# ---- extensor_imediato ----
extensor_imediato, gate families picked out:
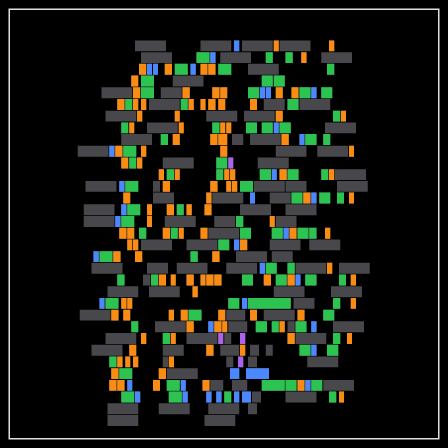

**config.mk**
```make
export PLATFORM = sky130hd
export DESIGN_NAME = extensor_imediato
export DESIGN_NICKNAME = d
export VERILOG_FILES = /design/src/rtl/extensor_pkg.sv /design/src/rtl/extensor_modo.sv /design/src/rtl/extensor_imediato.sv
export SDC_FILE = /design/constraint.sdc
export NUM_CORES = 1
export LEC_CHECK = 0
export CORE_MARGIN = 2
export CORE_UTILIZATION = 31
export DETAILED_ROUTE_END_ITERATION = 10
export DONT_BUFFER_PORTS = 1
export RECOVER_POWER = 100
export SKIP_CTS_REPAIR_TIMING = 1
export SYNTH_ARGS = -nofsm -noshare
export SYNTH_HDL_FRONTEND = slang
export SYNTH_SLANG_ARGS = --single-unit
```
**constraint.sdc**
```tcl
create_clock -name clock -period 3.43 [get_ports clock]
set_input_delay 0.686 -clock clock [delete_from_list [all_inputs] [get_ports clock]]
set_output_delay 0.686 -clock clock [all_outputs]
set_load 0.02 [all_outputs]
```
**src/rtl/extensor_pkg.sv**
```systemverilog
// Shared constants for the immediate extender: mode codes and buffer occupancy.
// Mode 2 shifting is enabled only when EXTENSOR_SHIFT_EN is defined.
package extensor_pkg;

  localparam logic [1:0] MODO_SINAL    = 2'd0;
  localparam logic [1:0] MODO_ZERO     = 2'd1;
  localparam logic [1:0] MODO_DESLOC   = 2'd2;
  localparam logic [1:0] MODO_SUPERIOR = 2'd3;

  typedef enum logic [1:0] {
    VAZIO = 2'd0,
    CHEIO = 2'd1,
    SKID  = 2'd2
  } estado_t;

endpackage

```
**src/rtl/extensor_modo.sv**
```systemverilog
// Combinational mode logic: widens sinal_in to OUT_W bits per modo.
// With EXTENSOR_SHIFT_EN undefined, mode 2 falls back to plain sign extension.
module extensor_modo
  import extensor_pkg::*;
#(
  parameter int IN_W  = 16,
  parameter int OUT_W = 32
) (
  input  logic [IN_W-1:0]  sinal_in,
  input  logic [1:0]       modo,
  output logic [OUT_W-1:0] resultado
);

  logic [OUT_W-1:0] ext_sinal;
  logic [OUT_W-1:0] ext_zero;
  logic [OUT_W-1:0] ext_sup;

  assign ext_sinal = {{(OUT_W-IN_W){sinal_in[IN_W-1]}}, sinal_in};
  assign ext_zero  = {{(OUT_W-IN_W){1'b0}}, sinal_in};
  assign ext_sup   = {sinal_in, {(OUT_W-IN_W){1'b0}}};

`ifdef EXTENSOR_SHIFT_EN
  logic [OUT_W-1:0] ext_desloc;

  // Top two bits of the sign-extended value fall off the end
  assign ext_desloc = {ext_sinal[OUT_W-3:0], 2'b00};

  always_comb begin
    resultado = ext_sinal;
    unique case (modo)
      MODO_SINAL:    resultado = ext_sinal;
      MODO_ZERO:     resultado = ext_zero;
      MODO_DESLOC:   resultado = ext_desloc;
      MODO_SUPERIOR: resultado = ext_sup;
    endcase
  end
`else
  always_comb begin
    resultado = ext_sinal;
    unique case (modo)
      MODO_SINAL:    resultado = ext_sinal;
      MODO_ZERO:     resultado = ext_zero;
      MODO_DESLOC:   resultado = ext_sinal;
      MODO_SUPERIOR: resultado = ext_sup;
    endcase
  end
`endif

endmodule

```
**src/rtl/extensor_imediato.sv**
```systemverilog
// Registered immediate extender with a 2-entry skid buffer on a valid/ready link.
// Mode behaviour lives in extensor_modo (EXTENSOR_SHIFT_EN gates mode 2 shifting).
module extensor_imediato
  import extensor_pkg::*;
#(
  parameter int IN_W  = 16,
  parameter int OUT_W = 32
) (
  input  logic             clock,
  input  logic             reset,
  input  logic [IN_W-1:0]  sinal_in,
  input  logic [1:0]       modo,
  input  logic             valido_in,
  output logic             pronto_in,
  output logic [OUT_W-1:0] sinal_out,
  output logic             valido_out,
  input  logic             pronto_out
);

  estado_t          estado, estado_n;
  logic [OUT_W-1:0] r, r_n;
  logic [OUT_W-1:0] s, s_n;
  logic [OUT_W-1:0] resultado;
  logic             entra, sai;

  extensor_modo #(
    .IN_W  (IN_W),
    .OUT_W (OUT_W)
  ) u_modo (
    .sinal_in  (sinal_in),
    .modo      (modo),
    .resultado (resultado)
  );

  // Ready depends on registered occupancy only
  assign pronto_in  = (estado != SKID);
  assign valido_out = (estado != VAZIO);
  assign sinal_out  = r;

  assign entra = valido_in && pronto_in;
  assign sai   = valido_out && pronto_out;

  always_comb begin
    estado_n = estado;
    r_n      = r;
    s_n      = s;
    unique case (estado)
      VAZIO: begin
        if (entra) begin
          r_n      = resultado;
          estado_n = CHEIO;
        end
      end
      CHEIO: begin
        if (entra && !sai) begin
          s_n      = resultado;
          estado_n = SKID;
        end else if (sai && !entra) begin
          estado_n = VAZIO;
        end else if (entra && sai) begin
          r_n = resultado;
        end
      end
      SKID: begin
        if (sai) begin
          r_n      = s;
          estado_n = CHEIO;
        end
      end
      default: estado_n = VAZIO;
    endcase
  end

  always_ff @(posedge clock) begin
    if (reset) begin
      estado <= VAZIO;
      r      <= '0;
      s      <= '0;
    end else begin
      estado <= estado_n;
      r      <= r_n;
      s      <= s_n;
    end
  end

endmodule

```
# ---- frame_scan_streamer ----
**src/rtl/frame_scan_streamer.sv**
```systemverilog
// Raster-scan reader: walks (x,y) over the pixel memory, maps 2-bit codes to
// grayscale and streams one pixel per beat with sof/eol markers under valid/ready.
module frame_scan_streamer #(
  parameter int frame_width  = 640,
  parameter int frame_height = 480
) (
  input  logic        clk,
  input  logic        rst_n,
  input  logic        start,
  input  logic        continuous,
  output logic [31:0] width,
  output logic [31:0] height,
  input  logic [1:0]  pix_value,
  output logic        m_valid,
  input  logic        m_ready,
  output logic [7:0]  m_data,
  output logic        m_sof,
  output logic        m_eol,
  output logic        busy,
  output logic        frame_done,
  output logic [15:0] frame_count
);

  localparam int XW = (frame_width  > 1) ? $clog2(frame_width)  : 1;
  localparam int YW = (frame_height > 1) ? $clog2(frame_height) : 1;

  typedef enum logic [1:0] {IDLE, SCAN, FLUSH} state_t;

  state_t        state_q, state_d;
  logic [XW-1:0] x_q, x_d;
  logic [YW-1:0] y_q, y_d;
  logic          m_valid_q, m_valid_d;
  logic [7:0]    m_data_q, m_data_d;
  logic          m_sof_q, m_sof_d;
  logic          m_eol_q, m_eol_d;
  logic          busy_q, busy_d;
  logic          frame_done_q, frame_done_d;
  logic [15:0]   frame_count_q, frame_count_d;
  logic          load, last_x, last_y;

  assign last_x = (x_q == XW'(frame_width - 1));
  assign last_y = (y_q == YW'(frame_height - 1));
  assign load   = (state_q == SCAN) && (!m_valid_q || m_ready);

  always_comb begin
    state_d       = state_q;
    x_d           = x_q;
    y_d           = y_q;
    m_valid_d     = m_valid_q;
    m_data_d      = m_data_q;
    m_sof_d       = m_sof_q;
    m_eol_d       = m_eol_q;
    frame_done_d  = 1'b0;
    frame_count_d = frame_count_q;
    case (state_q)
      IDLE: begin
        x_d = '0;
        y_d = '0;
        if (start) state_d = SCAN;
      end
      SCAN: begin
        // Counters only move on load, so stalls freeze the memory coordinates too.
        if (load) begin
          m_data_d  = {4{pix_value}};
          m_sof_d   = (x_q == '0) && (y_q == '0);
          m_eol_d   = last_x;
          m_valid_d = 1'b1;
          if (last_x) begin
            x_d = '0;
            if (last_y) begin
              y_d     = '0;
              state_d = FLUSH;
            end else begin
              y_d = y_q + YW'(1);
            end
          end else begin
            x_d = x_q + XW'(1);
          end
        end
      end
      FLUSH: begin
        if (m_ready) begin
          m_valid_d     = 1'b0;
          frame_done_d  = 1'b1;
          frame_count_d = frame_count_q + 16'd1;
          state_d       = continuous ? SCAN : IDLE;
        end
      end
      default: state_d = IDLE;
    endcase
    busy_d = (state_d != IDLE);
  end

  always_ff @(posedge clk or negedge rst_n) begin
    if (!rst_n) begin
      state_q       <= IDLE;
      x_q           <= '0;
      y_q           <= '0;
      m_valid_q     <= 1'b0;
      m_data_q      <= 8'h00;
      m_sof_q       <= 1'b0;
      m_eol_q       <= 1'b0;
      busy_q        <= 1'b0;
      frame_done_q  <= 1'b0;
      frame_count_q <= 16'd0;
    end else begin
      state_q       <= state_d;
      x_q           <= x_d;
      y_q           <= y_d;
      m_valid_q     <= m_valid_d;
      m_data_q      <= m_data_d;
      m_sof_q       <= m_sof_d;
      m_eol_q       <= m_eol_d;
      busy_q        <= busy_d;
      frame_done_q  <= frame_done_d;
      frame_count_q <= frame_count_d;
    end
  end

  assign width       = {{(32-XW){1'b0}}, x_q};
  assign height      = {{(32-YW){1'b0}}, y_q};
  assign m_valid     = m_valid_q;
  assign m_data      = m_data_q;
  assign m_sof       = m_sof_q;
  assign m_eol       = m_eol_q;
  assign busy        = busy_q;
  assign frame_done  = frame_done_q;
  assign frame_count = frame_count_q;

endmodule
```
**config.mk**
```make
export PLATFORM = sky130hd
export DESIGN_NAME = frame_scan_streamer
export DESIGN_NICKNAME = d
export VERILOG_FILES = /design/src/rtl/frame_scan_streamer.sv
export SDC_FILE = /design/constraint.sdc
export NUM_CORES = 1
export LEC_CHECK = 0
export CORE_MARGIN = 8
export CORE_UTILIZATION = 40
export DETAILED_ROUTE_END_ITERATION = 10
export PLACE_DENSITY = 0.77
export SYNTH_ARGS = -nofsm -noshare
export SYNTH_HDL_FRONTEND = slang
export SYNTH_SLANG_ARGS = --single-unit
```
**constraint.sdc**
```tcl
create_clock -name clk -period 1.8 [get_ports clk]
set_input_delay 0.36 -clock clk [delete_from_list [all_inputs] [get_ports clk]]
set_output_delay 0.36 -clock clk [all_outputs]
set_load 0.02 [all_outputs]
```
# ---- wbu_gpr_writeback_flat ----
### config.mk
export PLATFORM = sky130hd
export DESIGN_NAME = wbu_gpr_writeback_flat
export DESIGN_NICKNAME = d
export VERILOG_FILES = /design/src/rtl/wbu_gpr_writeback_if.sv /design/src/rtl/wbu_gpr_writeback.sv /design/src/flat_wrapper.sv
export SDC_FILE = /design/constraint.sdc
export NUM_CORES = 1
export LEC_CHECK = 0
export ABC_AREA = 1
export CAP_MARGIN = 20
export CORE_AREA = 2 2 201 203
export CTS_CLUSTER_SIZE = 10
export DETAILED_ROUTE_END_ITERATION = 10
export DIE_AREA = 0 0 203 205
export PLACE_DENSITY = 0.51
export REMOVE_ABC_BUFFERS = 1
export SETUP_SLACK_MARGIN = 0.02
export SYNTH_ARGS = -nofsm -noshare
export SYNTH_HDL_FRONTEND = slang
export SYNTH_SLANG_ARGS = --single-unit
export TNS_END_PERCENT = 20
### constraint.sdc
create_clock -name clk -period 1.83 [get_ports clk]
set_input_delay 0.2745 -clock clk [delete_from_list [all_inputs] [get_ports clk]]
set_output_delay 0.2745 -clock clk [all_outputs]
set_load 0.02 [all_outputs]
### src/rtl/wbu_gpr_writeback_if.sv
// Result-source bundle for the write-back unit: the in-order pipeline
// result channel, the MDU result channel and the MDU issue notification.
// The master side belongs to the producers; the slave side belongs to the WBU.
interface wbu_gpr_writeback_if #(
    parameter int XLEN  = 64,
    parameter int GPR_W = 5
);
    // Pipeline (ALU/LSU) result channel
    logic             pipe_valid;
    logic             pipe_ready;
    logic             pipe_wen;
    logic [GPR_W-1:0] pipe_rd;
    logic [XLEN-1:0]  pipe_data;

    // MDU issue notification, which feeds the busy scoreboard
    logic             mdu_issue;
    logic [GPR_W-1:0] mdu_issue_rd;

    // MDU result channel
    logic             mdu_valid;
    logic             mdu_ready;
    logic [GPR_W-1:0] mdu_rd;
    logic [XLEN-1:0]  mdu_data;

    modport master (
        output pipe_valid, pipe_wen, pipe_rd, pipe_data,
        output mdu_issue, mdu_issue_rd,
        output mdu_valid, mdu_rd, mdu_data,
        input  pipe_ready, mdu_ready
    );

    modport slave (
        input  pipe_valid, pipe_wen, pipe_rd, pipe_data,
        input  mdu_issue, mdu_issue_rd,
        input  mdu_valid, mdu_rd, mdu_data,
        output pipe_ready, mdu_ready
    );
endinterface

### src/rtl/wbu_gpr_writeback.sv
// Write-back front end for the RV64IM GPR file. It drives the single GPR
// write port from either the pipeline or the MDU (the MDU has strict
// priority), tracks registers with outstanding MDU results, and forwards
// the write currently on the port to the two IDU read ports.
module wbu_gpr_writeback #(
    parameter int XLEN    = 64,
    parameter int GPR_NUM = 32,
    parameter int GPR_W   = 5    // must equal log2(GPR_NUM)
) (
    input  logic               clk,
    input  logic               rst,
    wbu_gpr_writeback_if.slave res,

    // GPR file write port
    output logic               RegWr,
    output logic [GPR_W-1:0]   WBU_rd,
    output logic [XLEN-1:0]    rf_busW,

    // Registers waiting on an MDU result
    output logic [GPR_NUM-1:0] busy_mask,

    // IDU read ports with write-to-read bypass
    input  logic [GPR_W-1:0]   IDU_rs1,
    input  logic [GPR_W-1:0]   IDU_rs2,
    input  logic [XLEN-1:0]    gpr_rs1_data,
    input  logic [XLEN-1:0]    gpr_rs2_data,
    output logic [XLEN-1:0]    IDU_rs1_data,
    output logic [XLEN-1:0]    IDU_rs2_data
);

    logic               mdu_fire;
    logic               pipe_fire;
    logic [GPR_NUM-1:0] busy_next;

    // Arbitration: MDU always wins, the pipeline stalls while an MDU result waits.
    always_comb begin
        res.mdu_ready  = !rst;
        res.pipe_ready = !rst && !res.mdu_valid;
        mdu_fire       = res.mdu_valid  && res.mdu_ready;
        pipe_fire      = res.pipe_valid && res.pipe_ready;
    end

    // Write register stage: one accepted result drives the GPR write port next cycle.
    always_ff @(posedge clk) begin
        // NOTE: sequential state uses non-blocking assignments so every flop
        // samples pre-edge values regardless of statement order.
        if (rst) begin
            RegWr   <= 1'b0;
            WBU_rd  <= '0;
            rf_busW <= '0;
        end else if (mdu_fire) begin
            RegWr   <= (res.mdu_rd != '0);
            WBU_rd  <= res.mdu_rd;
            rf_busW <= res.mdu_data;
        end else if (pipe_fire) begin
            RegWr   <= res.pipe_wen && (res.pipe_rd != '0);
            WBU_rd  <= res.pipe_rd;
            rf_busW <= res.pipe_data;
        end else begin
            // No transfer: index and data hold, only the enable drops.
            RegWr   <= 1'b0;
        end
    end

    // Scoreboard next state: clear on MDU result, then set on issue so set wins.
    always_comb begin
        // NOTE: default first so every path assigns busy_next and no latch is inferred.
        busy_next = busy_mask;
        if (mdu_fire) begin
            busy_next[res.mdu_rd] = 1'b0;
        end
        if (res.mdu_issue && (res.mdu_issue_rd != '0)) begin
            busy_next[res.mdu_issue_rd] = 1'b1;
        end
        busy_next[0] = 1'b0;
    end

    // Scoreboard register; reset discards all outstanding MDU results.
    always_ff @(posedge clk) begin
        if (rst) begin
            busy_mask <= '0;
        end else begin
            busy_mask <= busy_next;
        end
    end

    // Bypass: the write on the port this cycle is visible to the IDU reads; x0 never bypasses.
    always_comb begin
        IDU_rs1_data = gpr_rs1_data;
        IDU_rs2_data = gpr_rs2_data;
        if (RegWr && (WBU_rd == IDU_rs1) && (IDU_rs1 != '0)) begin
            IDU_rs1_data = rf_busW;
        end
        if (RegWr && (WBU_rd == IDU_rs2) && (IDU_rs2 != '0)) begin
            IDU_rs2_data = rf_busW;
        end
    end

endmodule
### src/flat_wrapper.sv
// flat-port wrapper written by rule: the top's interface ports become plain ports
module wbu_gpr_writeback_flat 
#(
    parameter int XLEN    = 64,
    parameter int GPR_NUM = 32,
    parameter int GPR_W   = 5                               
)
  (clk, rst, RegWr, WBU_rd, rf_busW, busy_mask, IDU_rs1, IDU_rs2, gpr_rs1_data, gpr_rs2_data, IDU_rs1_data, IDU_rs2_data, res_pipe_valid, res_pipe_wen, res_pipe_rd, res_pipe_data, res_mdu_issue, res_mdu_issue_rd, res_mdu_valid, res_mdu_rd, res_mdu_data, res_pipe_ready, res_mdu_ready);
  wbu_gpr_writeback_if #(.XLEN(XLEN), .GPR_W(GPR_W)) res_i ();
  input  logic clk;
  input  logic rst;
  output logic RegWr;
  output logic [GPR_W-1:0] WBU_rd;
  output logic [XLEN-1:0] rf_busW;
  output logic [GPR_NUM-1:0] busy_mask;
  input  logic [GPR_W-1:0] IDU_rs1;
  input  logic [GPR_W-1:0] IDU_rs2;
  input  logic [XLEN-1:0] gpr_rs1_data;
  input  logic [XLEN-1:0] gpr_rs2_data;
  output logic [XLEN-1:0] IDU_rs1_data;
  output logic [XLEN-1:0] IDU_rs2_data;
  input wire logic [$bits(res_i.pipe_valid)-1:0] res_pipe_valid;
  input wire logic [$bits(res_i.pipe_wen)-1:0] res_pipe_wen;
  input wire logic [$bits(res_i.pipe_rd)-1:0] res_pipe_rd;
  input wire logic [$bits(res_i.pipe_data)-1:0] res_pipe_data;
  input wire logic [$bits(res_i.mdu_issue)-1:0] res_mdu_issue;
  input wire logic [$bits(res_i.mdu_issue_rd)-1:0] res_mdu_issue_rd;
  input wire logic [$bits(res_i.mdu_valid)-1:0] res_mdu_valid;
  input wire logic [$bits(res_i.mdu_rd)-1:0] res_mdu_rd;
  input wire logic [$bits(res_i.mdu_data)-1:0] res_mdu_data;
  output wire logic [$bits(res_i.pipe_ready)-1:0] res_pipe_ready;
  output wire logic [$bits(res_i.mdu_ready)-1:0] res_mdu_ready;
  assign res_i.pipe_valid = res_pipe_valid;
  assign res_i.pipe_wen = res_pipe_wen;
  assign res_i.pipe_rd = res_pipe_rd;
  assign res_i.pipe_data = res_pipe_data;
  assign res_i.mdu_issue = res_mdu_issue;
  assign res_i.mdu_issue_rd = res_mdu_issue_rd;
  assign res_i.mdu_valid = res_mdu_valid;
  assign res_i.mdu_rd = res_mdu_rd;
  assign res_i.mdu_data = res_mdu_data;
  assign res_pipe_ready = res_i.pipe_ready;
  assign res_mdu_ready = res_i.mdu_ready;
  wbu_gpr_writeback #(.XLEN(XLEN), .GPR_NUM(GPR_NUM), .GPR_W(GPR_W)) u_core (.clk(clk), .rst(rst), .res(res_i), .RegWr(RegWr), .WBU_rd(WBU_rd), .rf_busW(rf_busW), .busy_mask(busy_mask), .IDU_rs1(IDU_rs1), .IDU_rs2(IDU_rs2), .gpr_rs1_data(gpr_rs1_data), .gpr_rs2_data(gpr_rs2_data), .IDU_rs1_data(IDU_rs1_data), .IDU_rs2_data(IDU_rs2_data));
endmodule
frame_scan_streamer, close-up of the layout:
Region (0, 46) to (50, 96) um. Cells in gray, sequential cells in the stronger gray; small squares are vias.
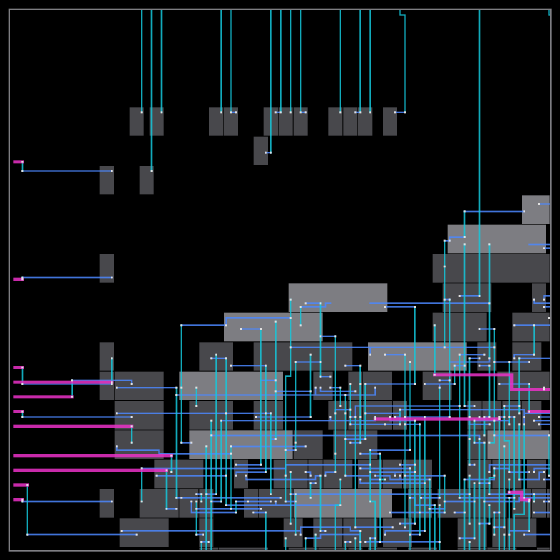
layer	color
M1	blue
M2	cyan
M3	magenta
netlist names of flops here include	x_q (8)
sequential cells in the window	8
most frequent	conb_1 (18), buf_4 (10)
cells with their middle in the window	86

==> summary.txt, frame_scan_streamer <==
fresh numbers from the pnr run: outcome=completed, critical path data required time=between 1000 and 1500 ps, post-synthesis register bit count=about 44, die area=between 9000 and 10000 sq um, sequential-to-total area share from yosys stat=42.78%, Worst R2R Path Depth=6, Post-synth EDFFs=0, number of warning messages in the logs=30, max_cap viols=0, Async SR Flop Fraction=100.0%, CTS root buffer=clkbuf_8, crit path DAT=around 1400 ps, switching share of power=27.61%, and+or+nand+nor area frac=between 20% and 30%, ANT nets after route=0, GRT Util Overall=13.38%, Top area cell types=dfrtp_1, buf_4, xnor2_1, nand2_1, nand3_1
[frame_scan_streamer: cell type report]
class                      count  share of cell area (%)
clock buffer                   5                   1.966
inverter                       9                  0.9650
multi-input combinational    204                   35.38
clock inverter                 3                   2.573
tap                           77                   2.752
timing repair buffer          92                   24.84
sequential                    44                   31.52
[frame_scan_streamer: repair_timing]
action,CTS,global route
cloned,0,0
hold endpoints to repair,1,0
pin swaps,0,4
hold buffers,1,0
setup endpoints to repair,4,21
setup buffers,0,2
resized,3,15
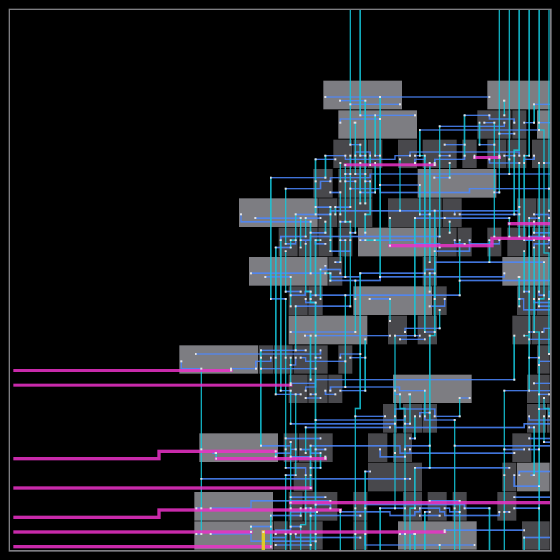
extensor_imediato: close-up of the layout
Region (0, 49) to (50, 99) um. Cells in gray, sequential cells in the stronger gray; small squares are vias.
layer	color
M1	blue
M4	yellow
M2	cyan
M3	magenta
cells with their middle in the window	87
most frequent	nand3_1 (22), nand2_1 (17), dfxtp_1 (16)
sequential cells in the window	16
netlist names of flops here include	s (8), sinal_out (8)

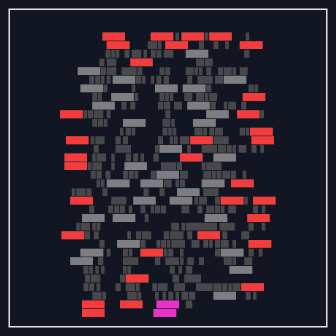
extensor_imediato: sequential cells grouped by signal name
Other sequential cells in the stronger gray, the rest of the logic in the fainter gray.
name in the netlist	color	sequential cells
estado	magenta	2
sinal_out	red	32
Final Util: 34.38%
sequential logic power: 890 uW
flop share of the area: 43.85%

Notes on 'gate families picked out' of extensor_imediato above:
family	color	cells
nor cells	blue	38
inv cells	purple	4
nand cells	orange	117
aoi and oai cells	green	83
logic share of the area: 44.77%
fin cells: 444

==> summary.txt, extensor_imediato <==
fresh numbers from the pnr run: Cell Area, Placed=2850 sq um, final count of hold timing violations=0, Top cell excl fill/tap=dfxtp_1, outcome=completed, die width=between 90 and 100 um, ys flop type=dfxtp_1, CTS root buffer=clkbuf_8, largest net degree at the start of global routing=roughly 67, CTS H-tree lvls=3, die area=slightly below 10000 sq um, Final Critical Period=approximately 2900 ps, number of logic gates=247, total power=around 1600 uW, vias in the first global route=around 2200, ClkCell Share=~5.6%, Final setup viols=0, Max FO, Critical Path=around 49, comb pwr=169 uW, Worst-path clk slew=roughly 70 ps, Max clock buf depth=2, Yosys top cell by instances=dfxtp_1
[extensor_imediato: path summary, 6_finish.rpt]
check | start | endpoint | slack (ps)
setup / recovery | estado[1] | sinal_out[9] | 550
hold / removal | reset | estado[0] | 420
setup reg to reg | estado[1] | sinal_out[9] | 550
hold reg to reg | s[2] | s[2] | 450
[extensor_imediato: per-layer routing]
| layer | wire, um | GRT usage (%) |
|---|---|---|
| met1 | 3190 | 21.31 |
| met2 | 3290 | 21.00 |
| met3 | 610 | 5.692 |
| met4 | 69 | 6.533 |
| met5 | 0 | 0 |
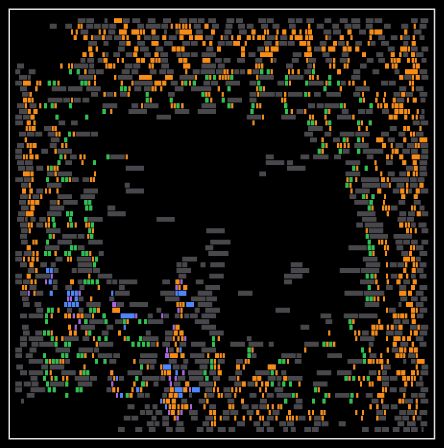
wbu_gpr_writeback_flat: gate families picked out
family	color	cells
aoi and oai cells	green	203
inv cells	purple	30
nand cells	orange	731
nor cells	blue	29
Top cell excl fill/tap: nand2_1
logic share of the area: 31.70%
fin cells: 2278

==> summary.txt, wbu_gpr_writeback_flat <==
fresh numbers from the pnr run: outcome=finished with violations, failing checks=negative setup slack, final worst slack=-452.2 ps, GRT Util Overall=approximately 20%, Latency at later pin=between 300 and 400 ps, CP Launch Point=u_core.WBU_rd[2], kind of critical path=register to output port, Cell Area, Placed=between 10000 and 15000 sq um, CTS H-tree lvls=3, met3 WL post-DR=around 3800 um, GRT Residual Overflow=0, Final setup viols=between 100 and 150, and+or+nand+nor area frac=46.98%, Cell Type Count=22, PwrDens=~510 nW/um^2, core footprint=39370 sq um, critical path data required time=1560 ps, Fin Hold WS=around 270 ps, DRT Pass-1 Iters=5, worst hold start=rst, Worst-path clk slew=100 ps, share of layout cells above drive strength 1=23.45%
-- wbu_gpr_writeback_flat: power breakdown --
part	internal (uW)	leakage [uW]	switching, uW
logic	1500	0.00561	1490
registers	2300	0.000827	157
clock network	974	0.000144	1070
total	4780	0.00658	2720
-- wbu_gpr_writeback_flat: layout make-up --
class,count,area share (%)
clock buffers,9,1.526
flip-flops and latches,101,13.80
inverters,30,0.7967
well taps,525,4.450
multi-input cells,965,31.70
clock inverters,7,0.5085
repair buffers,641,47.22

# ---- dot_matrix_frame_writer ----
dot_matrix_frame_writer, PDN straps and rails:
Pins as bars on the die edge.
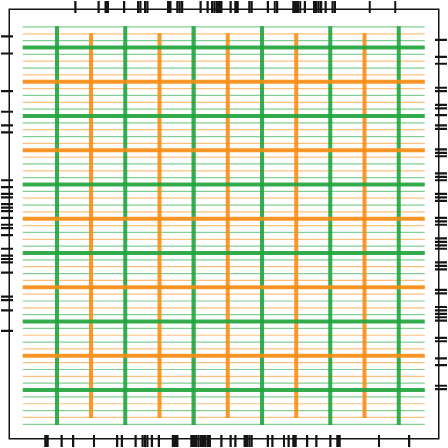

**config.mk**
```make
export PLATFORM = sky130hd
export DESIGN_NAME = dot_matrix_frame_writer
export DESIGN_NICKNAME = d
export VERILOG_FILES = /design/src/rtl/dot_matrix_frame_writer.sv
export SDC_FILE = /design/constraint.sdc
export NUM_CORES = 1
export LEC_CHECK = 0
export CORE_MARGIN = 5
export CORE_UTILIZATION = 56
export CTS_CLUSTER_DIAMETER = 80
export DETAILED_ROUTE_END_ITERATION = 6
export HOLD_SLACK_MARGIN = 0.1
export PLACE_DENSITY_LB_ADDON = 0.05
export SLEW_MARGIN = 20
export SYNTH_ARGS = -nofsm -noshare
export SYNTH_HDL_FRONTEND = slang
export SYNTH_SLANG_ARGS = --single-unit
```
**constraint.sdc**
```tcl
create_clock -name clk_in -period 14.2 [get_ports clk_in]
set_clock_uncertainty 0.2 [all_clocks]
set_input_delay 1.42 -clock clk_in [delete_from_list [all_inputs] [get_ports clk_in]]
set_output_delay 1.42 -clock clk_in [all_outputs]
set_load 0.01 [all_outputs]
```
**src/rtl/dot_matrix_frame_writer.sv**
```systemverilog
// rtl/dot_matrix_frame_writer.sv - double-buffered 8x8 red/green frame writer with frame-synchronous swap and blink
module dot_matrix_frame_writer #(
  parameter logic [63:0] DEFAULT_R    = 64'h0,
  parameter logic [63:0] DEFAULT_G    = 64'h0,
  parameter int          BLINK_FRAMES = 4
) (
  input  logic        clk_in,
  input  logic        rst,
  input  logic        wr_valid,
  output logic        wr_ready,
  input  logic [2:0]  wr_row,
  input  logic [7:0]  wr_r,
  input  logic [7:0]  wr_g,
  input  logic        commit,
  input  logic        frame_sync,
  input  logic        blink_en,
  output logic        commit_pending,
  output logic        swap_done,
  output logic [63:0] dot_matrix_R,
  output logic [63:0] dot_matrix_G
);

  localparam logic [7:0] BLINK_LAST = 8'(BLINK_FRAMES - 1);

  typedef enum logic {IDLE = 1'b0, PENDING = 1'b1} state_t;

  state_t      state_q, state_d;
  logic        copy_en;
  logic        wr_fire;
  logic [63:0] back_r_q, back_r_d;
  logic [63:0] back_g_q, back_g_d;
  logic [63:0] front_r_q, front_g_q;
  logic [63:0] out_r_q, out_g_q;
  logic        swapped_q;
  logic        swap_done_q;
  logic [7:0]  blink_cnt_q, blink_cnt_d;
  logic        phase_q, phase_d;
  logic        blank;

  always_ff @(posedge clk_in or posedge rst) begin
    if (rst) begin
      state_q <= IDLE;
    end else begin
      state_q <= state_d;
    end
  end

  // A commit landing on a frame_sync cycle still waits a full frame.
  always_comb begin
    state_d = state_q;
    case (state_q)
      IDLE:    if (commit) state_d = PENDING;
      PENDING: if (frame_sync) state_d = IDLE;
      default: state_d = IDLE;
    endcase
  end

  always_comb begin
    wr_ready       = 1'b0;
    commit_pending = 1'b0;
    copy_en        = 1'b0;
    case (state_q)
      IDLE:    wr_ready = 1'b1;
      PENDING: begin
        commit_pending = 1'b1;
        copy_en        = frame_sync;
      end
      default: ;
    endcase
  end

  assign wr_fire = wr_valid & wr_ready;

  always_comb begin
    back_r_d = back_r_q;
    back_g_d = back_g_q;
    if (wr_fire) begin
      back_r_d[{wr_row, 3'b000} +: 8] = wr_r;
      back_g_d[{wr_row, 3'b000} +: 8] = wr_g;
    end
  end

  always_comb begin
    blink_cnt_d = blink_cnt_q;
    phase_d     = phase_q;
    if (!blink_en) begin
      blink_cnt_d = 8'd0;
      phase_d     = 1'b0;
    end else if (frame_sync) begin
      if (blink_cnt_q >= BLINK_LAST) begin
        blink_cnt_d = 8'd0;
        phase_d     = ~phase_q;
      end else begin
        blink_cnt_d = blink_cnt_q + 8'd1;
      end
    end
  end

  assign blank = blink_en & phase_q;

  always_ff @(posedge clk_in or posedge rst) begin
    if (rst) begin
      back_r_q    <= DEFAULT_R;
      back_g_q    <= DEFAULT_G;
      front_r_q   <= DEFAULT_R;
      front_g_q   <= DEFAULT_G;
      out_r_q     <= DEFAULT_R;
      out_g_q     <= DEFAULT_G;
      swapped_q   <= 1'b0;
      swap_done_q <= 1'b0;
      blink_cnt_q <= 8'd0;
      phase_q     <= 1'b0;
    end else begin
      back_r_q    <= back_r_d;
      back_g_q    <= back_g_d;
      if (copy_en) begin
        front_r_q <= back_r_q;
        front_g_q <= back_g_q;
      end
      out_r_q     <= blank ? 64'h0 : front_r_q;
      out_g_q     <= blank ? 64'h0 : front_g_q;
      // swap_done trails the copy by one cycle so it marks the new image on the outputs.
      swapped_q   <= copy_en;
      swap_done_q <= swapped_q;
      blink_cnt_q <= blink_cnt_d;
      phase_q     <= phase_d;
    end
  end

  assign swap_done    = swap_done_q;
  assign dot_matrix_R = out_r_q;
  assign dot_matrix_G = out_g_q;

endmodule
```
# ---- multicycle_controller ----
File: src/rtl/multicycle_controller.sv
// Sequencing control unit for a multi-cycle RV32I(M) core: fetch/decode/execute/memory/writeback
// with ready-style memory handshakes, optional mul/div handshake and trap redirection.
module multicycle_controller #(
  parameter int M_EXT       = 1,
  parameter int MEM_TIMEOUT = 16,
  parameter int ALU_OP_W    = 5
) (
  input  logic                clk_i,
  input  logic                rst_ni,
  input  logic [31:0]         instr_i,
  input  logic                imem_ready_i,
  input  logic                dmem_ready_i,
  input  logic                md_done_i,
  input  logic                branch_taken_i,
  output logic                imem_req_o,
  output logic                dmem_req_o,
  output logic                dmem_we_o,
  output logic                md_start_o,
  output logic                ir_wr_en_o,
  output logic                pc_wr_en_o,
  output logic [1:0]          pc_src_o,
  output logic                regf_wr_en_o,
  output logic [1:0]          regf_rd_src_o,
  output logic                alu_src_a_o,
  output logic                alu_src_b_o,
  output logic [ALU_OP_W-1:0] alu_op_o,
  output logic                trap_o,
  output logic [1:0]          trap_cause_o,
  output logic                retire_o,
  output logic [2:0]          state_o
);

  localparam int CNT_W = $clog2(MEM_TIMEOUT + 1);
  localparam logic [CNT_W-1:0] CNT_LAST = CNT_W'(MEM_TIMEOUT - 1);
  localparam logic [CNT_W-1:0] CNT_MAX  = CNT_W'(MEM_TIMEOUT);

  localparam logic [6:0] OPC_OP     = 7'b0110011;
  localparam logic [6:0] OPC_OP_IMM = 7'b0010011;
  localparam logic [6:0] OPC_LOAD   = 7'b0000011;
  localparam logic [6:0] OPC_STORE  = 7'b0100011;
  localparam logic [6:0] OPC_BRANCH = 7'b1100011;
  localparam logic [6:0] OPC_JAL    = 7'b1101111;
  localparam logic [6:0] OPC_JALR   = 7'b1100111;
  localparam logic [6:0] OPC_LUI    = 7'b0110111;
  localparam logic [6:0] OPC_AUIPC  = 7'b0010111;

  typedef enum logic [2:0] {
    FETCH   = 3'd0,
    DECODE  = 3'd1,
    EXEC    = 3'd2,
    MD_WAIT = 3'd3,
    MEM     = 3'd4,
    WB      = 3'd5,
    TRAP    = 3'd6
  } state_t;

  state_t           state;
  logic [CNT_W-1:0] wait_cnt;
  logic [1:0]       cause;

  logic [6:0] opcode;
  logic [2:0] funct3;
  logic [6:0] funct7;
  logic       is_op, is_opimm, is_load, is_store, is_branch;
  logic       is_jal, is_jalr, is_lui, is_auipc, is_md, op_legal, legal;
  logic [4:0] alu_fn;
  logic [1:0] rd_src;
  logic       unused_instr;

  assign opcode       = instr_i[6:0];
  assign funct3       = instr_i[14:12];
  assign funct7       = instr_i[31:25];
  assign unused_instr = ^{instr_i[24:15], instr_i[11:7]};

  assign is_op     = (opcode == OPC_OP);
  assign is_opimm  = (opcode == OPC_OP_IMM);
  assign is_load   = (opcode == OPC_LOAD);
  assign is_store  = (opcode == OPC_STORE);
  assign is_branch = (opcode == OPC_BRANCH);
  assign is_jal    = (opcode == OPC_JAL);
  assign is_jalr   = (opcode == OPC_JALR);
  assign is_lui    = (opcode == OPC_LUI);
  assign is_auipc  = (opcode == OPC_AUIPC);
  assign is_md     = is_op && (funct7 == 7'h01) && (M_EXT != 0);

  // funct7=0x20 is only meaningful for SUB and SRA; anything else in OP is reserved.
  assign op_legal = (funct7 == 7'h00)
                 || ((funct7 == 7'h20) && ((funct3 == 3'b000) || (funct3 == 3'b101)))
                 || is_md;
  assign legal = is_opimm || is_load || is_store || is_branch || is_jal || is_jalr
              || is_lui || is_auipc || (is_op && op_legal);

  assign rd_src = is_load                ? 2'b01 :
                  (is_jal || is_jalr)    ? 2'b10 :
                  (is_lui || is_auipc)   ? 2'b11 : 2'b00;

  // NOTE: every always_comb output gets a default first so no path can infer a latch.
  always_comb begin
    alu_fn = 5'h00;
    if (is_op && (funct7 == 7'h01)) begin
      alu_fn = {2'b10, funct3};
    end else if (is_op || is_opimm) begin
      case (funct3)
        3'b000:  alu_fn = (is_op && instr_i[30]) ? 5'h01 : 5'h00;
        3'b001:  alu_fn = 5'h05;
        3'b010:  alu_fn = 5'h08;
        3'b011:  alu_fn = 5'h09;
        3'b100:  alu_fn = 5'h02;
        3'b101:  alu_fn = instr_i[30] ? 5'h07 : 5'h06;
        3'b110:  alu_fn = 5'h03;
        default: alu_fn = 5'h04;
      endcase
    end else if (is_branch) begin
      case (funct3)
        3'b000:  alu_fn = 5'h0A;
        3'b001:  alu_fn = 5'h0B;
        3'b100:  alu_fn = 5'h0C;
        3'b101:  alu_fn = 5'h0D;
        3'b110:  alu_fn = 5'h0E;
        3'b111:  alu_fn = 5'h0F;
        default: alu_fn = 5'h00;
      endcase
    end
  end

  // NOTE: sequential state uses non-blocking assignments only; later writes override the default.
  always_ff @(posedge clk_i or negedge rst_ni) begin
    if (!rst_ni) begin
      state    <= FETCH;
      wait_cnt <= '0;
      cause    <= 2'b00;
    end else begin
      wait_cnt <= (wait_cnt == CNT_MAX) ? wait_cnt : wait_cnt + CNT_W'(1);
      case (state)
        FETCH: begin
          if (imem_ready_i) begin
            state <= DECODE; wait_cnt <= '0;
          end else if (wait_cnt == CNT_LAST) begin
            state <= TRAP; wait_cnt <= '0; cause <= 2'b10;
          end
        end
        DECODE: begin
          wait_cnt <= '0;
          if (!legal) begin
            state <= TRAP; cause <= 2'b01;
          end else begin
            state <= EXEC;
          end
        end
        EXEC: begin
          wait_cnt <= '0;
          if (is_md)                      state <= MD_WAIT;
          else if (is_load || is_store)   state <= MEM;
          else if (is_branch)             state <= FETCH;
          else                            state <= WB;
        end
        MD_WAIT: begin
          if (md_done_i) begin
            state <= WB; wait_cnt <= '0;
          end
        end
        MEM: begin
          if (dmem_ready_i) begin
            state <= is_load ? WB : FETCH; wait_cnt <= '0;
          end else if (wait_cnt == CNT_LAST) begin
            state <= TRAP; wait_cnt <= '0; cause <= 2'b11;
          end
        end
        WB:      begin state <= FETCH; wait_cnt <= '0; end
        TRAP:    begin state <= FETCH; wait_cnt <= '0; end
        default: begin state <= FETCH; wait_cnt <= '0; end
      endcase
    end
  end

  // Outputs are forced low while reset is held so an abort never leaks a write or retire.
  always_comb begin
    imem_req_o    = 1'b0;
    dmem_req_o    = 1'b0;
    dmem_we_o     = 1'b0;
    md_start_o    = 1'b0;
    ir_wr_en_o    = 1'b0;
    pc_wr_en_o    = 1'b0;
    pc_src_o      = 2'b00;
    regf_wr_en_o  = 1'b0;
    regf_rd_src_o = 2'b00;
    alu_src_a_o   = 1'b0;
    alu_src_b_o   = 1'b0;
    alu_op_o      = '0;
    trap_o        = 1'b0;
    retire_o      = 1'b0;
    if (rst_ni) begin
      if (state inside {DECODE, EXEC, MD_WAIT, MEM, WB}) begin
        alu_op_o      = ALU_OP_W'(alu_fn);
        alu_src_a_o   = is_auipc;
        alu_src_b_o   = !(is_op || is_branch);
        regf_rd_src_o = rd_src;
      end
      case (state)
        FETCH: begin
          imem_req_o = 1'b1;
          ir_wr_en_o = imem_ready_i;
        end
        EXEC: begin
          md_start_o = is_md;
          if (is_branch) begin
            pc_wr_en_o = 1'b1;
            pc_src_o   = branch_taken_i ? 2'b01 : 2'b00;
            retire_o   = 1'b1;
          end
        end
        MEM: begin
          dmem_req_o = 1'b1;
          dmem_we_o  = is_store;
          if (dmem_ready_i && is_store) begin
            pc_wr_en_o = 1'b1;
            retire_o   = 1'b1;
          end
        end
        WB: begin
          regf_wr_en_o = 1'b1;
          pc_wr_en_o   = 1'b1;
          retire_o     = 1'b1;
          pc_src_o     = is_jal ? 2'b01 : (is_jalr ? 2'b10 : 2'b00);
        end
        TRAP: begin
          trap_o     = 1'b1;
          pc_wr_en_o = 1'b1;
          pc_src_o   = 2'b11;
        end
        default: ;
      endcase
    end
  end

  assign trap_cause_o = cause;
  assign state_o      = state;

endmodule
File: config.mk
export PLATFORM = sky130hd
export DESIGN_NAME = multicycle_controller
export DESIGN_NICKNAME = d
export VERILOG_FILES = /design/src/rtl/multicycle_controller.sv
export SDC_FILE = /design/constraint.sdc
export NUM_CORES = 1
export LEC_CHECK = 0
export CAP_MARGIN = 10
export CORE_MARGIN = 2
export CORE_UTILIZATION = 41
export CTS_BUF_LIST = sky130_fd_sc_hd__clkbuf_8
export DETAILED_ROUTE_END_ITERATION = 10
export GPL_ROUTABILITY_DRIVEN = 0
export PLACE_DENSITY = 0.83
export SYNTH_ARGS = -nofsm -noshare
export SYNTH_HDL_FRONTEND = slang
export SYNTH_SLANG_ARGS = --single-unit
File: constraint.sdc
create_clock -name clk_i -period 2.2 [get_ports clk_i]
set_input_delay 0.44 -clock clk_i [delete_from_list [all_inputs] [get_ports clk_i]]
set_output_delay 0.44 -clock clk_i [all_outputs]
set_load 0.05 [all_outputs]
# ---- care_scheduler ----
`src/rtl/care_sched_pkg.sv`:
```
// care_sched_pkg -- shared types and constants for the care scheduler.
//   sched_state_t : FSM state encoding
//   stat indices  : HUNGER..SOCIAL (0..5), NUM_STATS
//   op codes      : OP_DEC / OP_INC
//   DECAY_AMT     : magnitude of each decay step
//   lowest_set()  : index of the lowest set bit of a stat mask (fixed priority)
package care_sched_pkg;

   typedef enum logic [1:0] {
      IDLE  = 2'd0,
      ACT   = 2'd1,
      DECAY = 2'd2,
      COOL  = 2'd3
   } sched_state_t;

   localparam int NUM_STATS = 6;

   localparam logic [2:0] HUNGER    = 3'd0;
   localparam logic [2:0] HAPPINESS = 3'd1;
   localparam logic [2:0] HEALTH    = 3'd2;
   localparam logic [2:0] HYGIENE   = 3'd3;
   localparam logic [2:0] ENERGY    = 3'd4;
   localparam logic [2:0] SOCIAL    = 3'd5;

   localparam logic OP_DEC = 1'b0;
   localparam logic OP_INC = 1'b1;

   localparam logic [3:0] DECAY_AMT = 4'd1;

   // Walk from the top down so the lowest set index wins.
   function automatic logic [2:0] lowest_set(input logic [NUM_STATS-1:0] v);
      lowest_set = HUNGER;
      for (int i = NUM_STATS - 1; i >= 0; i--) begin
         if (v[i]) lowest_set = 3'(i);
      end
   endfunction

endpackage

```
`src/rtl/care_scheduler_btn_edge_latch.sv`:
```
// btn_edge_latch -- rising-edge detector with sticky pending bits.
//   clk, rst_n : clock, async active-low reset
//   btn_in     : raw button levels
//   clr_mask   : one-hot clear of the bit being granted this cycle
//   pend       : pending request bits
// A rise arriving in the same cycle as its clear wins, so a press during the
// grant cycle is not lost.
module btn_edge_latch
   import care_sched_pkg::*;
#(
   parameter int W = NUM_STATS
) (
   input  logic         clk,
   input  logic         rst_n,
   input  logic [W-1:0] btn_in,
   input  logic [W-1:0] clr_mask,
   output logic [W-1:0] pend
);

   logic [W-1:0] btn_q;
   logic [W-1:0] rise;

   assign rise = btn_in & ~btn_q;

   always_ff @(posedge clk or negedge rst_n) begin
      if (!rst_n) begin
         btn_q <= '0;
         pend  <= '0;
      end else begin
         btn_q <= btn_in;
         pend  <= (pend & ~clr_mask) | rise;
      end
   end

endmodule

```
`src/rtl/care_scheduler.sv`:
```
// care_scheduler -- arbitrates care-button actions and periodic stat decay
// onto a single valid/ready update port.
//   clk, rst_n      : clock, async active-low reset
//   ena             : enables prescaler and new grants
//   btn_in[5:0]     : care buttons, bit i -> stat i
//   rand_in[3:0]    : random source, [1:0] sets action magnitude
//   upd_valid/ready : update handshake
//   upd_stat/op/amt : update target, direction, magnitude
//   tick            : one-cycle pulse per decay period
//   busy            : FSM not idle
// Optional build macro SCHED_STARVE_GUARD_EN: after 4 consecutive action
// grants with a decay outstanding, the decay is granted ahead of actions.
//
// state | meaning
// IDLE  | waiting; grants an action or a decay sweep when ena=1
// ACT   | presenting one increment update until accepted
// DECAY | sweeping decrement updates over stats 0..5
// COOL  | lockout after an action, COOLDOWN cycles
module care_scheduler
   import care_sched_pkg::*;
#(
   parameter logic [23:0] TICK_COUNT = 24'd10_000_000,
   parameter logic [7:0]  COOLDOWN   = 8'd16
) (
   input  logic       clk,
   input  logic       rst_n,
   input  logic       ena,
   input  logic [5:0] btn_in,
   input  logic [3:0] rand_in,
   output logic       upd_valid,
   input  logic       upd_ready,
   output logic [2:0] upd_stat,
   output logic       upd_op,
   output logic [3:0] upd_amt,
   output logic       tick,
   output logic       busy
);

   sched_state_t state, state_nxt;

   logic [23:0] presc, presc_nxt;
   logic        decay_pend, decay_pend_nxt;
   logic [2:0]  idx, idx_nxt;
   logic [7:0]  cnt, cnt_nxt;
   logic [2:0]  stat_r, stat_nxt;
   logic        op_r, op_nxt;
   logic [3:0]  amt_r, amt_nxt;

   logic [NUM_STATS-1:0] act_pend;
   logic [NUM_STATS-1:0] clr_mask;
   logic                 grant_act;
   logic                 grant_decay;
   logic                 starve;
   logic [2:0]           act_idx;

   // Only the low two random bits set the action magnitude.
   logic unused_rand;
   assign unused_rand = ^rand_in[3:2];

   btn_edge_latch #(.W(NUM_STATS)) u_btn (
      .clk      (clk),
      .rst_n    (rst_n),
      .btn_in   (btn_in),
      .clr_mask (clr_mask),
      .pend     (act_pend)
   );

   assign act_idx = lowest_set(act_pend);

   // Prescaler: counts only while enabled, tick at terminal count.
   assign tick = ena && (presc == TICK_COUNT - 24'd1);

   always_comb begin
      presc_nxt = presc;
      if (ena) presc_nxt = tick ? 24'd0 : presc + 24'd1;
   end

   // A decay grant consumes the pending flag; a tick landing while it is
   // already set is simply absorbed.
   always_comb begin
      decay_pend_nxt = decay_pend;
      if (grant_decay)  decay_pend_nxt = 1'b0;
      else if (tick)    decay_pend_nxt = 1'b1;
   end

`ifdef SCHED_STARVE_GUARD_EN
   logic [2:0] streak;

   assign starve = (streak == 3'd4);

   always_ff @(posedge clk or negedge rst_n) begin
      if (!rst_n) begin
         streak <= 3'd0;
      end else if (grant_decay) begin
         streak <= 3'd0;
      end else if (grant_act && decay_pend && !starve) begin
         streak <= streak + 3'd1;
      end
   end
`else
   assign starve = 1'b0;
`endif

   always_comb begin
      state_nxt   = state;
      idx_nxt     = idx;
      cnt_nxt     = cnt;
      stat_nxt    = stat_r;
      op_nxt      = op_r;
      amt_nxt     = amt_r;
      clr_mask    = '0;
      grant_act   = 1'b0;
      grant_decay = 1'b0;
      upd_valid   = 1'b0;

      unique case (state)
         IDLE: begin
            if (ena) begin
               if ((act_pend != '0) && !(starve && decay_pend)) begin
                  grant_act = 1'b1;
                  state_nxt = ACT;
                  stat_nxt  = act_idx;
                  op_nxt    = OP_INC;
                  amt_nxt   = {2'b00, rand_in[1:0]} + 4'd1;
                  clr_mask  = NUM_STATS'(1) << act_idx;
               end else if (decay_pend) begin
                  grant_decay = 1'b1;
                  state_nxt   = DECAY;
                  idx_nxt     = HUNGER;
                  op_nxt      = OP_DEC;
                  amt_nxt     = DECAY_AMT;
               end
            end
         end
         ACT: begin
            upd_valid = 1'b1;
            if (upd_ready) begin
               state_nxt = COOL;
               cnt_nxt   = COOLDOWN - 8'd1;
            end
         end
         DECAY: begin
            upd_valid = 1'b1;
            if (upd_ready) begin
               if (idx == SOCIAL) begin
                  state_nxt = IDLE;
                  idx_nxt   = HUNGER;
               end else begin
                  idx_nxt = idx + 3'd1;
               end
            end
         end
         COOL: begin
            if (cnt == 8'd0) state_nxt = IDLE;
            else             cnt_nxt   = cnt - 8'd1;
         end
         default: state_nxt = IDLE;
      endcase
   end

   always_ff @(posedge clk or negedge rst_n) begin
      if (!rst_n) begin
         state      <= IDLE;
         presc      <= 24'd0;
         decay_pend <= 1'b0;
         idx        <= 3'd0;
         cnt        <= 8'd0;
         stat_r     <= 3'd0;
         op_r       <= 1'b0;
         amt_r      <= 4'd0;
      end else begin
         state      <= state_nxt;
         presc      <= presc_nxt;
         decay_pend <= decay_pend_nxt;
         idx        <= idx_nxt;
         cnt        <= cnt_nxt;
         stat_r     <= stat_nxt;
         op_r       <= op_nxt;
         amt_r      <= amt_nxt;
      end
   end

   assign upd_stat = (state == DECAY) ? idx : stat_r;
   assign upd_op   = op_r;
   assign upd_amt  = amt_r;
   assign busy     = (state != IDLE);

endmodule

```
`config.mk`:
```
export PLATFORM = sky130hd
export DESIGN_NAME = care_scheduler
export DESIGN_NICKNAME = d
export VERILOG_FILES = /design/src/rtl/care_sched_pkg.sv /design/src/rtl/care_scheduler_btn_edge_latch.sv /design/src/rtl/care_scheduler.sv
export SDC_FILE = /design/constraint.sdc
export NUM_CORES = 1
export LEC_CHECK = 0
export ABC_AREA = 1
export CAP_MARGIN = 20
export CORE_AREA = 2 2 78 80
export DETAILED_ROUTE_END_ITERATION = 10
export DIE_AREA = 0 0 80 82
export PLACE_DENSITY = 0.81
export SLEW_MARGIN = 30
export SYNTH_ARGS = -nofsm -noshare
export SYNTH_HDL_FRONTEND = slang
export SYNTH_SLANG_ARGS = --single-unit
```
`constraint.sdc`:
```
create_clock -name clk -period 3.9 [get_ports clk]
set_clock_uncertainty 0.2 [all_clocks]
set_input_delay 0.39 -clock clk [delete_from_list [all_inputs] [get_ports clk]]
set_output_delay 0.39 -clock clk [all_outputs]
set_load 0.1 [all_outputs]
```
care_scheduler, close-up of the layout:
Region (0, 32) to (50, 82) um. Cells in gray, sequential cells in the stronger gray; small squares are vias.
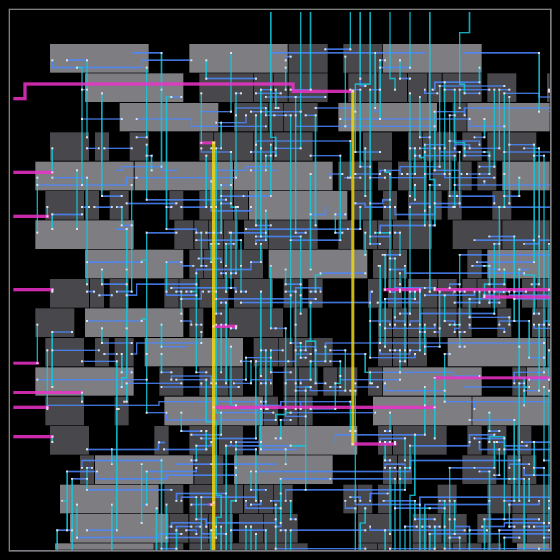
layer	color
M2	cyan
M3	magenta
M1	blue
M4	yellow
most frequent	nand2_1 (37), inv_1 (30), dfrtp_1 (28)
netlist names of flops here include	u_btn.btn_q (6), u_btn.pend (6), presc (4)
cells with their middle in the window	192
sequential cells in the window	28

==> summary.txt, care_scheduler <==
fresh numbers from the pnr run: GRT Util Overall=24.59%, Fin Hold WS=approximately 210 ps, max FFs per register=24, internal power=about 1400 uW, Hold WC Path Type=register to register, critical path, cell by cell=inv_1, ha_1, inv_1, clkdlybuf4s50_1, yosys warns=0, Non-CTS inverters=approximately 80, most frequent CP cell=inv_1, tap cells=around 75, Max clock buf depth=2, outcome=completed, P_clk=just over 600 uW, Post-Route WL=~7000 um, switching share of power=~45%, via count=~2800, Worst Tran Pin Value=980.7 ps, Reg-to-Reg Start=state[1], Biggest register=presc, CP top delay family=buffers and inverters, kind of critical path=register to output port, ys flop type=dfrtp_1, Peak VDD IR=~0.57 mV
## care_scheduler: layout by cell type (no fill, tap or decap), types with 2 or more instances in the layout
master           count
a21oi_1              9
a22o_1               2
a22oi_1              2
buf_4                6
bufinv_16            2
clkbuf_8            10
clkdlybuf4s50_1     16
clkinv_2             2
dfrtp_1             57
ha_1                 8
inv_1               69
inv_2                9
nand2_1            103
nand2_2              4
nand3_1             32
nand3_2              4
nand4_1             12
nor2_1              57
nor2_2              11
nor3_1              13
nor3_2               2
o21ai_0             15
o21ai_1              9
o22ai_1              3
xnor2_1              2
xor2_1               9
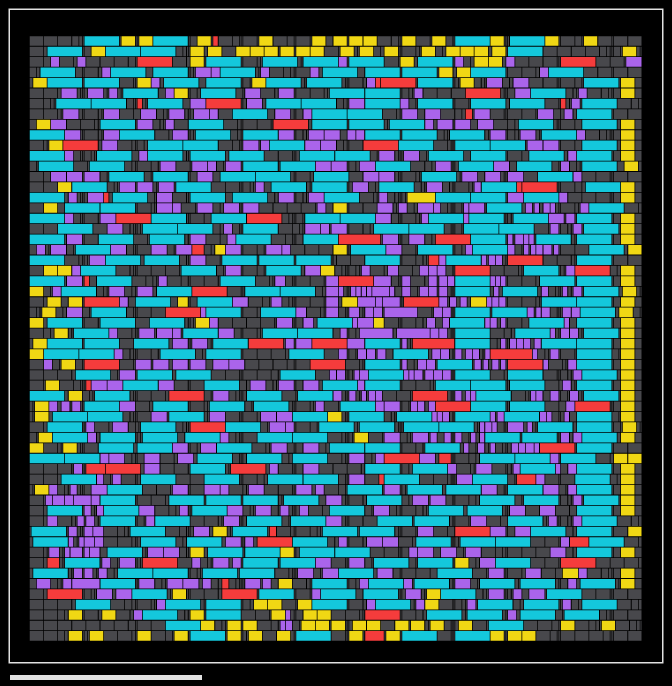
dot_matrix_frame_writer: cells colored by class
The bar under the picture is 50 um long. Fill, decap, tap and diode cells in gray.
class	color	cells
remaining buffers and delay cells	yellow	162
remaining logic cells	purple	529
clock drivers and dummy loads	red	64
registers	cyan	396
flop share of the area: 56.84%
core footprint: 25180 sq um
Final Util: 69.23%
FP Rows: 58

About 'PDN straps and rails' of dot_matrix_frame_writer:
net	color
VSS	green
VDD	orange
rows	58
signal pins	156
die width: 169.9 um
chip height: 169.9 um
Peak VDD IR: 0.1232 mV

==> summary.txt, dot_matrix_frame_writer <==
fresh numbers from the pnr run: CTS root buffer=clkbuf_16, Hold Crit Endpoint=swap_done, register area=about 9900 sq um, dominant kind of combinational cell=multiplexers, yosys warns=0, Yosys Chip Area=around 14000 sq um, Complex Gates by Area=under 10%, Clock Power Share=~28%, leakage power=between 0.007 and 0.008 uW, CP top delay family=buffers and inverters, Hold Buf Count CTS=0, FFs & Latches=around 400, fmax=199.1 MHz, DRT Pass-1 Iters=4, outcome=completed, Core Util at FP=between 50 and 60%, ClkCell Share=under 10%, Reg-to-Reg Start=state_q, Plain + repair buffers=approximately 160, final worst slack=9177 ps, max_cap viols=0, crit path DAT=between 5000 and 6000 ps, hold path depth=0, Latency at later pin=~520 ps
## dot_matrix_frame_writer: layout by cell type (no fill, tap or decap), drive strengths merged, types with 7 or more instances in the layout
| cell type | Yosys | layout |
|---|---|---|
| buf | 13 | 7 |
| and2 | 135 | 135 |
| clkbuf | 38 | 54 |
| nand2 | 32 | 32 |
| mux2 | 200 | 200 |
| dfrtp | 396 | 396 |
| nand4 | 28 | 28 |
| o21ai | 53 | 53 |
| clkdlybuf4s50 | 0 | 155 |
| inv | 34 | 36 |
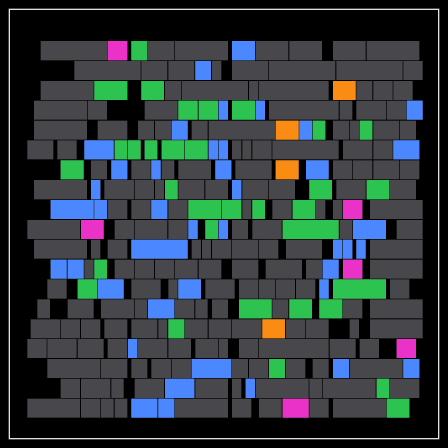
multicycle_controller: gate families picked out
family	color	cells
non-inverting ao/oa cells	magenta	6
aoi and oai cells	green	33
xor and xnor cells	orange	4
nor cells	blue	42
Top cell excl fill/tap: buf_4
logic share of the area: 42.99%
fin cells: 292

==> summary.txt, multicycle_controller <==
fresh numbers from the pnr run: die area=~3400 sq um, Final setup viols=7, vias in the first global route=1880, final worst slack=-48.73 ps, Peak VDD IR=0.7198 mV, Slew headroom=roughly two thirds, top cells by count, synth=nor2_1, nand2_1, dfrtp_1, inv_1, PwrDens=around 800 nW/um^2, failing checks=design-rule violations, negative setup slack, Non-CTS inverters=9, Synth Cell Area=1222 sq um, core footprint=around 2800 sq um, Layout area overhead=105.2%, Synth Area per Inst=roughly 7.1 sq um, DRC Markers=3, ANT nets after route=0, largest net degree at the start of global routing=15, outcome=finished with violations, Post-synth mux share=~1.6%, port bufs=about 47, total power=between 2000 and 2500 uW, chip height=roughly 60 um, Reg2Reg Setup Slack=roughly 160 ps, Yosys top cell by instances=nor2_1, Crit-path slowest cell=and4_1
## multicycle_controller: where the power goes
group / internal, uW / switching [uW] / leakage (uW)
Sequential: 241 / 56.4 / 0.000123
Combinational: 575 / 899 / 0.000926
Clock: 158 / 85.8 / 0.0000288
Total: 974 / 1040 / 0.00108
## multicycle_controller: registers in the layout, indices dropped and copies added, names as in the netlist
| name | cells |
|---|---|
| state_o | 3 |
| wait_cnt | 5 |
| trap_cause_o | 2 |

==> screenshots <==
The clock network.
image #1
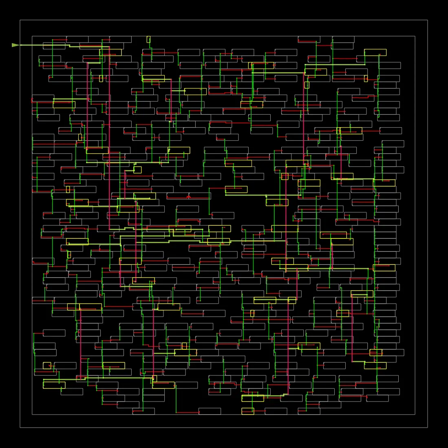
image #2
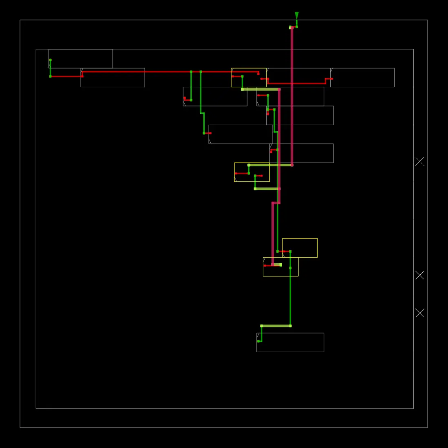
image #3
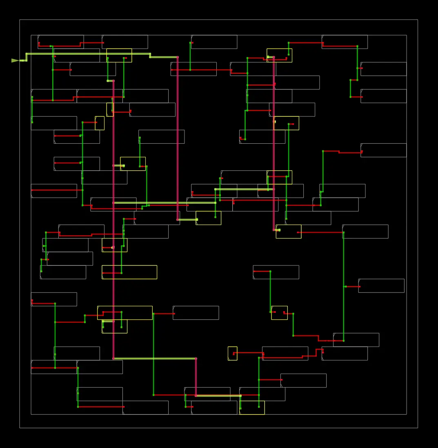
image #1 -> dot_matrix_frame_writer
image #2 -> multicycle_controller
image #3 -> care_scheduler
- fewest clock buffers: image #2


# ---- mtm_alu_deserializer ----
mtm_alu_deserializer, PDN straps and rails:
Pins as bars on the die edge.
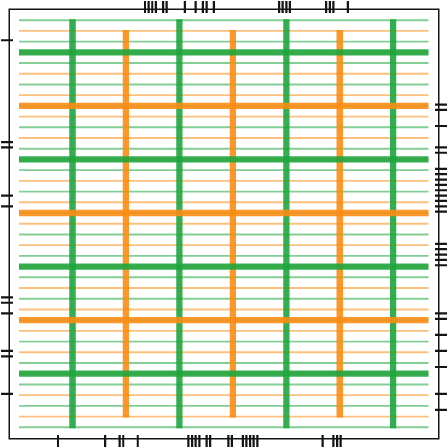

--- config.mk ---
export PLATFORM = sky130hd
export DESIGN_NAME = mtm_alu_deserializer
export DESIGN_NICKNAME = d
export VERILOG_FILES = /design/src/rtl/mtm_alu_pkg.sv /design/src/rtl/mtm_alu_deser_crc4.sv /design/src/rtl/mtm_alu_deserializer.sv
export SDC_FILE = /design/constraint.sdc
export NUM_CORES = 1
export LEC_CHECK = 0
export CAP_MARGIN = 10
export CORE_MARGIN = 2
export CORE_UTILIZATION = 54
export DETAILED_ROUTE_END_ITERATION = 16
export HOLD_SLACK_MARGIN = 0.05
export PLACE_DENSITY_LB_ADDON = 0.1
export SLEW_MARGIN = 20
export SYNTH_ARGS = -nofsm -noshare
export SYNTH_HDL_FRONTEND = slang
export SYNTH_SLANG_ARGS = --single-unit
--- constraint.sdc ---
create_clock -name clk -period 1.9 [get_ports clk]
set_input_delay 0.285 -clock clk [delete_from_list [all_inputs] [get_ports clk]]
set_output_delay 0.285 -clock clk [all_outputs]
set_load 0.02 [all_outputs]
--- src/rtl/mtm_alu_pkg.sv ---
// Shared ALU package: FSM states, packet type codes and CRC4 helper.
// Used by the deserializer, serializer and core.
package mtm_alu_pkg;

   typedef enum logic [1:0] {
      IDLE,
      TYPE,
      PAYLOAD,
      STOP
   } state_t;

   localparam logic PKT_TYPE_DATA = 1'b0;
   localparam logic PKT_TYPE_CMD  = 1'b1;

   // x^4 + x + 1, implicit x^4 term
   localparam logic [3:0] CRC4_POLY = 4'h3;

   function automatic logic [3:0] crc4_68(input logic [67:0] d);
      logic [3:0] c;
      logic       fb;
      c = '0;
      for (int i = 67; i >= 0; i--) begin
         fb = c[3] ^ d[i];
         c  = {c[2:0], 1'b0} ^ (fb ? CRC4_POLY : 4'h0);
      end
      return c;
   endfunction

endpackage

--- src/rtl/mtm_alu_deser_crc4.sv ---
// Combinational CRC4 over the 68-bit word {B, A, 1'b1, OP}.
// Only instantiated when MTM_DESER_CRC_CHECK_EN is defined.
module mtm_alu_deser_crc4
   import mtm_alu_pkg::*;
(
   input  logic [67:0] data,
   output logic [3:0]  crc
);

   assign crc = crc4_68(data);

endmodule

--- src/rtl/mtm_alu_deserializer.sv ---
// Serial-to-parallel ALU front end: 8 DATA packets + CMD -> A, B, OP, CRC.
// Define MTM_DESER_CRC_CHECK_EN to enable the CRC4 check and err_crc.
module mtm_alu_deserializer
   import mtm_alu_pkg::*;
#(
   parameter int DATA_PKTS = 8,
   parameter int PKT_W     = 8
)
(
   input  logic        clk,
   input  logic        rst_n,
   input  logic        sin,
   output logic [31:0] A,
   output logic [31:0] B,
   output logic [2:0]  OP,
   output logic [3:0]  CRC,
   output logic        dout_valid,
   output logic        err_data,
   output logic        err_crc,
   output logic        err_frame
);

   localparam int BW = $clog2(PKT_W);
   localparam int CW = $clog2(DATA_PKTS + 1);
   localparam int SW = DATA_PKTS * PKT_W;
   localparam logic [CW-1:0] FULL = CW'(DATA_PKTS);
   localparam logic [BW-1:0] LAST = BW'(PKT_W - 1);

   state_t          state;
   state_t          state_n;
   logic [BW-1:0]   bit_cnt;
   logic [CW-1:0]   pkt_cnt;
   logic            pkt_type;
   logic            overrun;
   logic [PKT_W-1:0] sr;
   logic [SW-1:0]   stage;

   logic stop_ok;
   logic data_done;
   logic cmd_done;
   logic cnt_ok;
   logic crc_ok;
   logic valid_d;
   logic err_data_d;
   logic err_frame_d;
   logic last_bit;

   assign last_bit = (bit_cnt == LAST);

   always_ff @(posedge clk) begin
      if (!rst_n) state <= IDLE;
      else        state <= state_n;
   end

   always_comb begin
      state_n = state;
      unique case (state)
         IDLE:    if (!sin) state_n = TYPE;
         TYPE:    state_n = PAYLOAD;
         PAYLOAD: if (last_bit) state_n = STOP;
         STOP:    state_n = IDLE;
         default: state_n = IDLE;
      endcase
   end

   always_comb begin
      stop_ok     = (state == STOP) && sin;
      data_done   = stop_ok && (pkt_type == PKT_TYPE_DATA);
      cmd_done    = stop_ok && (pkt_type == PKT_TYPE_CMD);
      cnt_ok      = (pkt_cnt == FULL) && !overrun;
      valid_d     = cmd_done && cnt_ok && crc_ok;
      err_data_d  = cmd_done && !cnt_ok;
      err_frame_d = (state == STOP) && !sin;
   end

`ifdef MTM_DESER_CRC_CHECK_EN
   logic [3:0] crc_calc;

   mtm_alu_deser_crc4 u_crc (
      .data ({stage, 1'b1, sr[6:4]}),
      .crc  (crc_calc)
   );

   assign crc_ok = (crc_calc == sr[3:0]);

   always_ff @(posedge clk) begin
      if (!rst_n) err_crc <= 1'b0;
      else        err_crc <= cmd_done && cnt_ok && !crc_ok;
   end
`else
   assign crc_ok  = 1'b1;
   assign err_crc = 1'b0;
`endif

   // Bytes arrive B MSB first, so shifting in yields {B, A}
   always_ff @(posedge clk) begin
      if (!rst_n) begin
         bit_cnt    <= '0;
         pkt_cnt    <= '0;
         pkt_type   <= 1'b0;
         overrun    <= 1'b0;
         sr         <= '0;
         stage      <= '0;
         A          <= '0;
         B          <= '0;
         OP         <= '0;
         CRC        <= '0;
         dout_valid <= 1'b0;
         err_data   <= 1'b0;
         err_frame  <= 1'b0;
      end else begin
         dout_valid <= valid_d;
         err_data   <= err_data_d;
         err_frame  <= err_frame_d;
         if (state == TYPE) begin
            pkt_type <= sin;
            bit_cnt  <= '0;
         end
         if (state == PAYLOAD) begin
            sr      <= {sr[PKT_W-2:0], sin};
            bit_cnt <= bit_cnt + 1'b1;
         end
         if (data_done) begin
            if (pkt_cnt == FULL) begin
               overrun <= 1'b1;
            end else begin
               stage   <= {stage[SW-PKT_W-1:0], sr};
               pkt_cnt <= pkt_cnt + 1'b1;
            end
         end
         if (cmd_done || err_frame_d) begin
            pkt_cnt <= '0;
            overrun <= 1'b0;
         end
         if (valid_d) begin
            B   <= stage[63:32];
            A   <= stage[31:0];
            OP  <= sr[6:4];
            CRC <= sr[3:0];
         end
      end
   end

endmodule
# ---- matrix_mem_arbiter ----
===== config.mk =====
export PLATFORM = sky130hd
export DESIGN_NAME = matrix_mem_arbiter
export DESIGN_NICKNAME = d
export VERILOG_FILES = /design/src/rtl/matrix_mem_arbiter.sv
export SDC_FILE = /design/constraint.sdc
export NUM_CORES = 1
export LEC_CHECK = 0
export CAP_MARGIN = 10
export CELL_PAD_IN_SITES_DETAIL_PLACEMENT = 0
export CELL_PAD_IN_SITES_GLOBAL_PLACEMENT = 1
export CORE_MARGIN = 3
export CORE_UTILIZATION = 22
export DETAILED_ROUTE_END_ITERATION = 16
export GPL_TIMING_DRIVEN = 0
export HOLD_SLACK_MARGIN = 0.1
export PLACE_DENSITY = 0.91
export SLEW_MARGIN = 20
export SYNTH_ARGS = -nofsm -noshare
export SYNTH_HDL_FRONTEND = slang
export SYNTH_SLANG_ARGS = --single-unit

===== constraint.sdc =====
create_clock -name clk -period 2.8 [get_ports clk]
set_input_delay 0.42 -clock clk [delete_from_list [all_inputs] [get_ports clk]]
set_output_delay 0.42 -clock clk [all_outputs]
set_load 0.02 [all_outputs]

===== src/rtl/matrix_mem_arbiter.sv =====
// Round-robin arbiter and clear sequencer for the single-port matrix memory.
// Two clients share one read/write port; a clear sweep zeroes every entry.
module matrix_mem_arbiter #(
    parameter int DW = 8,
    parameter int m  = 8,
    parameter int n  = 8
) (
    input  logic              clk,
    input  logic              rst_n,
    input  logic              clr,
    output logic              busy,
    input  logic              req0,
    input  logic              req1,
    input  logic              we0,
    input  logic              we1,
    input  logic [m+n-1:0]    addr0,
    input  logic [m+n-1:0]    addr1,
    input  logic [2*DW-1:0]   wdata0,
    input  logic [2*DW-1:0]   wdata1,
    output logic              gnt0,
    output logic              gnt1,
    output logic              rvalid0,
    output logic              rvalid1,
    output logic [2*DW-1:0]   rdata,
    output logic              err,
    output logic              ramEN,
    output logic              writeEN,
    output logic              readEN,
    output logic [m+n-1:0]    memAddr,
    output logic [2*DW-1:0]   memDataIn,
    input  logic [2*DW-1:0]   memDataOut,
    output logic              dbg_state
);

    localparam int AW    = m + n;
    localparam int DEPTH = m * n;
    localparam logic [AW:0]   DEPTH_X  = (AW+1)'(DEPTH);
    localparam logic [AW-1:0] LAST_CNT = AW'(DEPTH - 1);

    typedef enum logic {
        IDLE  = 1'b0,
        CLEAR = 1'b1
    } state_t;

    state_t        state_q, state_d;
    logic [AW-1:0] cnt_q, cnt_d;
    logic          last_q, last_d;
    logic          rvalid0_q, rvalid0_d;
    logic          rvalid1_q, rvalid1_d;
    logic          err_q, err_d;

    logic          pick0, pick1;
    logic          in_range0, in_range1;

    assign in_range0 = ({1'b0, addr0} < DEPTH_X);
    assign in_range1 = ({1'b0, addr1} < DEPTH_X);

    always_ff @(posedge clk or negedge rst_n) begin
        if (!rst_n) begin
            state_q   <= IDLE;
            cnt_q     <= '0;
            last_q    <= 1'b1;
            rvalid0_q <= 1'b0;
            rvalid1_q <= 1'b0;
            err_q     <= 1'b0;
        end else begin
            state_q   <= state_d;
            cnt_q     <= cnt_d;
            last_q    <= last_d;
            rvalid0_q <= rvalid0_d;
            rvalid1_q <= rvalid1_d;
            err_q     <= err_d;
        end
    end

    // Handshake: a client holds reqN and its payload until gntN is seen high in the
    // same cycle; that cycle consumes the request. Nothing is queued here.
    always_comb begin
        state_d   = state_q;
        cnt_d     = cnt_q;
        last_d    = last_q;
        rvalid0_d = 1'b0;
        rvalid1_d = 1'b0;
        err_d     = 1'b0;
        pick0     = 1'b0;
        pick1     = 1'b0;
        gnt0      = 1'b0;
        gnt1      = 1'b0;
        ramEN     = 1'b0;
        writeEN   = 1'b0;
        readEN    = 1'b0;
        memAddr   = '0;
        memDataIn = '0;

        case (state_q)
            IDLE: begin
                if (clr) begin
                    state_d = CLEAR;
                    cnt_d   = '0;
                end else begin
                    // On a tie the client not served last wins; last_q=1 favours client 0.
                    pick0 = req0 && (!req1 || last_q);
                    pick1 = req1 && !pick0;
                    if (pick0) begin
                        gnt0   = 1'b1;
                        last_d = 1'b0;
                        if (in_range0) begin
                            ramEN   = 1'b1;
                            memAddr = addr0;
                            if (we0) begin
                                writeEN   = 1'b1;
                                memDataIn = wdata0;
                            end else begin
                                readEN    = 1'b1;
                                rvalid0_d = 1'b1;
                            end
                        end else begin
                            err_d = 1'b1;
                        end
                    end else if (pick1) begin
                        gnt1   = 1'b1;
                        last_d = 1'b1;
                        if (in_range1) begin
                            ramEN   = 1'b1;
                            memAddr = addr1;
                            if (we1) begin
                                writeEN   = 1'b1;
                                memDataIn = wdata1;
                            end else begin
                                readEN    = 1'b1;
                                rvalid1_d = 1'b1;
                            end
                        end else begin
                            err_d = 1'b1;
                        end
                    end
                end
            end
            CLEAR: begin
                ramEN   = 1'b1;
                writeEN = 1'b1;
                memAddr = cnt_q;
                if (cnt_q == LAST_CNT) begin
                    state_d = IDLE;
                    cnt_d   = '0;
                end else begin
                    cnt_d = cnt_q + AW'(1);
                end
            end
            default: begin
                state_d = IDLE;
                cnt_d   = '0;
            end
        endcase

        // Reset must silence the memory port at once, even mid-sweep.
        if (!rst_n) begin
            gnt0      = 1'b0;
            gnt1      = 1'b0;
            ramEN     = 1'b0;
            writeEN   = 1'b0;
            readEN    = 1'b0;
            memAddr   = '0;
            memDataIn = '0;
        end
    end

    assign busy      = (state_q == CLEAR);
    assign rvalid0   = rvalid0_q;
    assign rvalid1   = rvalid1_q;
    assign err       = err_q;
    assign rdata     = memDataOut;
    assign dbg_state = state_q;

endmodule


# ---- tx_rate_monitor ----
## config.mk

```make
export PLATFORM = sky130hd
export DESIGN_NAME = tx_rate_monitor
export DESIGN_NICKNAME = d
export VERILOG_FILES = /design/src/rtl/tx_rate_monitor.sv
export SDC_FILE = /design/constraint.sdc
export NUM_CORES = 2
export LEC_CHECK = 0
export ABC_AREA = 1
export CAP_MARGIN = 20
export CORE_AREA = 2 2 375 377
export CTS_CLUSTER_DIAMETER = 200
export DETAILED_ROUTE_END_ITERATION = 10
export DIE_AREA = 0 0 377 379
export GPL_TIMING_DRIVEN = 0
export SLEW_MARGIN = 20
export SYNTH_ARGS = -nofsm -noshare
export SYNTH_HDL_FRONTEND = slang
export SYNTH_SLANG_ARGS = --single-unit
```

## constraint.sdc

```tcl
create_clock -name axi_aclk -period 7.8 [get_ports axi_aclk]
set_input_delay 1.56 -clock axi_aclk [delete_from_list [all_inputs] [get_ports axi_aclk]]
set_output_delay 1.56 -clock axi_aclk [all_outputs]
set_load 0.02 [all_outputs]
```

## src/rtl/tx_rate_monitor.sv

```systemverilog
// tx_rate_monitor: two-entry skid buffer between an output-queue port and the
// MAC TX interface. It also counts delivered bytes, packets and stall cycles
// over a window of microsecond ticks, so software can check the inter-packet delay.
//
// state    | meaning
// ---------+----------------------------------------------
// ST_EMPTY | no beat held, m_axis_tvalid low
// ST_ONE   | output register holds a beat
// ST_TWO   | output and skid registers both hold beats
module tx_rate_monitor #(
    parameter int C_AXIS_DATA_WIDTH  = 256,
    parameter int C_AXIS_TUSER_WIDTH = 128,
    parameter int C_S_AXI_DATA_WIDTH = 32
) (
    input  logic                              axi_aclk,
    input  logic                              axi_resetn,
    input  logic                              utimer_clk,
    input  logic [C_S_AXI_DATA_WIDTH-1:0]     window_usec,
    input  logic [C_AXIS_DATA_WIDTH-1:0]      s_axis_tdata,
    input  logic [C_AXIS_DATA_WIDTH/8-1:0]    s_axis_tstrb,
    input  logic [C_AXIS_TUSER_WIDTH-1:0]     s_axis_tuser,
    input  logic                              s_axis_tlast,
    input  logic                              s_axis_tvalid,
    output logic                              s_axis_tready,
    output logic [C_AXIS_DATA_WIDTH-1:0]      m_axis_tdata,
    output logic [C_AXIS_DATA_WIDTH/8-1:0]    m_axis_tstrb,
    output logic [C_AXIS_TUSER_WIDTH-1:0]     m_axis_tuser,
    output logic                              m_axis_tlast,
    output logic                              m_axis_tvalid,
    input  logic                              m_axis_tready,
    output logic [C_S_AXI_DATA_WIDTH-1:0]     window_bytes,
    output logic [C_S_AXI_DATA_WIDTH-1:0]     window_pkts,
    output logic [C_S_AXI_DATA_WIDTH-1:0]     window_stalls,
    output logic                              window_valid
);

    localparam int STRB_W = C_AXIS_DATA_WIDTH / 8;
    localparam int CNT_W  = $clog2(STRB_W + 1);
    localparam int SW     = C_S_AXI_DATA_WIDTH;
    localparam int BEAT_W = C_AXIS_DATA_WIDTH + STRB_W + C_AXIS_TUSER_WIDTH + 1;

    typedef enum logic [1:0] {
        ST_EMPTY = 2'd0,
        ST_ONE   = 2'd1,
        ST_TWO   = 2'd2
    } state_t;

    state_t            r_state;
    state_t            w_state_nxt;
    logic [BEAT_W-1:0] r_out;
    logic [BEAT_W-1:0] r_skid;
    logic [BEAT_W-1:0] w_in_beat;
    logic              r_s_tready;
    logic              w_in_hs;
    logic              w_out_hs;
    logic              w_stall;
    logic              w_load_out;
    logic              w_load_skid;
    logic              w_skid_to_out;

    logic [CNT_W-1:0]  w_strb_cnt;
    logic [SW-1:0]     r_bytes_acc;
    logic [SW-1:0]     r_pkts_acc;
    logic [SW-1:0]     r_stall_acc;
    logic [SW-1:0]     r_tick_cnt;
    logic [SW-1:0]     w_bytes_sum;
    logic [SW-1:0]     w_pkts_sum;
    logic [SW-1:0]     w_stall_sum;
    logic [SW:0]       w_tick_inc;
    logic              w_usec_zero;
    logic              w_close;
    logic [SW-1:0]     r_win_bytes;
    logic [SW-1:0]     r_win_pkts;
    logic [SW-1:0]     r_win_stalls;
    logic              r_win_valid;

    function automatic logic [SW-1:0] sat_add(input logic [SW-1:0] a, input logic [SW-1:0] b);
        logic [SW:0] s;
        s = {1'b0, a} + {1'b0, b};
        return s[SW] ? {SW{1'b1}} : s[SW-1:0];
    endfunction

    assign w_in_beat     = {s_axis_tdata, s_axis_tstrb, s_axis_tuser, s_axis_tlast};
    assign {m_axis_tdata, m_axis_tstrb, m_axis_tuser, m_axis_tlast} = r_out;
    assign m_axis_tvalid = (r_state != ST_EMPTY);
    assign s_axis_tready = r_s_tready;
    assign w_in_hs       = s_axis_tvalid & r_s_tready;
    assign w_out_hs      = m_axis_tvalid & m_axis_tready;
    assign w_stall       = m_axis_tvalid & ~m_axis_tready;

    // Skid-buffer next state and register load selects.
    always_comb begin
        w_state_nxt   = r_state;
        w_load_out    = 1'b0;
        w_load_skid   = 1'b0;
        w_skid_to_out = 1'b0;
        case (r_state)
            ST_EMPTY: begin
                if (w_in_hs) begin
                    w_state_nxt = ST_ONE;
                    w_load_out  = 1'b1;
                end
            end
            ST_ONE: begin
                if (w_in_hs && w_out_hs) begin
                    w_load_out = 1'b1;
                end else if (w_in_hs) begin
                    w_state_nxt = ST_TWO;
                    w_load_skid = 1'b1;
                end else if (w_out_hs) begin
                    w_state_nxt = ST_EMPTY;
                end
            end
            ST_TWO: begin
                // s_axis_tready is low here, so only the output side can move.
                if (w_out_hs) begin
                    w_state_nxt   = ST_ONE;
                    w_skid_to_out = 1'b1;
                end
            end
            default: w_state_nxt = ST_EMPTY;
        endcase
    end

    // State register; tready is registered from the next state so it never depends on m_axis_tready combinationally.
    always_ff @(posedge axi_aclk or negedge axi_resetn) begin
        if (!axi_resetn) begin
            r_state    <= ST_EMPTY;
            r_s_tready <= 1'b0;
        end else begin
            r_state    <= w_state_nxt;
            r_s_tready <= (w_state_nxt != ST_TWO);
        end
    end

    // Output and skid beat registers.
    always_ff @(posedge axi_aclk or negedge axi_resetn) begin
        if (!axi_resetn) begin
            r_out  <= '0;
            r_skid <= '0;
        end else begin
            if (w_load_out) begin
                r_out <= w_in_beat;
            end else if (w_skid_to_out) begin
                r_out <= r_skid;
            end
            if (w_load_skid) begin
                r_skid <= w_in_beat;
            end
        end
    end

    // Byte count of the beat currently on the output.
    always_comb begin
        w_strb_cnt = '0;
        for (int i = 0; i < STRB_W; i++) begin
            w_strb_cnt = w_strb_cnt + CNT_W'(m_axis_tstrb[i]);
        end
    end

    assign w_bytes_sum = sat_add(r_bytes_acc, w_out_hs ? SW'(w_strb_cnt) : '0);
    assign w_pkts_sum  = sat_add(r_pkts_acc, SW'(w_out_hs & m_axis_tlast));
    assign w_stall_sum = sat_add(r_stall_acc, SW'(w_stall));
    assign w_tick_inc  = {1'b0, r_tick_cnt} + (SW + 1)'(1);
    assign w_usec_zero = (window_usec == '0);
    assign w_close     = utimer_clk & ~w_usec_zero & (w_tick_inc >= {1'b0, window_usec});

    // Accumulators, tick counter and window snapshot; the closing cycle's own events land in the snapshot.
    always_ff @(posedge axi_aclk or negedge axi_resetn) begin
        if (!axi_resetn) begin
            r_bytes_acc  <= '0;
            r_pkts_acc   <= '0;
            r_stall_acc  <= '0;
            r_tick_cnt   <= '0;
            r_win_bytes  <= '0;
            r_win_pkts   <= '0;
            r_win_stalls <= '0;
            r_win_valid  <= 1'b0;
        end else if (w_close) begin
            r_win_bytes  <= w_bytes_sum;
            r_win_pkts   <= w_pkts_sum;
            r_win_stalls <= w_stall_sum;
            r_win_valid  <= 1'b1;
            r_bytes_acc  <= '0;
            r_pkts_acc   <= '0;
            r_stall_acc  <= '0;
            r_tick_cnt   <= '0;
        end else begin
            r_win_valid <= 1'b0;
            r_bytes_acc <= w_bytes_sum;
            r_pkts_acc  <= w_pkts_sum;
            r_stall_acc <= w_stall_sum;
            if (w_usec_zero) begin
                r_tick_cnt <= '0;
            end else if (utimer_clk) begin
                r_tick_cnt <= w_tick_inc[SW-1:0];
            end
        end
    end

    assign window_bytes  = r_win_bytes;
    assign window_pkts   = r_win_pkts;
    assign window_stalls = r_win_stalls;
    assign window_valid  = r_win_valid;

endmodule
```

# ---- hazard_mc ----
**src/rtl/hazard_pkg.sv**
```systemverilog
// Shared types and constants for the hazard_mc pipeline hazard unit.
// Optional feature macro: HAZARD_MC_BRANCH_FWD_EN (decode-stage branch forwarding/stall).
package hazard_pkg;

  localparam int REG_AW_DEF = 5;
  localparam int MDU_CNT_W  = 4;

  typedef enum logic [1:0] {
    FWD_NONE = 2'b00,
    FWD_W    = 2'b01,
    FWD_M    = 2'b10
  } fwd_sel_e;

  typedef enum logic {
    MDU_IDLE = 1'b0,
    MDU_RUN  = 1'b1
  } mdu_state_e;

endpackage

```
**src/rtl/hazard_mc_mdu_tracker.sv**
```systemverilog
// Single-entry scoreboard for one in-flight multi-cycle MDU operation:
// latency counter, destination register and the RAW/WAW/structural hazard terms.
module mdu_tracker
  import hazard_pkg::*;
#(
  parameter int REG_AW  = REG_AW_DEF,
  parameter int MDU_LAT = 4
) (
  input  logic              clk,
  input  logic              reset,
  input  logic              issue,
  input  logic              start,
  input  logic              reg_write,
  input  logic [REG_AW-1:0] rs,
  input  logic [REG_AW-1:0] rt,
  input  logic [REG_AW-1:0] write_reg,
  input  logic [REG_AW-1:0] dst_in,
  output logic              busy,
  output logic              wb,
  output logic [REG_AW-1:0] wb_reg,
  output logic              raw,
  output logic              waw,
  output logic              struct_hz
);

  localparam logic [MDU_CNT_W-1:0] LOAD_CNT = MDU_CNT_W'(MDU_LAT - 1);

  mdu_state_e           state, state_nxt;
  logic [MDU_CNT_W-1:0] cnt, cnt_nxt;
  logic [REG_AW-1:0]    dst, dst_nxt;

  // NOTE: sequential state uses non-blocking assignments so every register
  // samples the pre-edge values, independent of process evaluation order.
  always_ff @(posedge clk) begin
    if (!reset) begin
      state <= MDU_IDLE;
      cnt   <= '0;
      dst   <= '0;
    end else begin
      state <= state_nxt;
      cnt   <= cnt_nxt;
      dst   <= dst_nxt;
    end
  end

  // NOTE: defaults first so every path assigns every target and no latch is inferred.
  always_comb begin
    state_nxt = state;
    cnt_nxt   = cnt;
    dst_nxt   = dst;
    if (issue) begin
      // Also covers the write-back cycle: a new op reloads the tracker back-to-back.
      state_nxt = MDU_RUN;
      cnt_nxt   = LOAD_CNT;
      dst_nxt   = dst_in;
    end else if (state == MDU_RUN) begin
      if (cnt != '0) begin
        cnt_nxt = cnt - MDU_CNT_W'(1);
      end else begin
        state_nxt = MDU_IDLE;
        dst_nxt   = '0;
      end
    end
  end

  always_comb begin
    busy      = (state == MDU_RUN);
    wb        = busy && (cnt == '0);
    wb_reg    = busy ? dst : '0;
    // RAW holds through the write-back cycle; the consumer reads the regfile a cycle later.
    raw       = busy && (dst != '0) && ((rs == dst) || (rt == dst));
    waw       = busy && reg_write && (write_reg == dst) && (dst != '0);
    struct_hz = start && busy && (cnt != '0);
  end

endmodule

```
**src/rtl/hazard_mc.sv**
```systemverilog
// Five-stage MIPS hazard unit: E/M/W forwarding, load-use and branch stalls, MDU tracking.
// Define HAZARD_MC_BRANCH_FWD_EN to resolve branches in decode (ForwardAD/BD and branch stall).
module hazard_mc
  import hazard_pkg::*;
#(
  parameter int REG_AW  = REG_AW_DEF,
  parameter int MDU_LAT = 4
) (
  input  logic              clk,
  input  logic              reset,
  input  logic              BranchD,
  input  logic              RegWriteD,
  input  logic              MduStartD,
  input  logic [REG_AW-1:0] RsD,
  input  logic [REG_AW-1:0] RtD,
  input  logic [REG_AW-1:0] WriteRegD,
  input  logic [REG_AW-1:0] MduDstD,
  input  logic              MemToRegE,
  input  logic              RegWriteE,
  input  logic [REG_AW-1:0] RsE,
  input  logic [REG_AW-1:0] RtE,
  input  logic [REG_AW-1:0] WriteRegE,
  input  logic              MemtoRegM,
  input  logic              RegWriteM,
  input  logic [REG_AW-1:0] WriteRegM,
  input  logic              RegWriteW,
  input  logic [REG_AW-1:0] WriteRegW,
  output logic              stallF,
  output logic              stallD,
  output logic              FlushE,
  output logic              ForwardAD,
  output logic              ForwardBD,
  output logic [1:0]        ForwardAE,
  output logic [1:0]        ForwardBE,
  output logic              MduBusy,
  output logic              MduWb,
  output logic [REG_AW-1:0] MduWbReg
);

  logic              lwstall, branchstall, mdustall, stall;
  logic              fwd_ad, fwd_bd;
  fwd_sel_e          fwd_ae, fwd_be;
  logic              mdu_issue, mdu_busy, mdu_wb, mdu_raw, mdu_waw, mdu_struct;
  logic [REG_AW-1:0] mdu_wb_reg;

  function automatic fwd_sel_e fwd_sel(input logic [REG_AW-1:0] src);
    if (src != '0 && src == WriteRegM && RegWriteM) return FWD_M;
    if (src != '0 && src == WriteRegW && RegWriteW) return FWD_W;
    return FWD_NONE;
  endfunction

  assign fwd_ae  = fwd_sel(RsE);
  assign fwd_be  = fwd_sel(RtE);
  assign lwstall = MemToRegE && ((RtE == RsD) || (RtE == RtD));

`ifdef HAZARD_MC_BRANCH_FWD_EN
  assign fwd_ad      = (RsD != '0) && (RsD == WriteRegM) && RegWriteM;
  assign fwd_bd      = (RtD != '0) && (RtD == WriteRegM) && RegWriteM;
  assign branchstall = BranchD &&
                       ((RegWriteE && ((WriteRegE == RsD) || (WriteRegE == RtD))) ||
                        (MemtoRegM && ((WriteRegM == RsD) || (WriteRegM == RtD))));
`else
  logic unused_branch;
  assign unused_branch = ^{BranchD, RegWriteE, WriteRegE, MemtoRegM};
  assign fwd_ad        = 1'b0;
  assign fwd_bd        = 1'b0;
  assign branchstall   = 1'b0;
`endif

  assign mdustall  = mdu_raw | mdu_waw | mdu_struct;
  assign stall     = lwstall | branchstall | mdustall;
  assign mdu_issue = reset && MduStartD && !stall;

  mdu_tracker #(
    .REG_AW  (REG_AW),
    .MDU_LAT (MDU_LAT)
  ) u_mdu_tracker (
    .clk       (clk),
    .reset     (reset),
    .issue     (mdu_issue),
    .start     (MduStartD),
    .reg_write (RegWriteD),
    .rs        (RsD),
    .rt        (RtD),
    .write_reg (WriteRegD),
    .dst_in    (MduDstD),
    .busy      (mdu_busy),
    .wb        (mdu_wb),
    .wb_reg    (mdu_wb_reg),
    .raw       (mdu_raw),
    .waw       (mdu_waw),
    .struct_hz (mdu_struct)
  );

  // Tracker state is cleared only at the next edge, so outputs are gated while reset is low.
  assign stallF    = reset && stall;
  assign stallD    = reset && stall;
  assign FlushE    = reset && stall;
  assign ForwardAD = reset && fwd_ad;
  assign ForwardBD = reset && fwd_bd;
  assign ForwardAE = reset ? fwd_ae : FWD_NONE;
  assign ForwardBE = reset ? fwd_be : FWD_NONE;
  assign MduBusy   = reset && mdu_busy;
  assign MduWb     = reset && mdu_wb;
  assign MduWbReg  = reset ? mdu_wb_reg : '0;

endmodule

```
**config.mk**
```make
export PLATFORM = sky130hd
export DESIGN_NAME = hazard_mc
export DESIGN_NICKNAME = d
export VERILOG_FILES = /design/src/rtl/hazard_pkg.sv /design/src/rtl/hazard_mc_mdu_tracker.sv /design/src/rtl/hazard_mc.sv
export SDC_FILE = /design/constraint.sdc
export NUM_CORES = 1
export LEC_CHECK = 0
export CORE_ASPECT_RATIO = 1.25
export CORE_MARGIN = 2
export CORE_UTILIZATION = 34
export DETAILED_ROUTE_END_ITERATION = 10
export MAX_ROUTING_LAYER = met4
export PLACE_DENSITY = 0.78
export REMOVE_ABC_BUFFERS = 1
export SLEW_MARGIN = 30
export SYNTH_ARGS = -nofsm -noshare
export SYNTH_HDL_FRONTEND = slang
export SYNTH_SLANG_ARGS = --single-unit
```
**constraint.sdc**
```tcl
create_clock -name clk -period 1.78 [get_ports clk]
set_clock_uncertainty 0.05 [all_clocks]
set_input_delay 0.356 -clock clk [delete_from_list [all_inputs] [get_ports clk]]
set_output_delay 0.356 -clock clk [all_outputs]
set_load 0.01 [all_outputs]
```
hazard_mc, sequential cells grouped by signal name:
Other sequential cells in the stronger gray, the rest of the logic in the fainter gray.
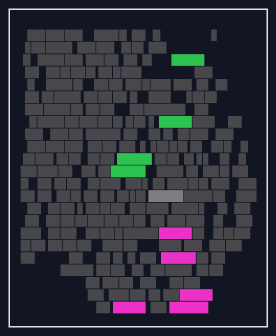
name in the netlist	color	sequential cells
u_mdu_tracker.dst	magenta	5
u_mdu_tracker.cnt	green	4
not colored	1
register area: 209.0 sq um
sequential logic power: 270 uW

==> summary.txt, hazard_mc <==
fresh numbers from the pnr run: Reg2Reg Setup Slack=-190 ps, FP Rows=23, Synth Area per Inst=roughly 8.2 sq um, Synth Cell Area=between 1000 and 1500 sq um, final worst slack=-442.2 ps, sequential-to-total area share from yosys stat=between 15 and 20%, Post-Route WL=about 4100 um, die area=a little under 4000 sq um, Final setup viols=21, outcome=finished with violations, Reg2Reg Capture Point=u_mdu_tracker.dst[2], 1st-iter DRT viols=20, M1 wire length=about 1600 um, Post-Place Setup Slack=-1061 ps, Post-synth mux share=0%, internal power=735.8 uW, Final Critical Period=~2200 ps, post-route cell area=2277 sq um, CTS Buf Count=3, failing checks=negative setup slack, Post-layout nets=292
-- hazard_mc: critical path, cell delays in order, from the launching register on --
cell,delay (ps)
dfxtp_4,360
or4_4,550
o21ai_4,160
a31oi_4,50
a211oi_2,220
nor2b_1,90
buf_2,140
-- hazard_mc: cell type report --
class                   count  share of cell area (%)
multi-input cells         115                   45.93
repair buffers            103                   40.55
flip-flops and latches     10                   9.176
well taps                  37                   2.033
clock buffers               3                   1.813
inverters                   3                  0.4945
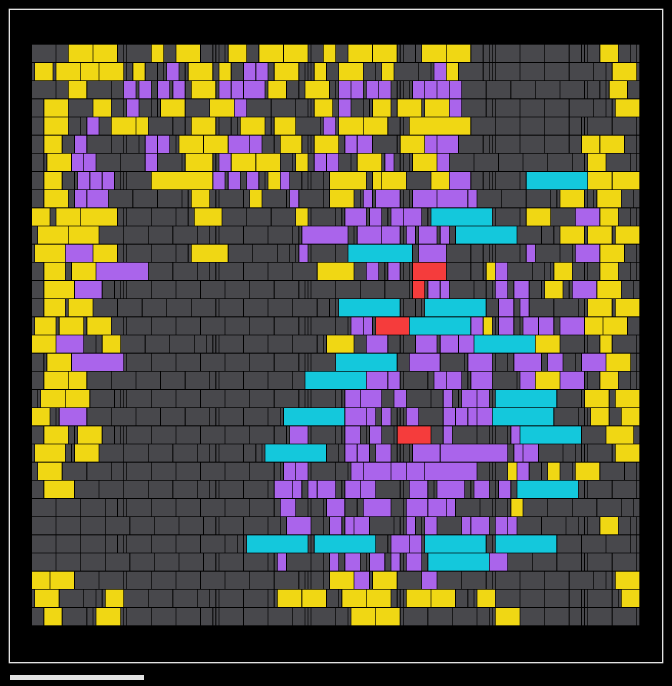
matrix_mem_arbiter: cells colored by class
The bar under the picture is 20 um long. Fill, decap, tap and diode cells in gray.
class	color	cells
clock drivers and dummy loads	red	4
registers	cyan	21
remaining buffers and delay cells	yellow	166
remaining logic cells	purple	183
post-route cell area: 3457 sq um
FP Rows: 32

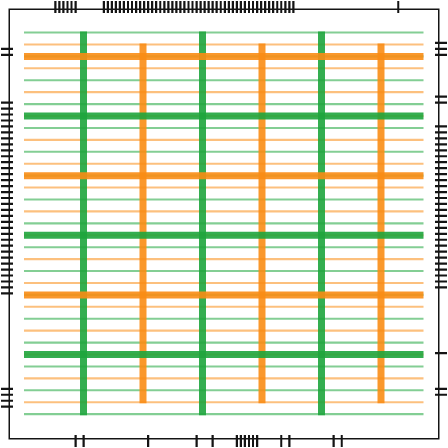
matrix_mem_arbiter: PDN straps and rails
Pins as bars on the die edge.
net	color
VDD	orange
VSS	green
met5 straps	6
met4 straps	6
signal pins	145
die width: 97.62 um
chip height: 97.62 um
core footprint: 7928 sq um
Peak VDD IR: 0.1827 mV

==> summary.txt, matrix_mem_arbiter <==
fresh numbers from the pnr run: outcome=completed, vias in the first global route=approximately 2300, GRT Residual Overflow=0, Hold Buf Count CTS=0, yosys cell count=between 200 and 250, max_cap viols=0, Worst R2R Path Depth=4, top cell type by total area after synthesis=dfrtp_1, fin. max-slew vios=0, top logic cells by instance count in the layout=clkdlybuf4s50_1, nand3_1, buf_4, dominant kind of combinational cell=simple AND/OR/NAND/NOR gates, Yosys Chip Area=1847 sq um, Post-synth EDFFs=0, Plain + repair buffers=between 150 and 200, Core Util at FP=about a quarter, logic area=~1200 sq um, kind of critical path=input pin to output port, vias per cell=4.926, met3 WL post-DR=430 um, sequential-to-total area share from yosys stat=28.52%, CTS tree=built, via count=roughly 2300, Post-Route WL=7033 um, Setup crit end=memAddr[2], final RePlAce weighted congestion=0.8260
## matrix_mem_arbiter: state kept, by name (all words and copies together), names as in the netlist
| signal | flops |
|---|---|
| busy | 1 |
| cnt_q | 16 |
| err | 1 |
| last_q | 1 |
| rvalid0 | 1 |
| rvalid1 | 1 |
## matrix_mem_arbiter: report_power, final
group | internal, uW | leakage [uW] | switching [uW]
combinational | 331 | 0.00117 | 288
clock | 99.3 | 0.0000255 | 107
sequential | 388 | 0.000253 | 130
## matrix_mem_arbiter: cells by family after synthesis
kind of cell	after synthesis
simple gates	107
flops	21
buf+inv	39
compound gates	68
fa+ha+maj	1
xor+xnor	1
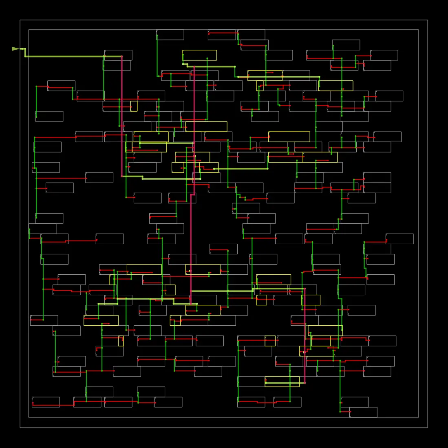
mtm_alu_deserializer: the clock network
clk_buf instances: 21
Latency at later pin: 520 ps
CTS Buf Count: 17

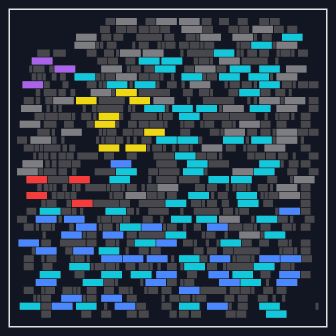
mtm_alu_deserializer: sequential cells grouped by signal name
Other sequential cells in the stronger gray, the rest of the logic in the fainter gray.
name in the netlist	color	sequential cells
bit_cnt	purple	3
B	blue	32
sr	yellow	8
stage	cyan	64
pkt_cnt	red	4
not colored	46
register area: 3143 sq um
Final Util: 68.30%
flop share of the area: 42.82%
sequential logic power: 3370 uW

## Picture notes: 'PDN straps and rails' of mtm_alu_deserializer
net	color
VDD	orange
VSS	green
met4 straps	7
rows	38
core footprint: 10750 sq um
Peak VDD IR: 0.7827 mV
die width: 108.7 um
chip height: 108.7 um

==> summary.txt, mtm_alu_deserializer <==
fresh numbers from the pnr run: Top cell excl fill/tap=dfxtp_1, vias in the first global route=between 3000 and 4000, Post-Route WL=11360 um, Max clock buf depth=2, CP endpoint kind=output port, DRC Markers=0, buffers and inverters on the worst path=1, Worst-path clk slew=roughly 60 ps, CTS H-tree lvls=4, switching share of power=a little under a quarter, worst stage delay on the critical path=620 ps, FP Rows=38, Layout area overhead=24.07%, via count=just under 4000, Largest regs=stage (64), A (32), B (32), outcome=completed, Synth Area per Inst=roughly 11 sq um, critical path data required time=1620 ps, max_cap viols=0, Yosys Chip Area=5916 sq um, syn nets=564, Fin Hold WS=between 200 and 250 ps, met3 Track Usage GR=5.559%, P_clk=around 3200 uW, diodes inserted=0, first-pass GRT wire length=~19000 um
mtm_alu_deserializer: worst paths after layout:
path / startpoint / endpoint / slack [ps] / cells after the start
max: B[31] / B[31] / 100 / 1
min reg2reg: A[22] / A[22] / 450 / 2
max reg2reg: pkt_cnt[0] / A[27] / 140 / 7
min: rst_n / B[11] / 230 / 3
mtm_alu_deserializer: cells by family after synthesis:
group	synth area share, %
AND/OR/NAND/NOR	12.71
flip-flops	53.13
multiplexers	24.56
buffers and inverters	6.028
AND-OR/OR-AND	1.607
adder cells (fa/ha/maj)	1.904
other	0.06339
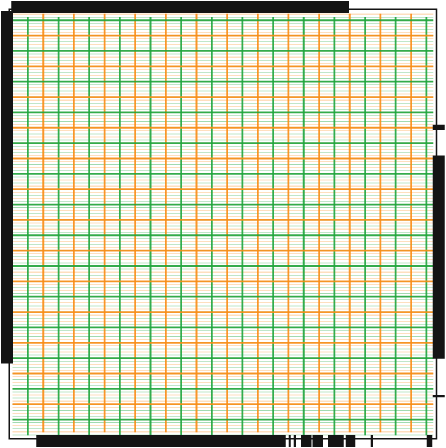
tx_rate_monitor: PDN straps and rails
Pins as bars on the die edge.
net	color
VDD	orange
VSS	green
rows	137
met4 straps	27
Peak VDD IR: 1.392 mV
die width: 377 um
chip height: 379 um

==> summary.txt, tx_rate_monitor <==
fresh numbers from the pnr run: fin cells=around 8600, yosys cell count=around 5600, Signal buf overhead=between 10% and 20%, clk_buf instances=between 150 and 200, Final setup viols=0, crit path DAT=slightly below 8000 ps, Plain + repair buffers=~1300, CTS root buffer=clkbuf_16, Fin Hold WS=470.7 ps, CP Launch Point=r_out[129], total negative slack=0 ps, via count=between 40000 and 50000, outcome=completed, Post-Route WL=just under 200000 um, hold path depth=2, Max FO, Critical Path=10, Worst Tran Pin Value=about 1200 ps, Reg2Reg Setup Slack=approximately 470 ps, internal power=17470 uW, Complex Gates by Area=9.272%, kind of critical path=register to register, Post-Place Setup Slack=587.8 ps, Post-synth EDFFs=0, fin. max-slew vios=0
-- tx_rate_monitor: registers in the layout, summed over array words and instances, names as in the netlist --
| register | flops |
|---|---|
| window_pkts | 32 |
| r_out | 417 |
| s_axis_tready | 1 |
| r_tick_cnt | 32 |
| window_bytes | 32 |
| r_state | 2 |
| window_valid | 1 |
| r_skid | 417 |
| r_bytes_acc | 32 |
| r_pkts_acc | 32 |
| r_stall_acc | 32 |
| window_stalls | 32 |
-- tx_rate_monitor: tightest hold or removal path: stages (launching register included) --
cell and delay (ps):
dfrtp_1 340, nand2_1 60, nand2_1 50

==> layout pictures side by side <==
Close-up of the layout.
picture 1
Region (2, 56) to (52, 106) um. Cells in gray, sequential cells in the stronger gray; small squares are vias.
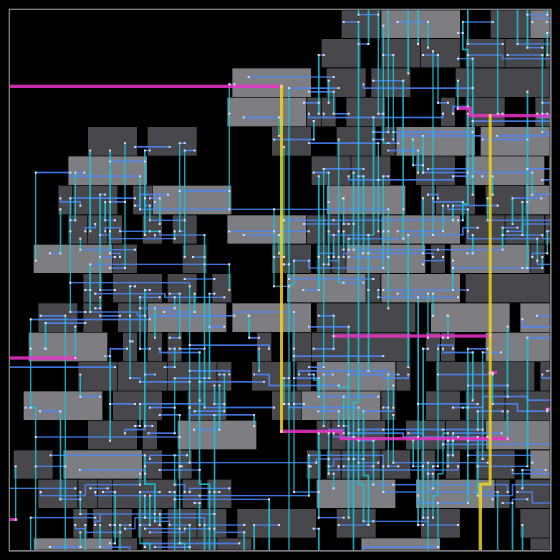
picture 2
Region (69, 259) to (119, 309) um. Cells in gray, sequential cells in the stronger gray; small squares are vias.
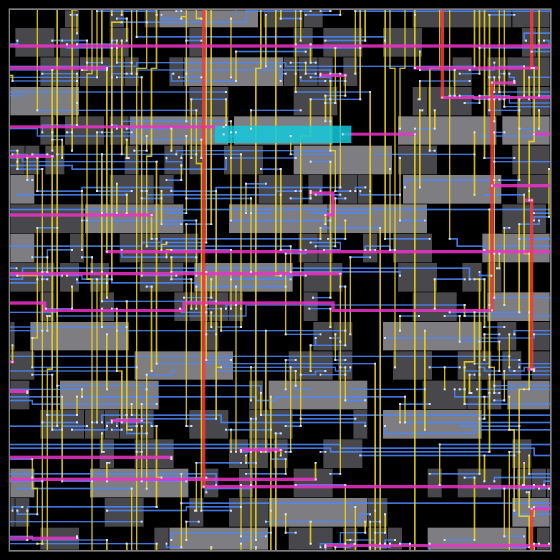
picture 3
Region (0, 48) to (50, 98) um. Cells in gray, sequential cells in the stronger gray; small squares are vias.
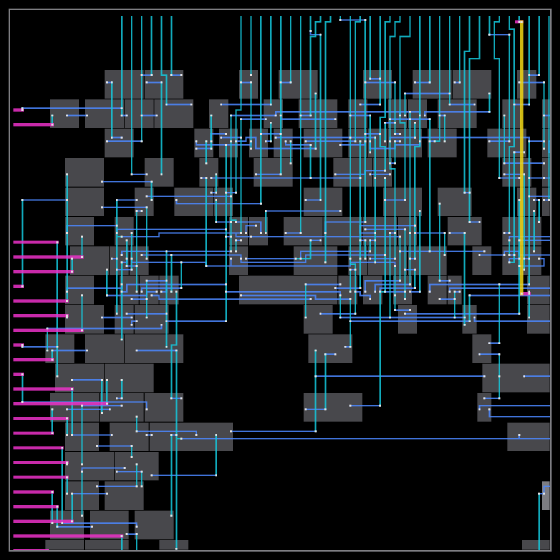
- picture 2 = tx_rate_monitor
- picture 3 = matrix_mem_arbiter
- picture 1 = mtm_alu_deserializer

Key to picture 1:
layer	color
M4	yellow
M3	magenta
M2	cyan
M1	blue
sequential cells in the window	29
netlist names of flops here include	sr (8), A (5), stage (5)
most frequent	dfxtp_1 (29), mux2i_1 (23), nand2_1 (19)
cells with their middle in the window	144



## Gallery

Gate families picked out.
Plate I
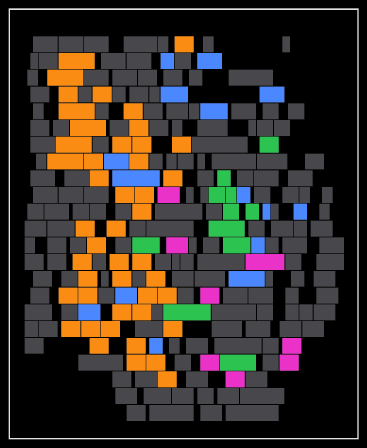
Plate II
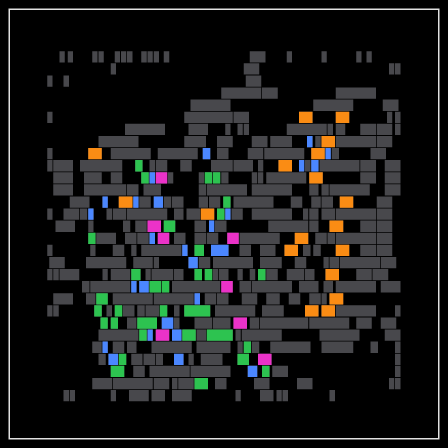
Plate III
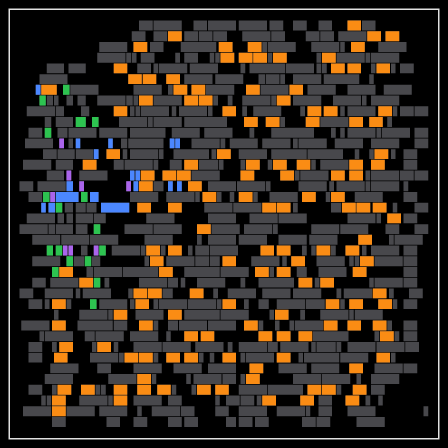
Plate IV
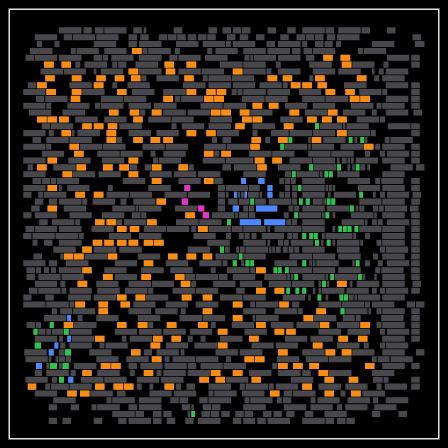
Plate V
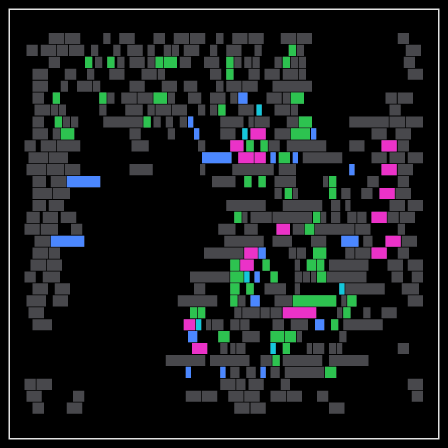
Plate VI
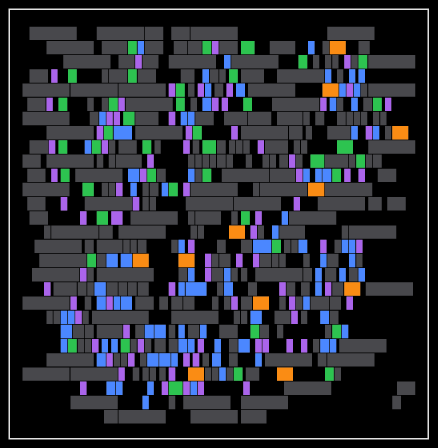
For matrix_mem_arbiter, see Plate V.
For dot_matrix_frame_writer, see Plate IV.
For frame_scan_streamer, see Plate II.
For care_scheduler, see Plate VI.
For hazard_mc, see Plate I.
For mtm_alu_deserializer, see Plate III.
The one with the fewest cells is Plate I.
The one with the most cells is Plate IV.


==> layout pictures side by side <==
PDN straps and rails.
Pins as bars on the die edge.
(a)
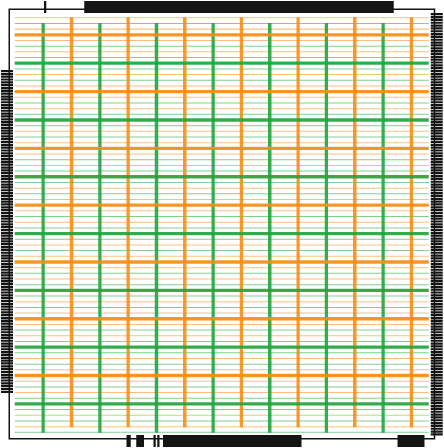
(b)
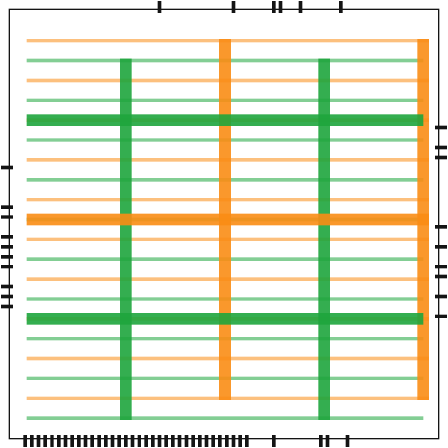
(c)
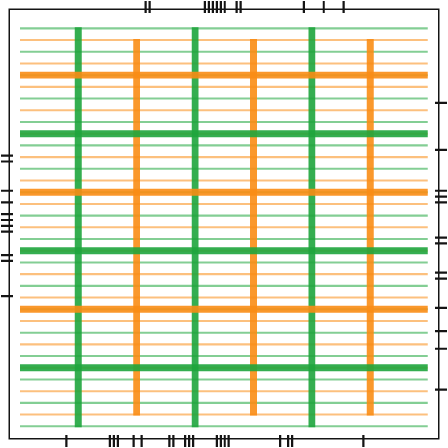
(d)
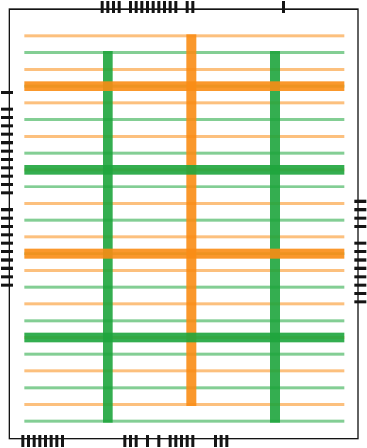
(e)
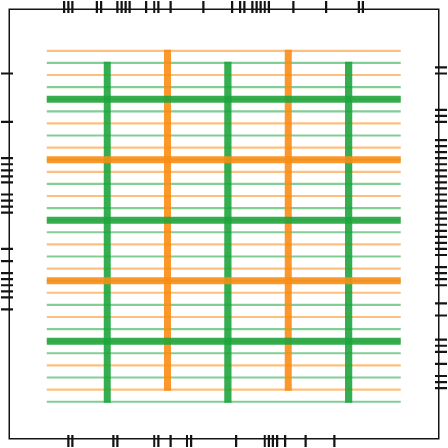
(f)
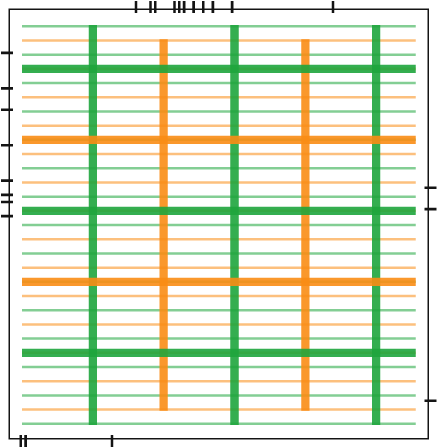
Of these, largest die: (a)
Of these, fewest pins: (f)
(f) is care_scheduler.
(b) is multicycle_controller.
(e) is frame_scan_streamer.
(d) is hazard_mc.
(c) is extensor_imediato.
(a) is wbu_gpr_writeback_flat.

Key to (c):
net	color
VSS	green
VDD	orange
met1 rails	35
rows	34

Power and IR drop assume default switching activity.
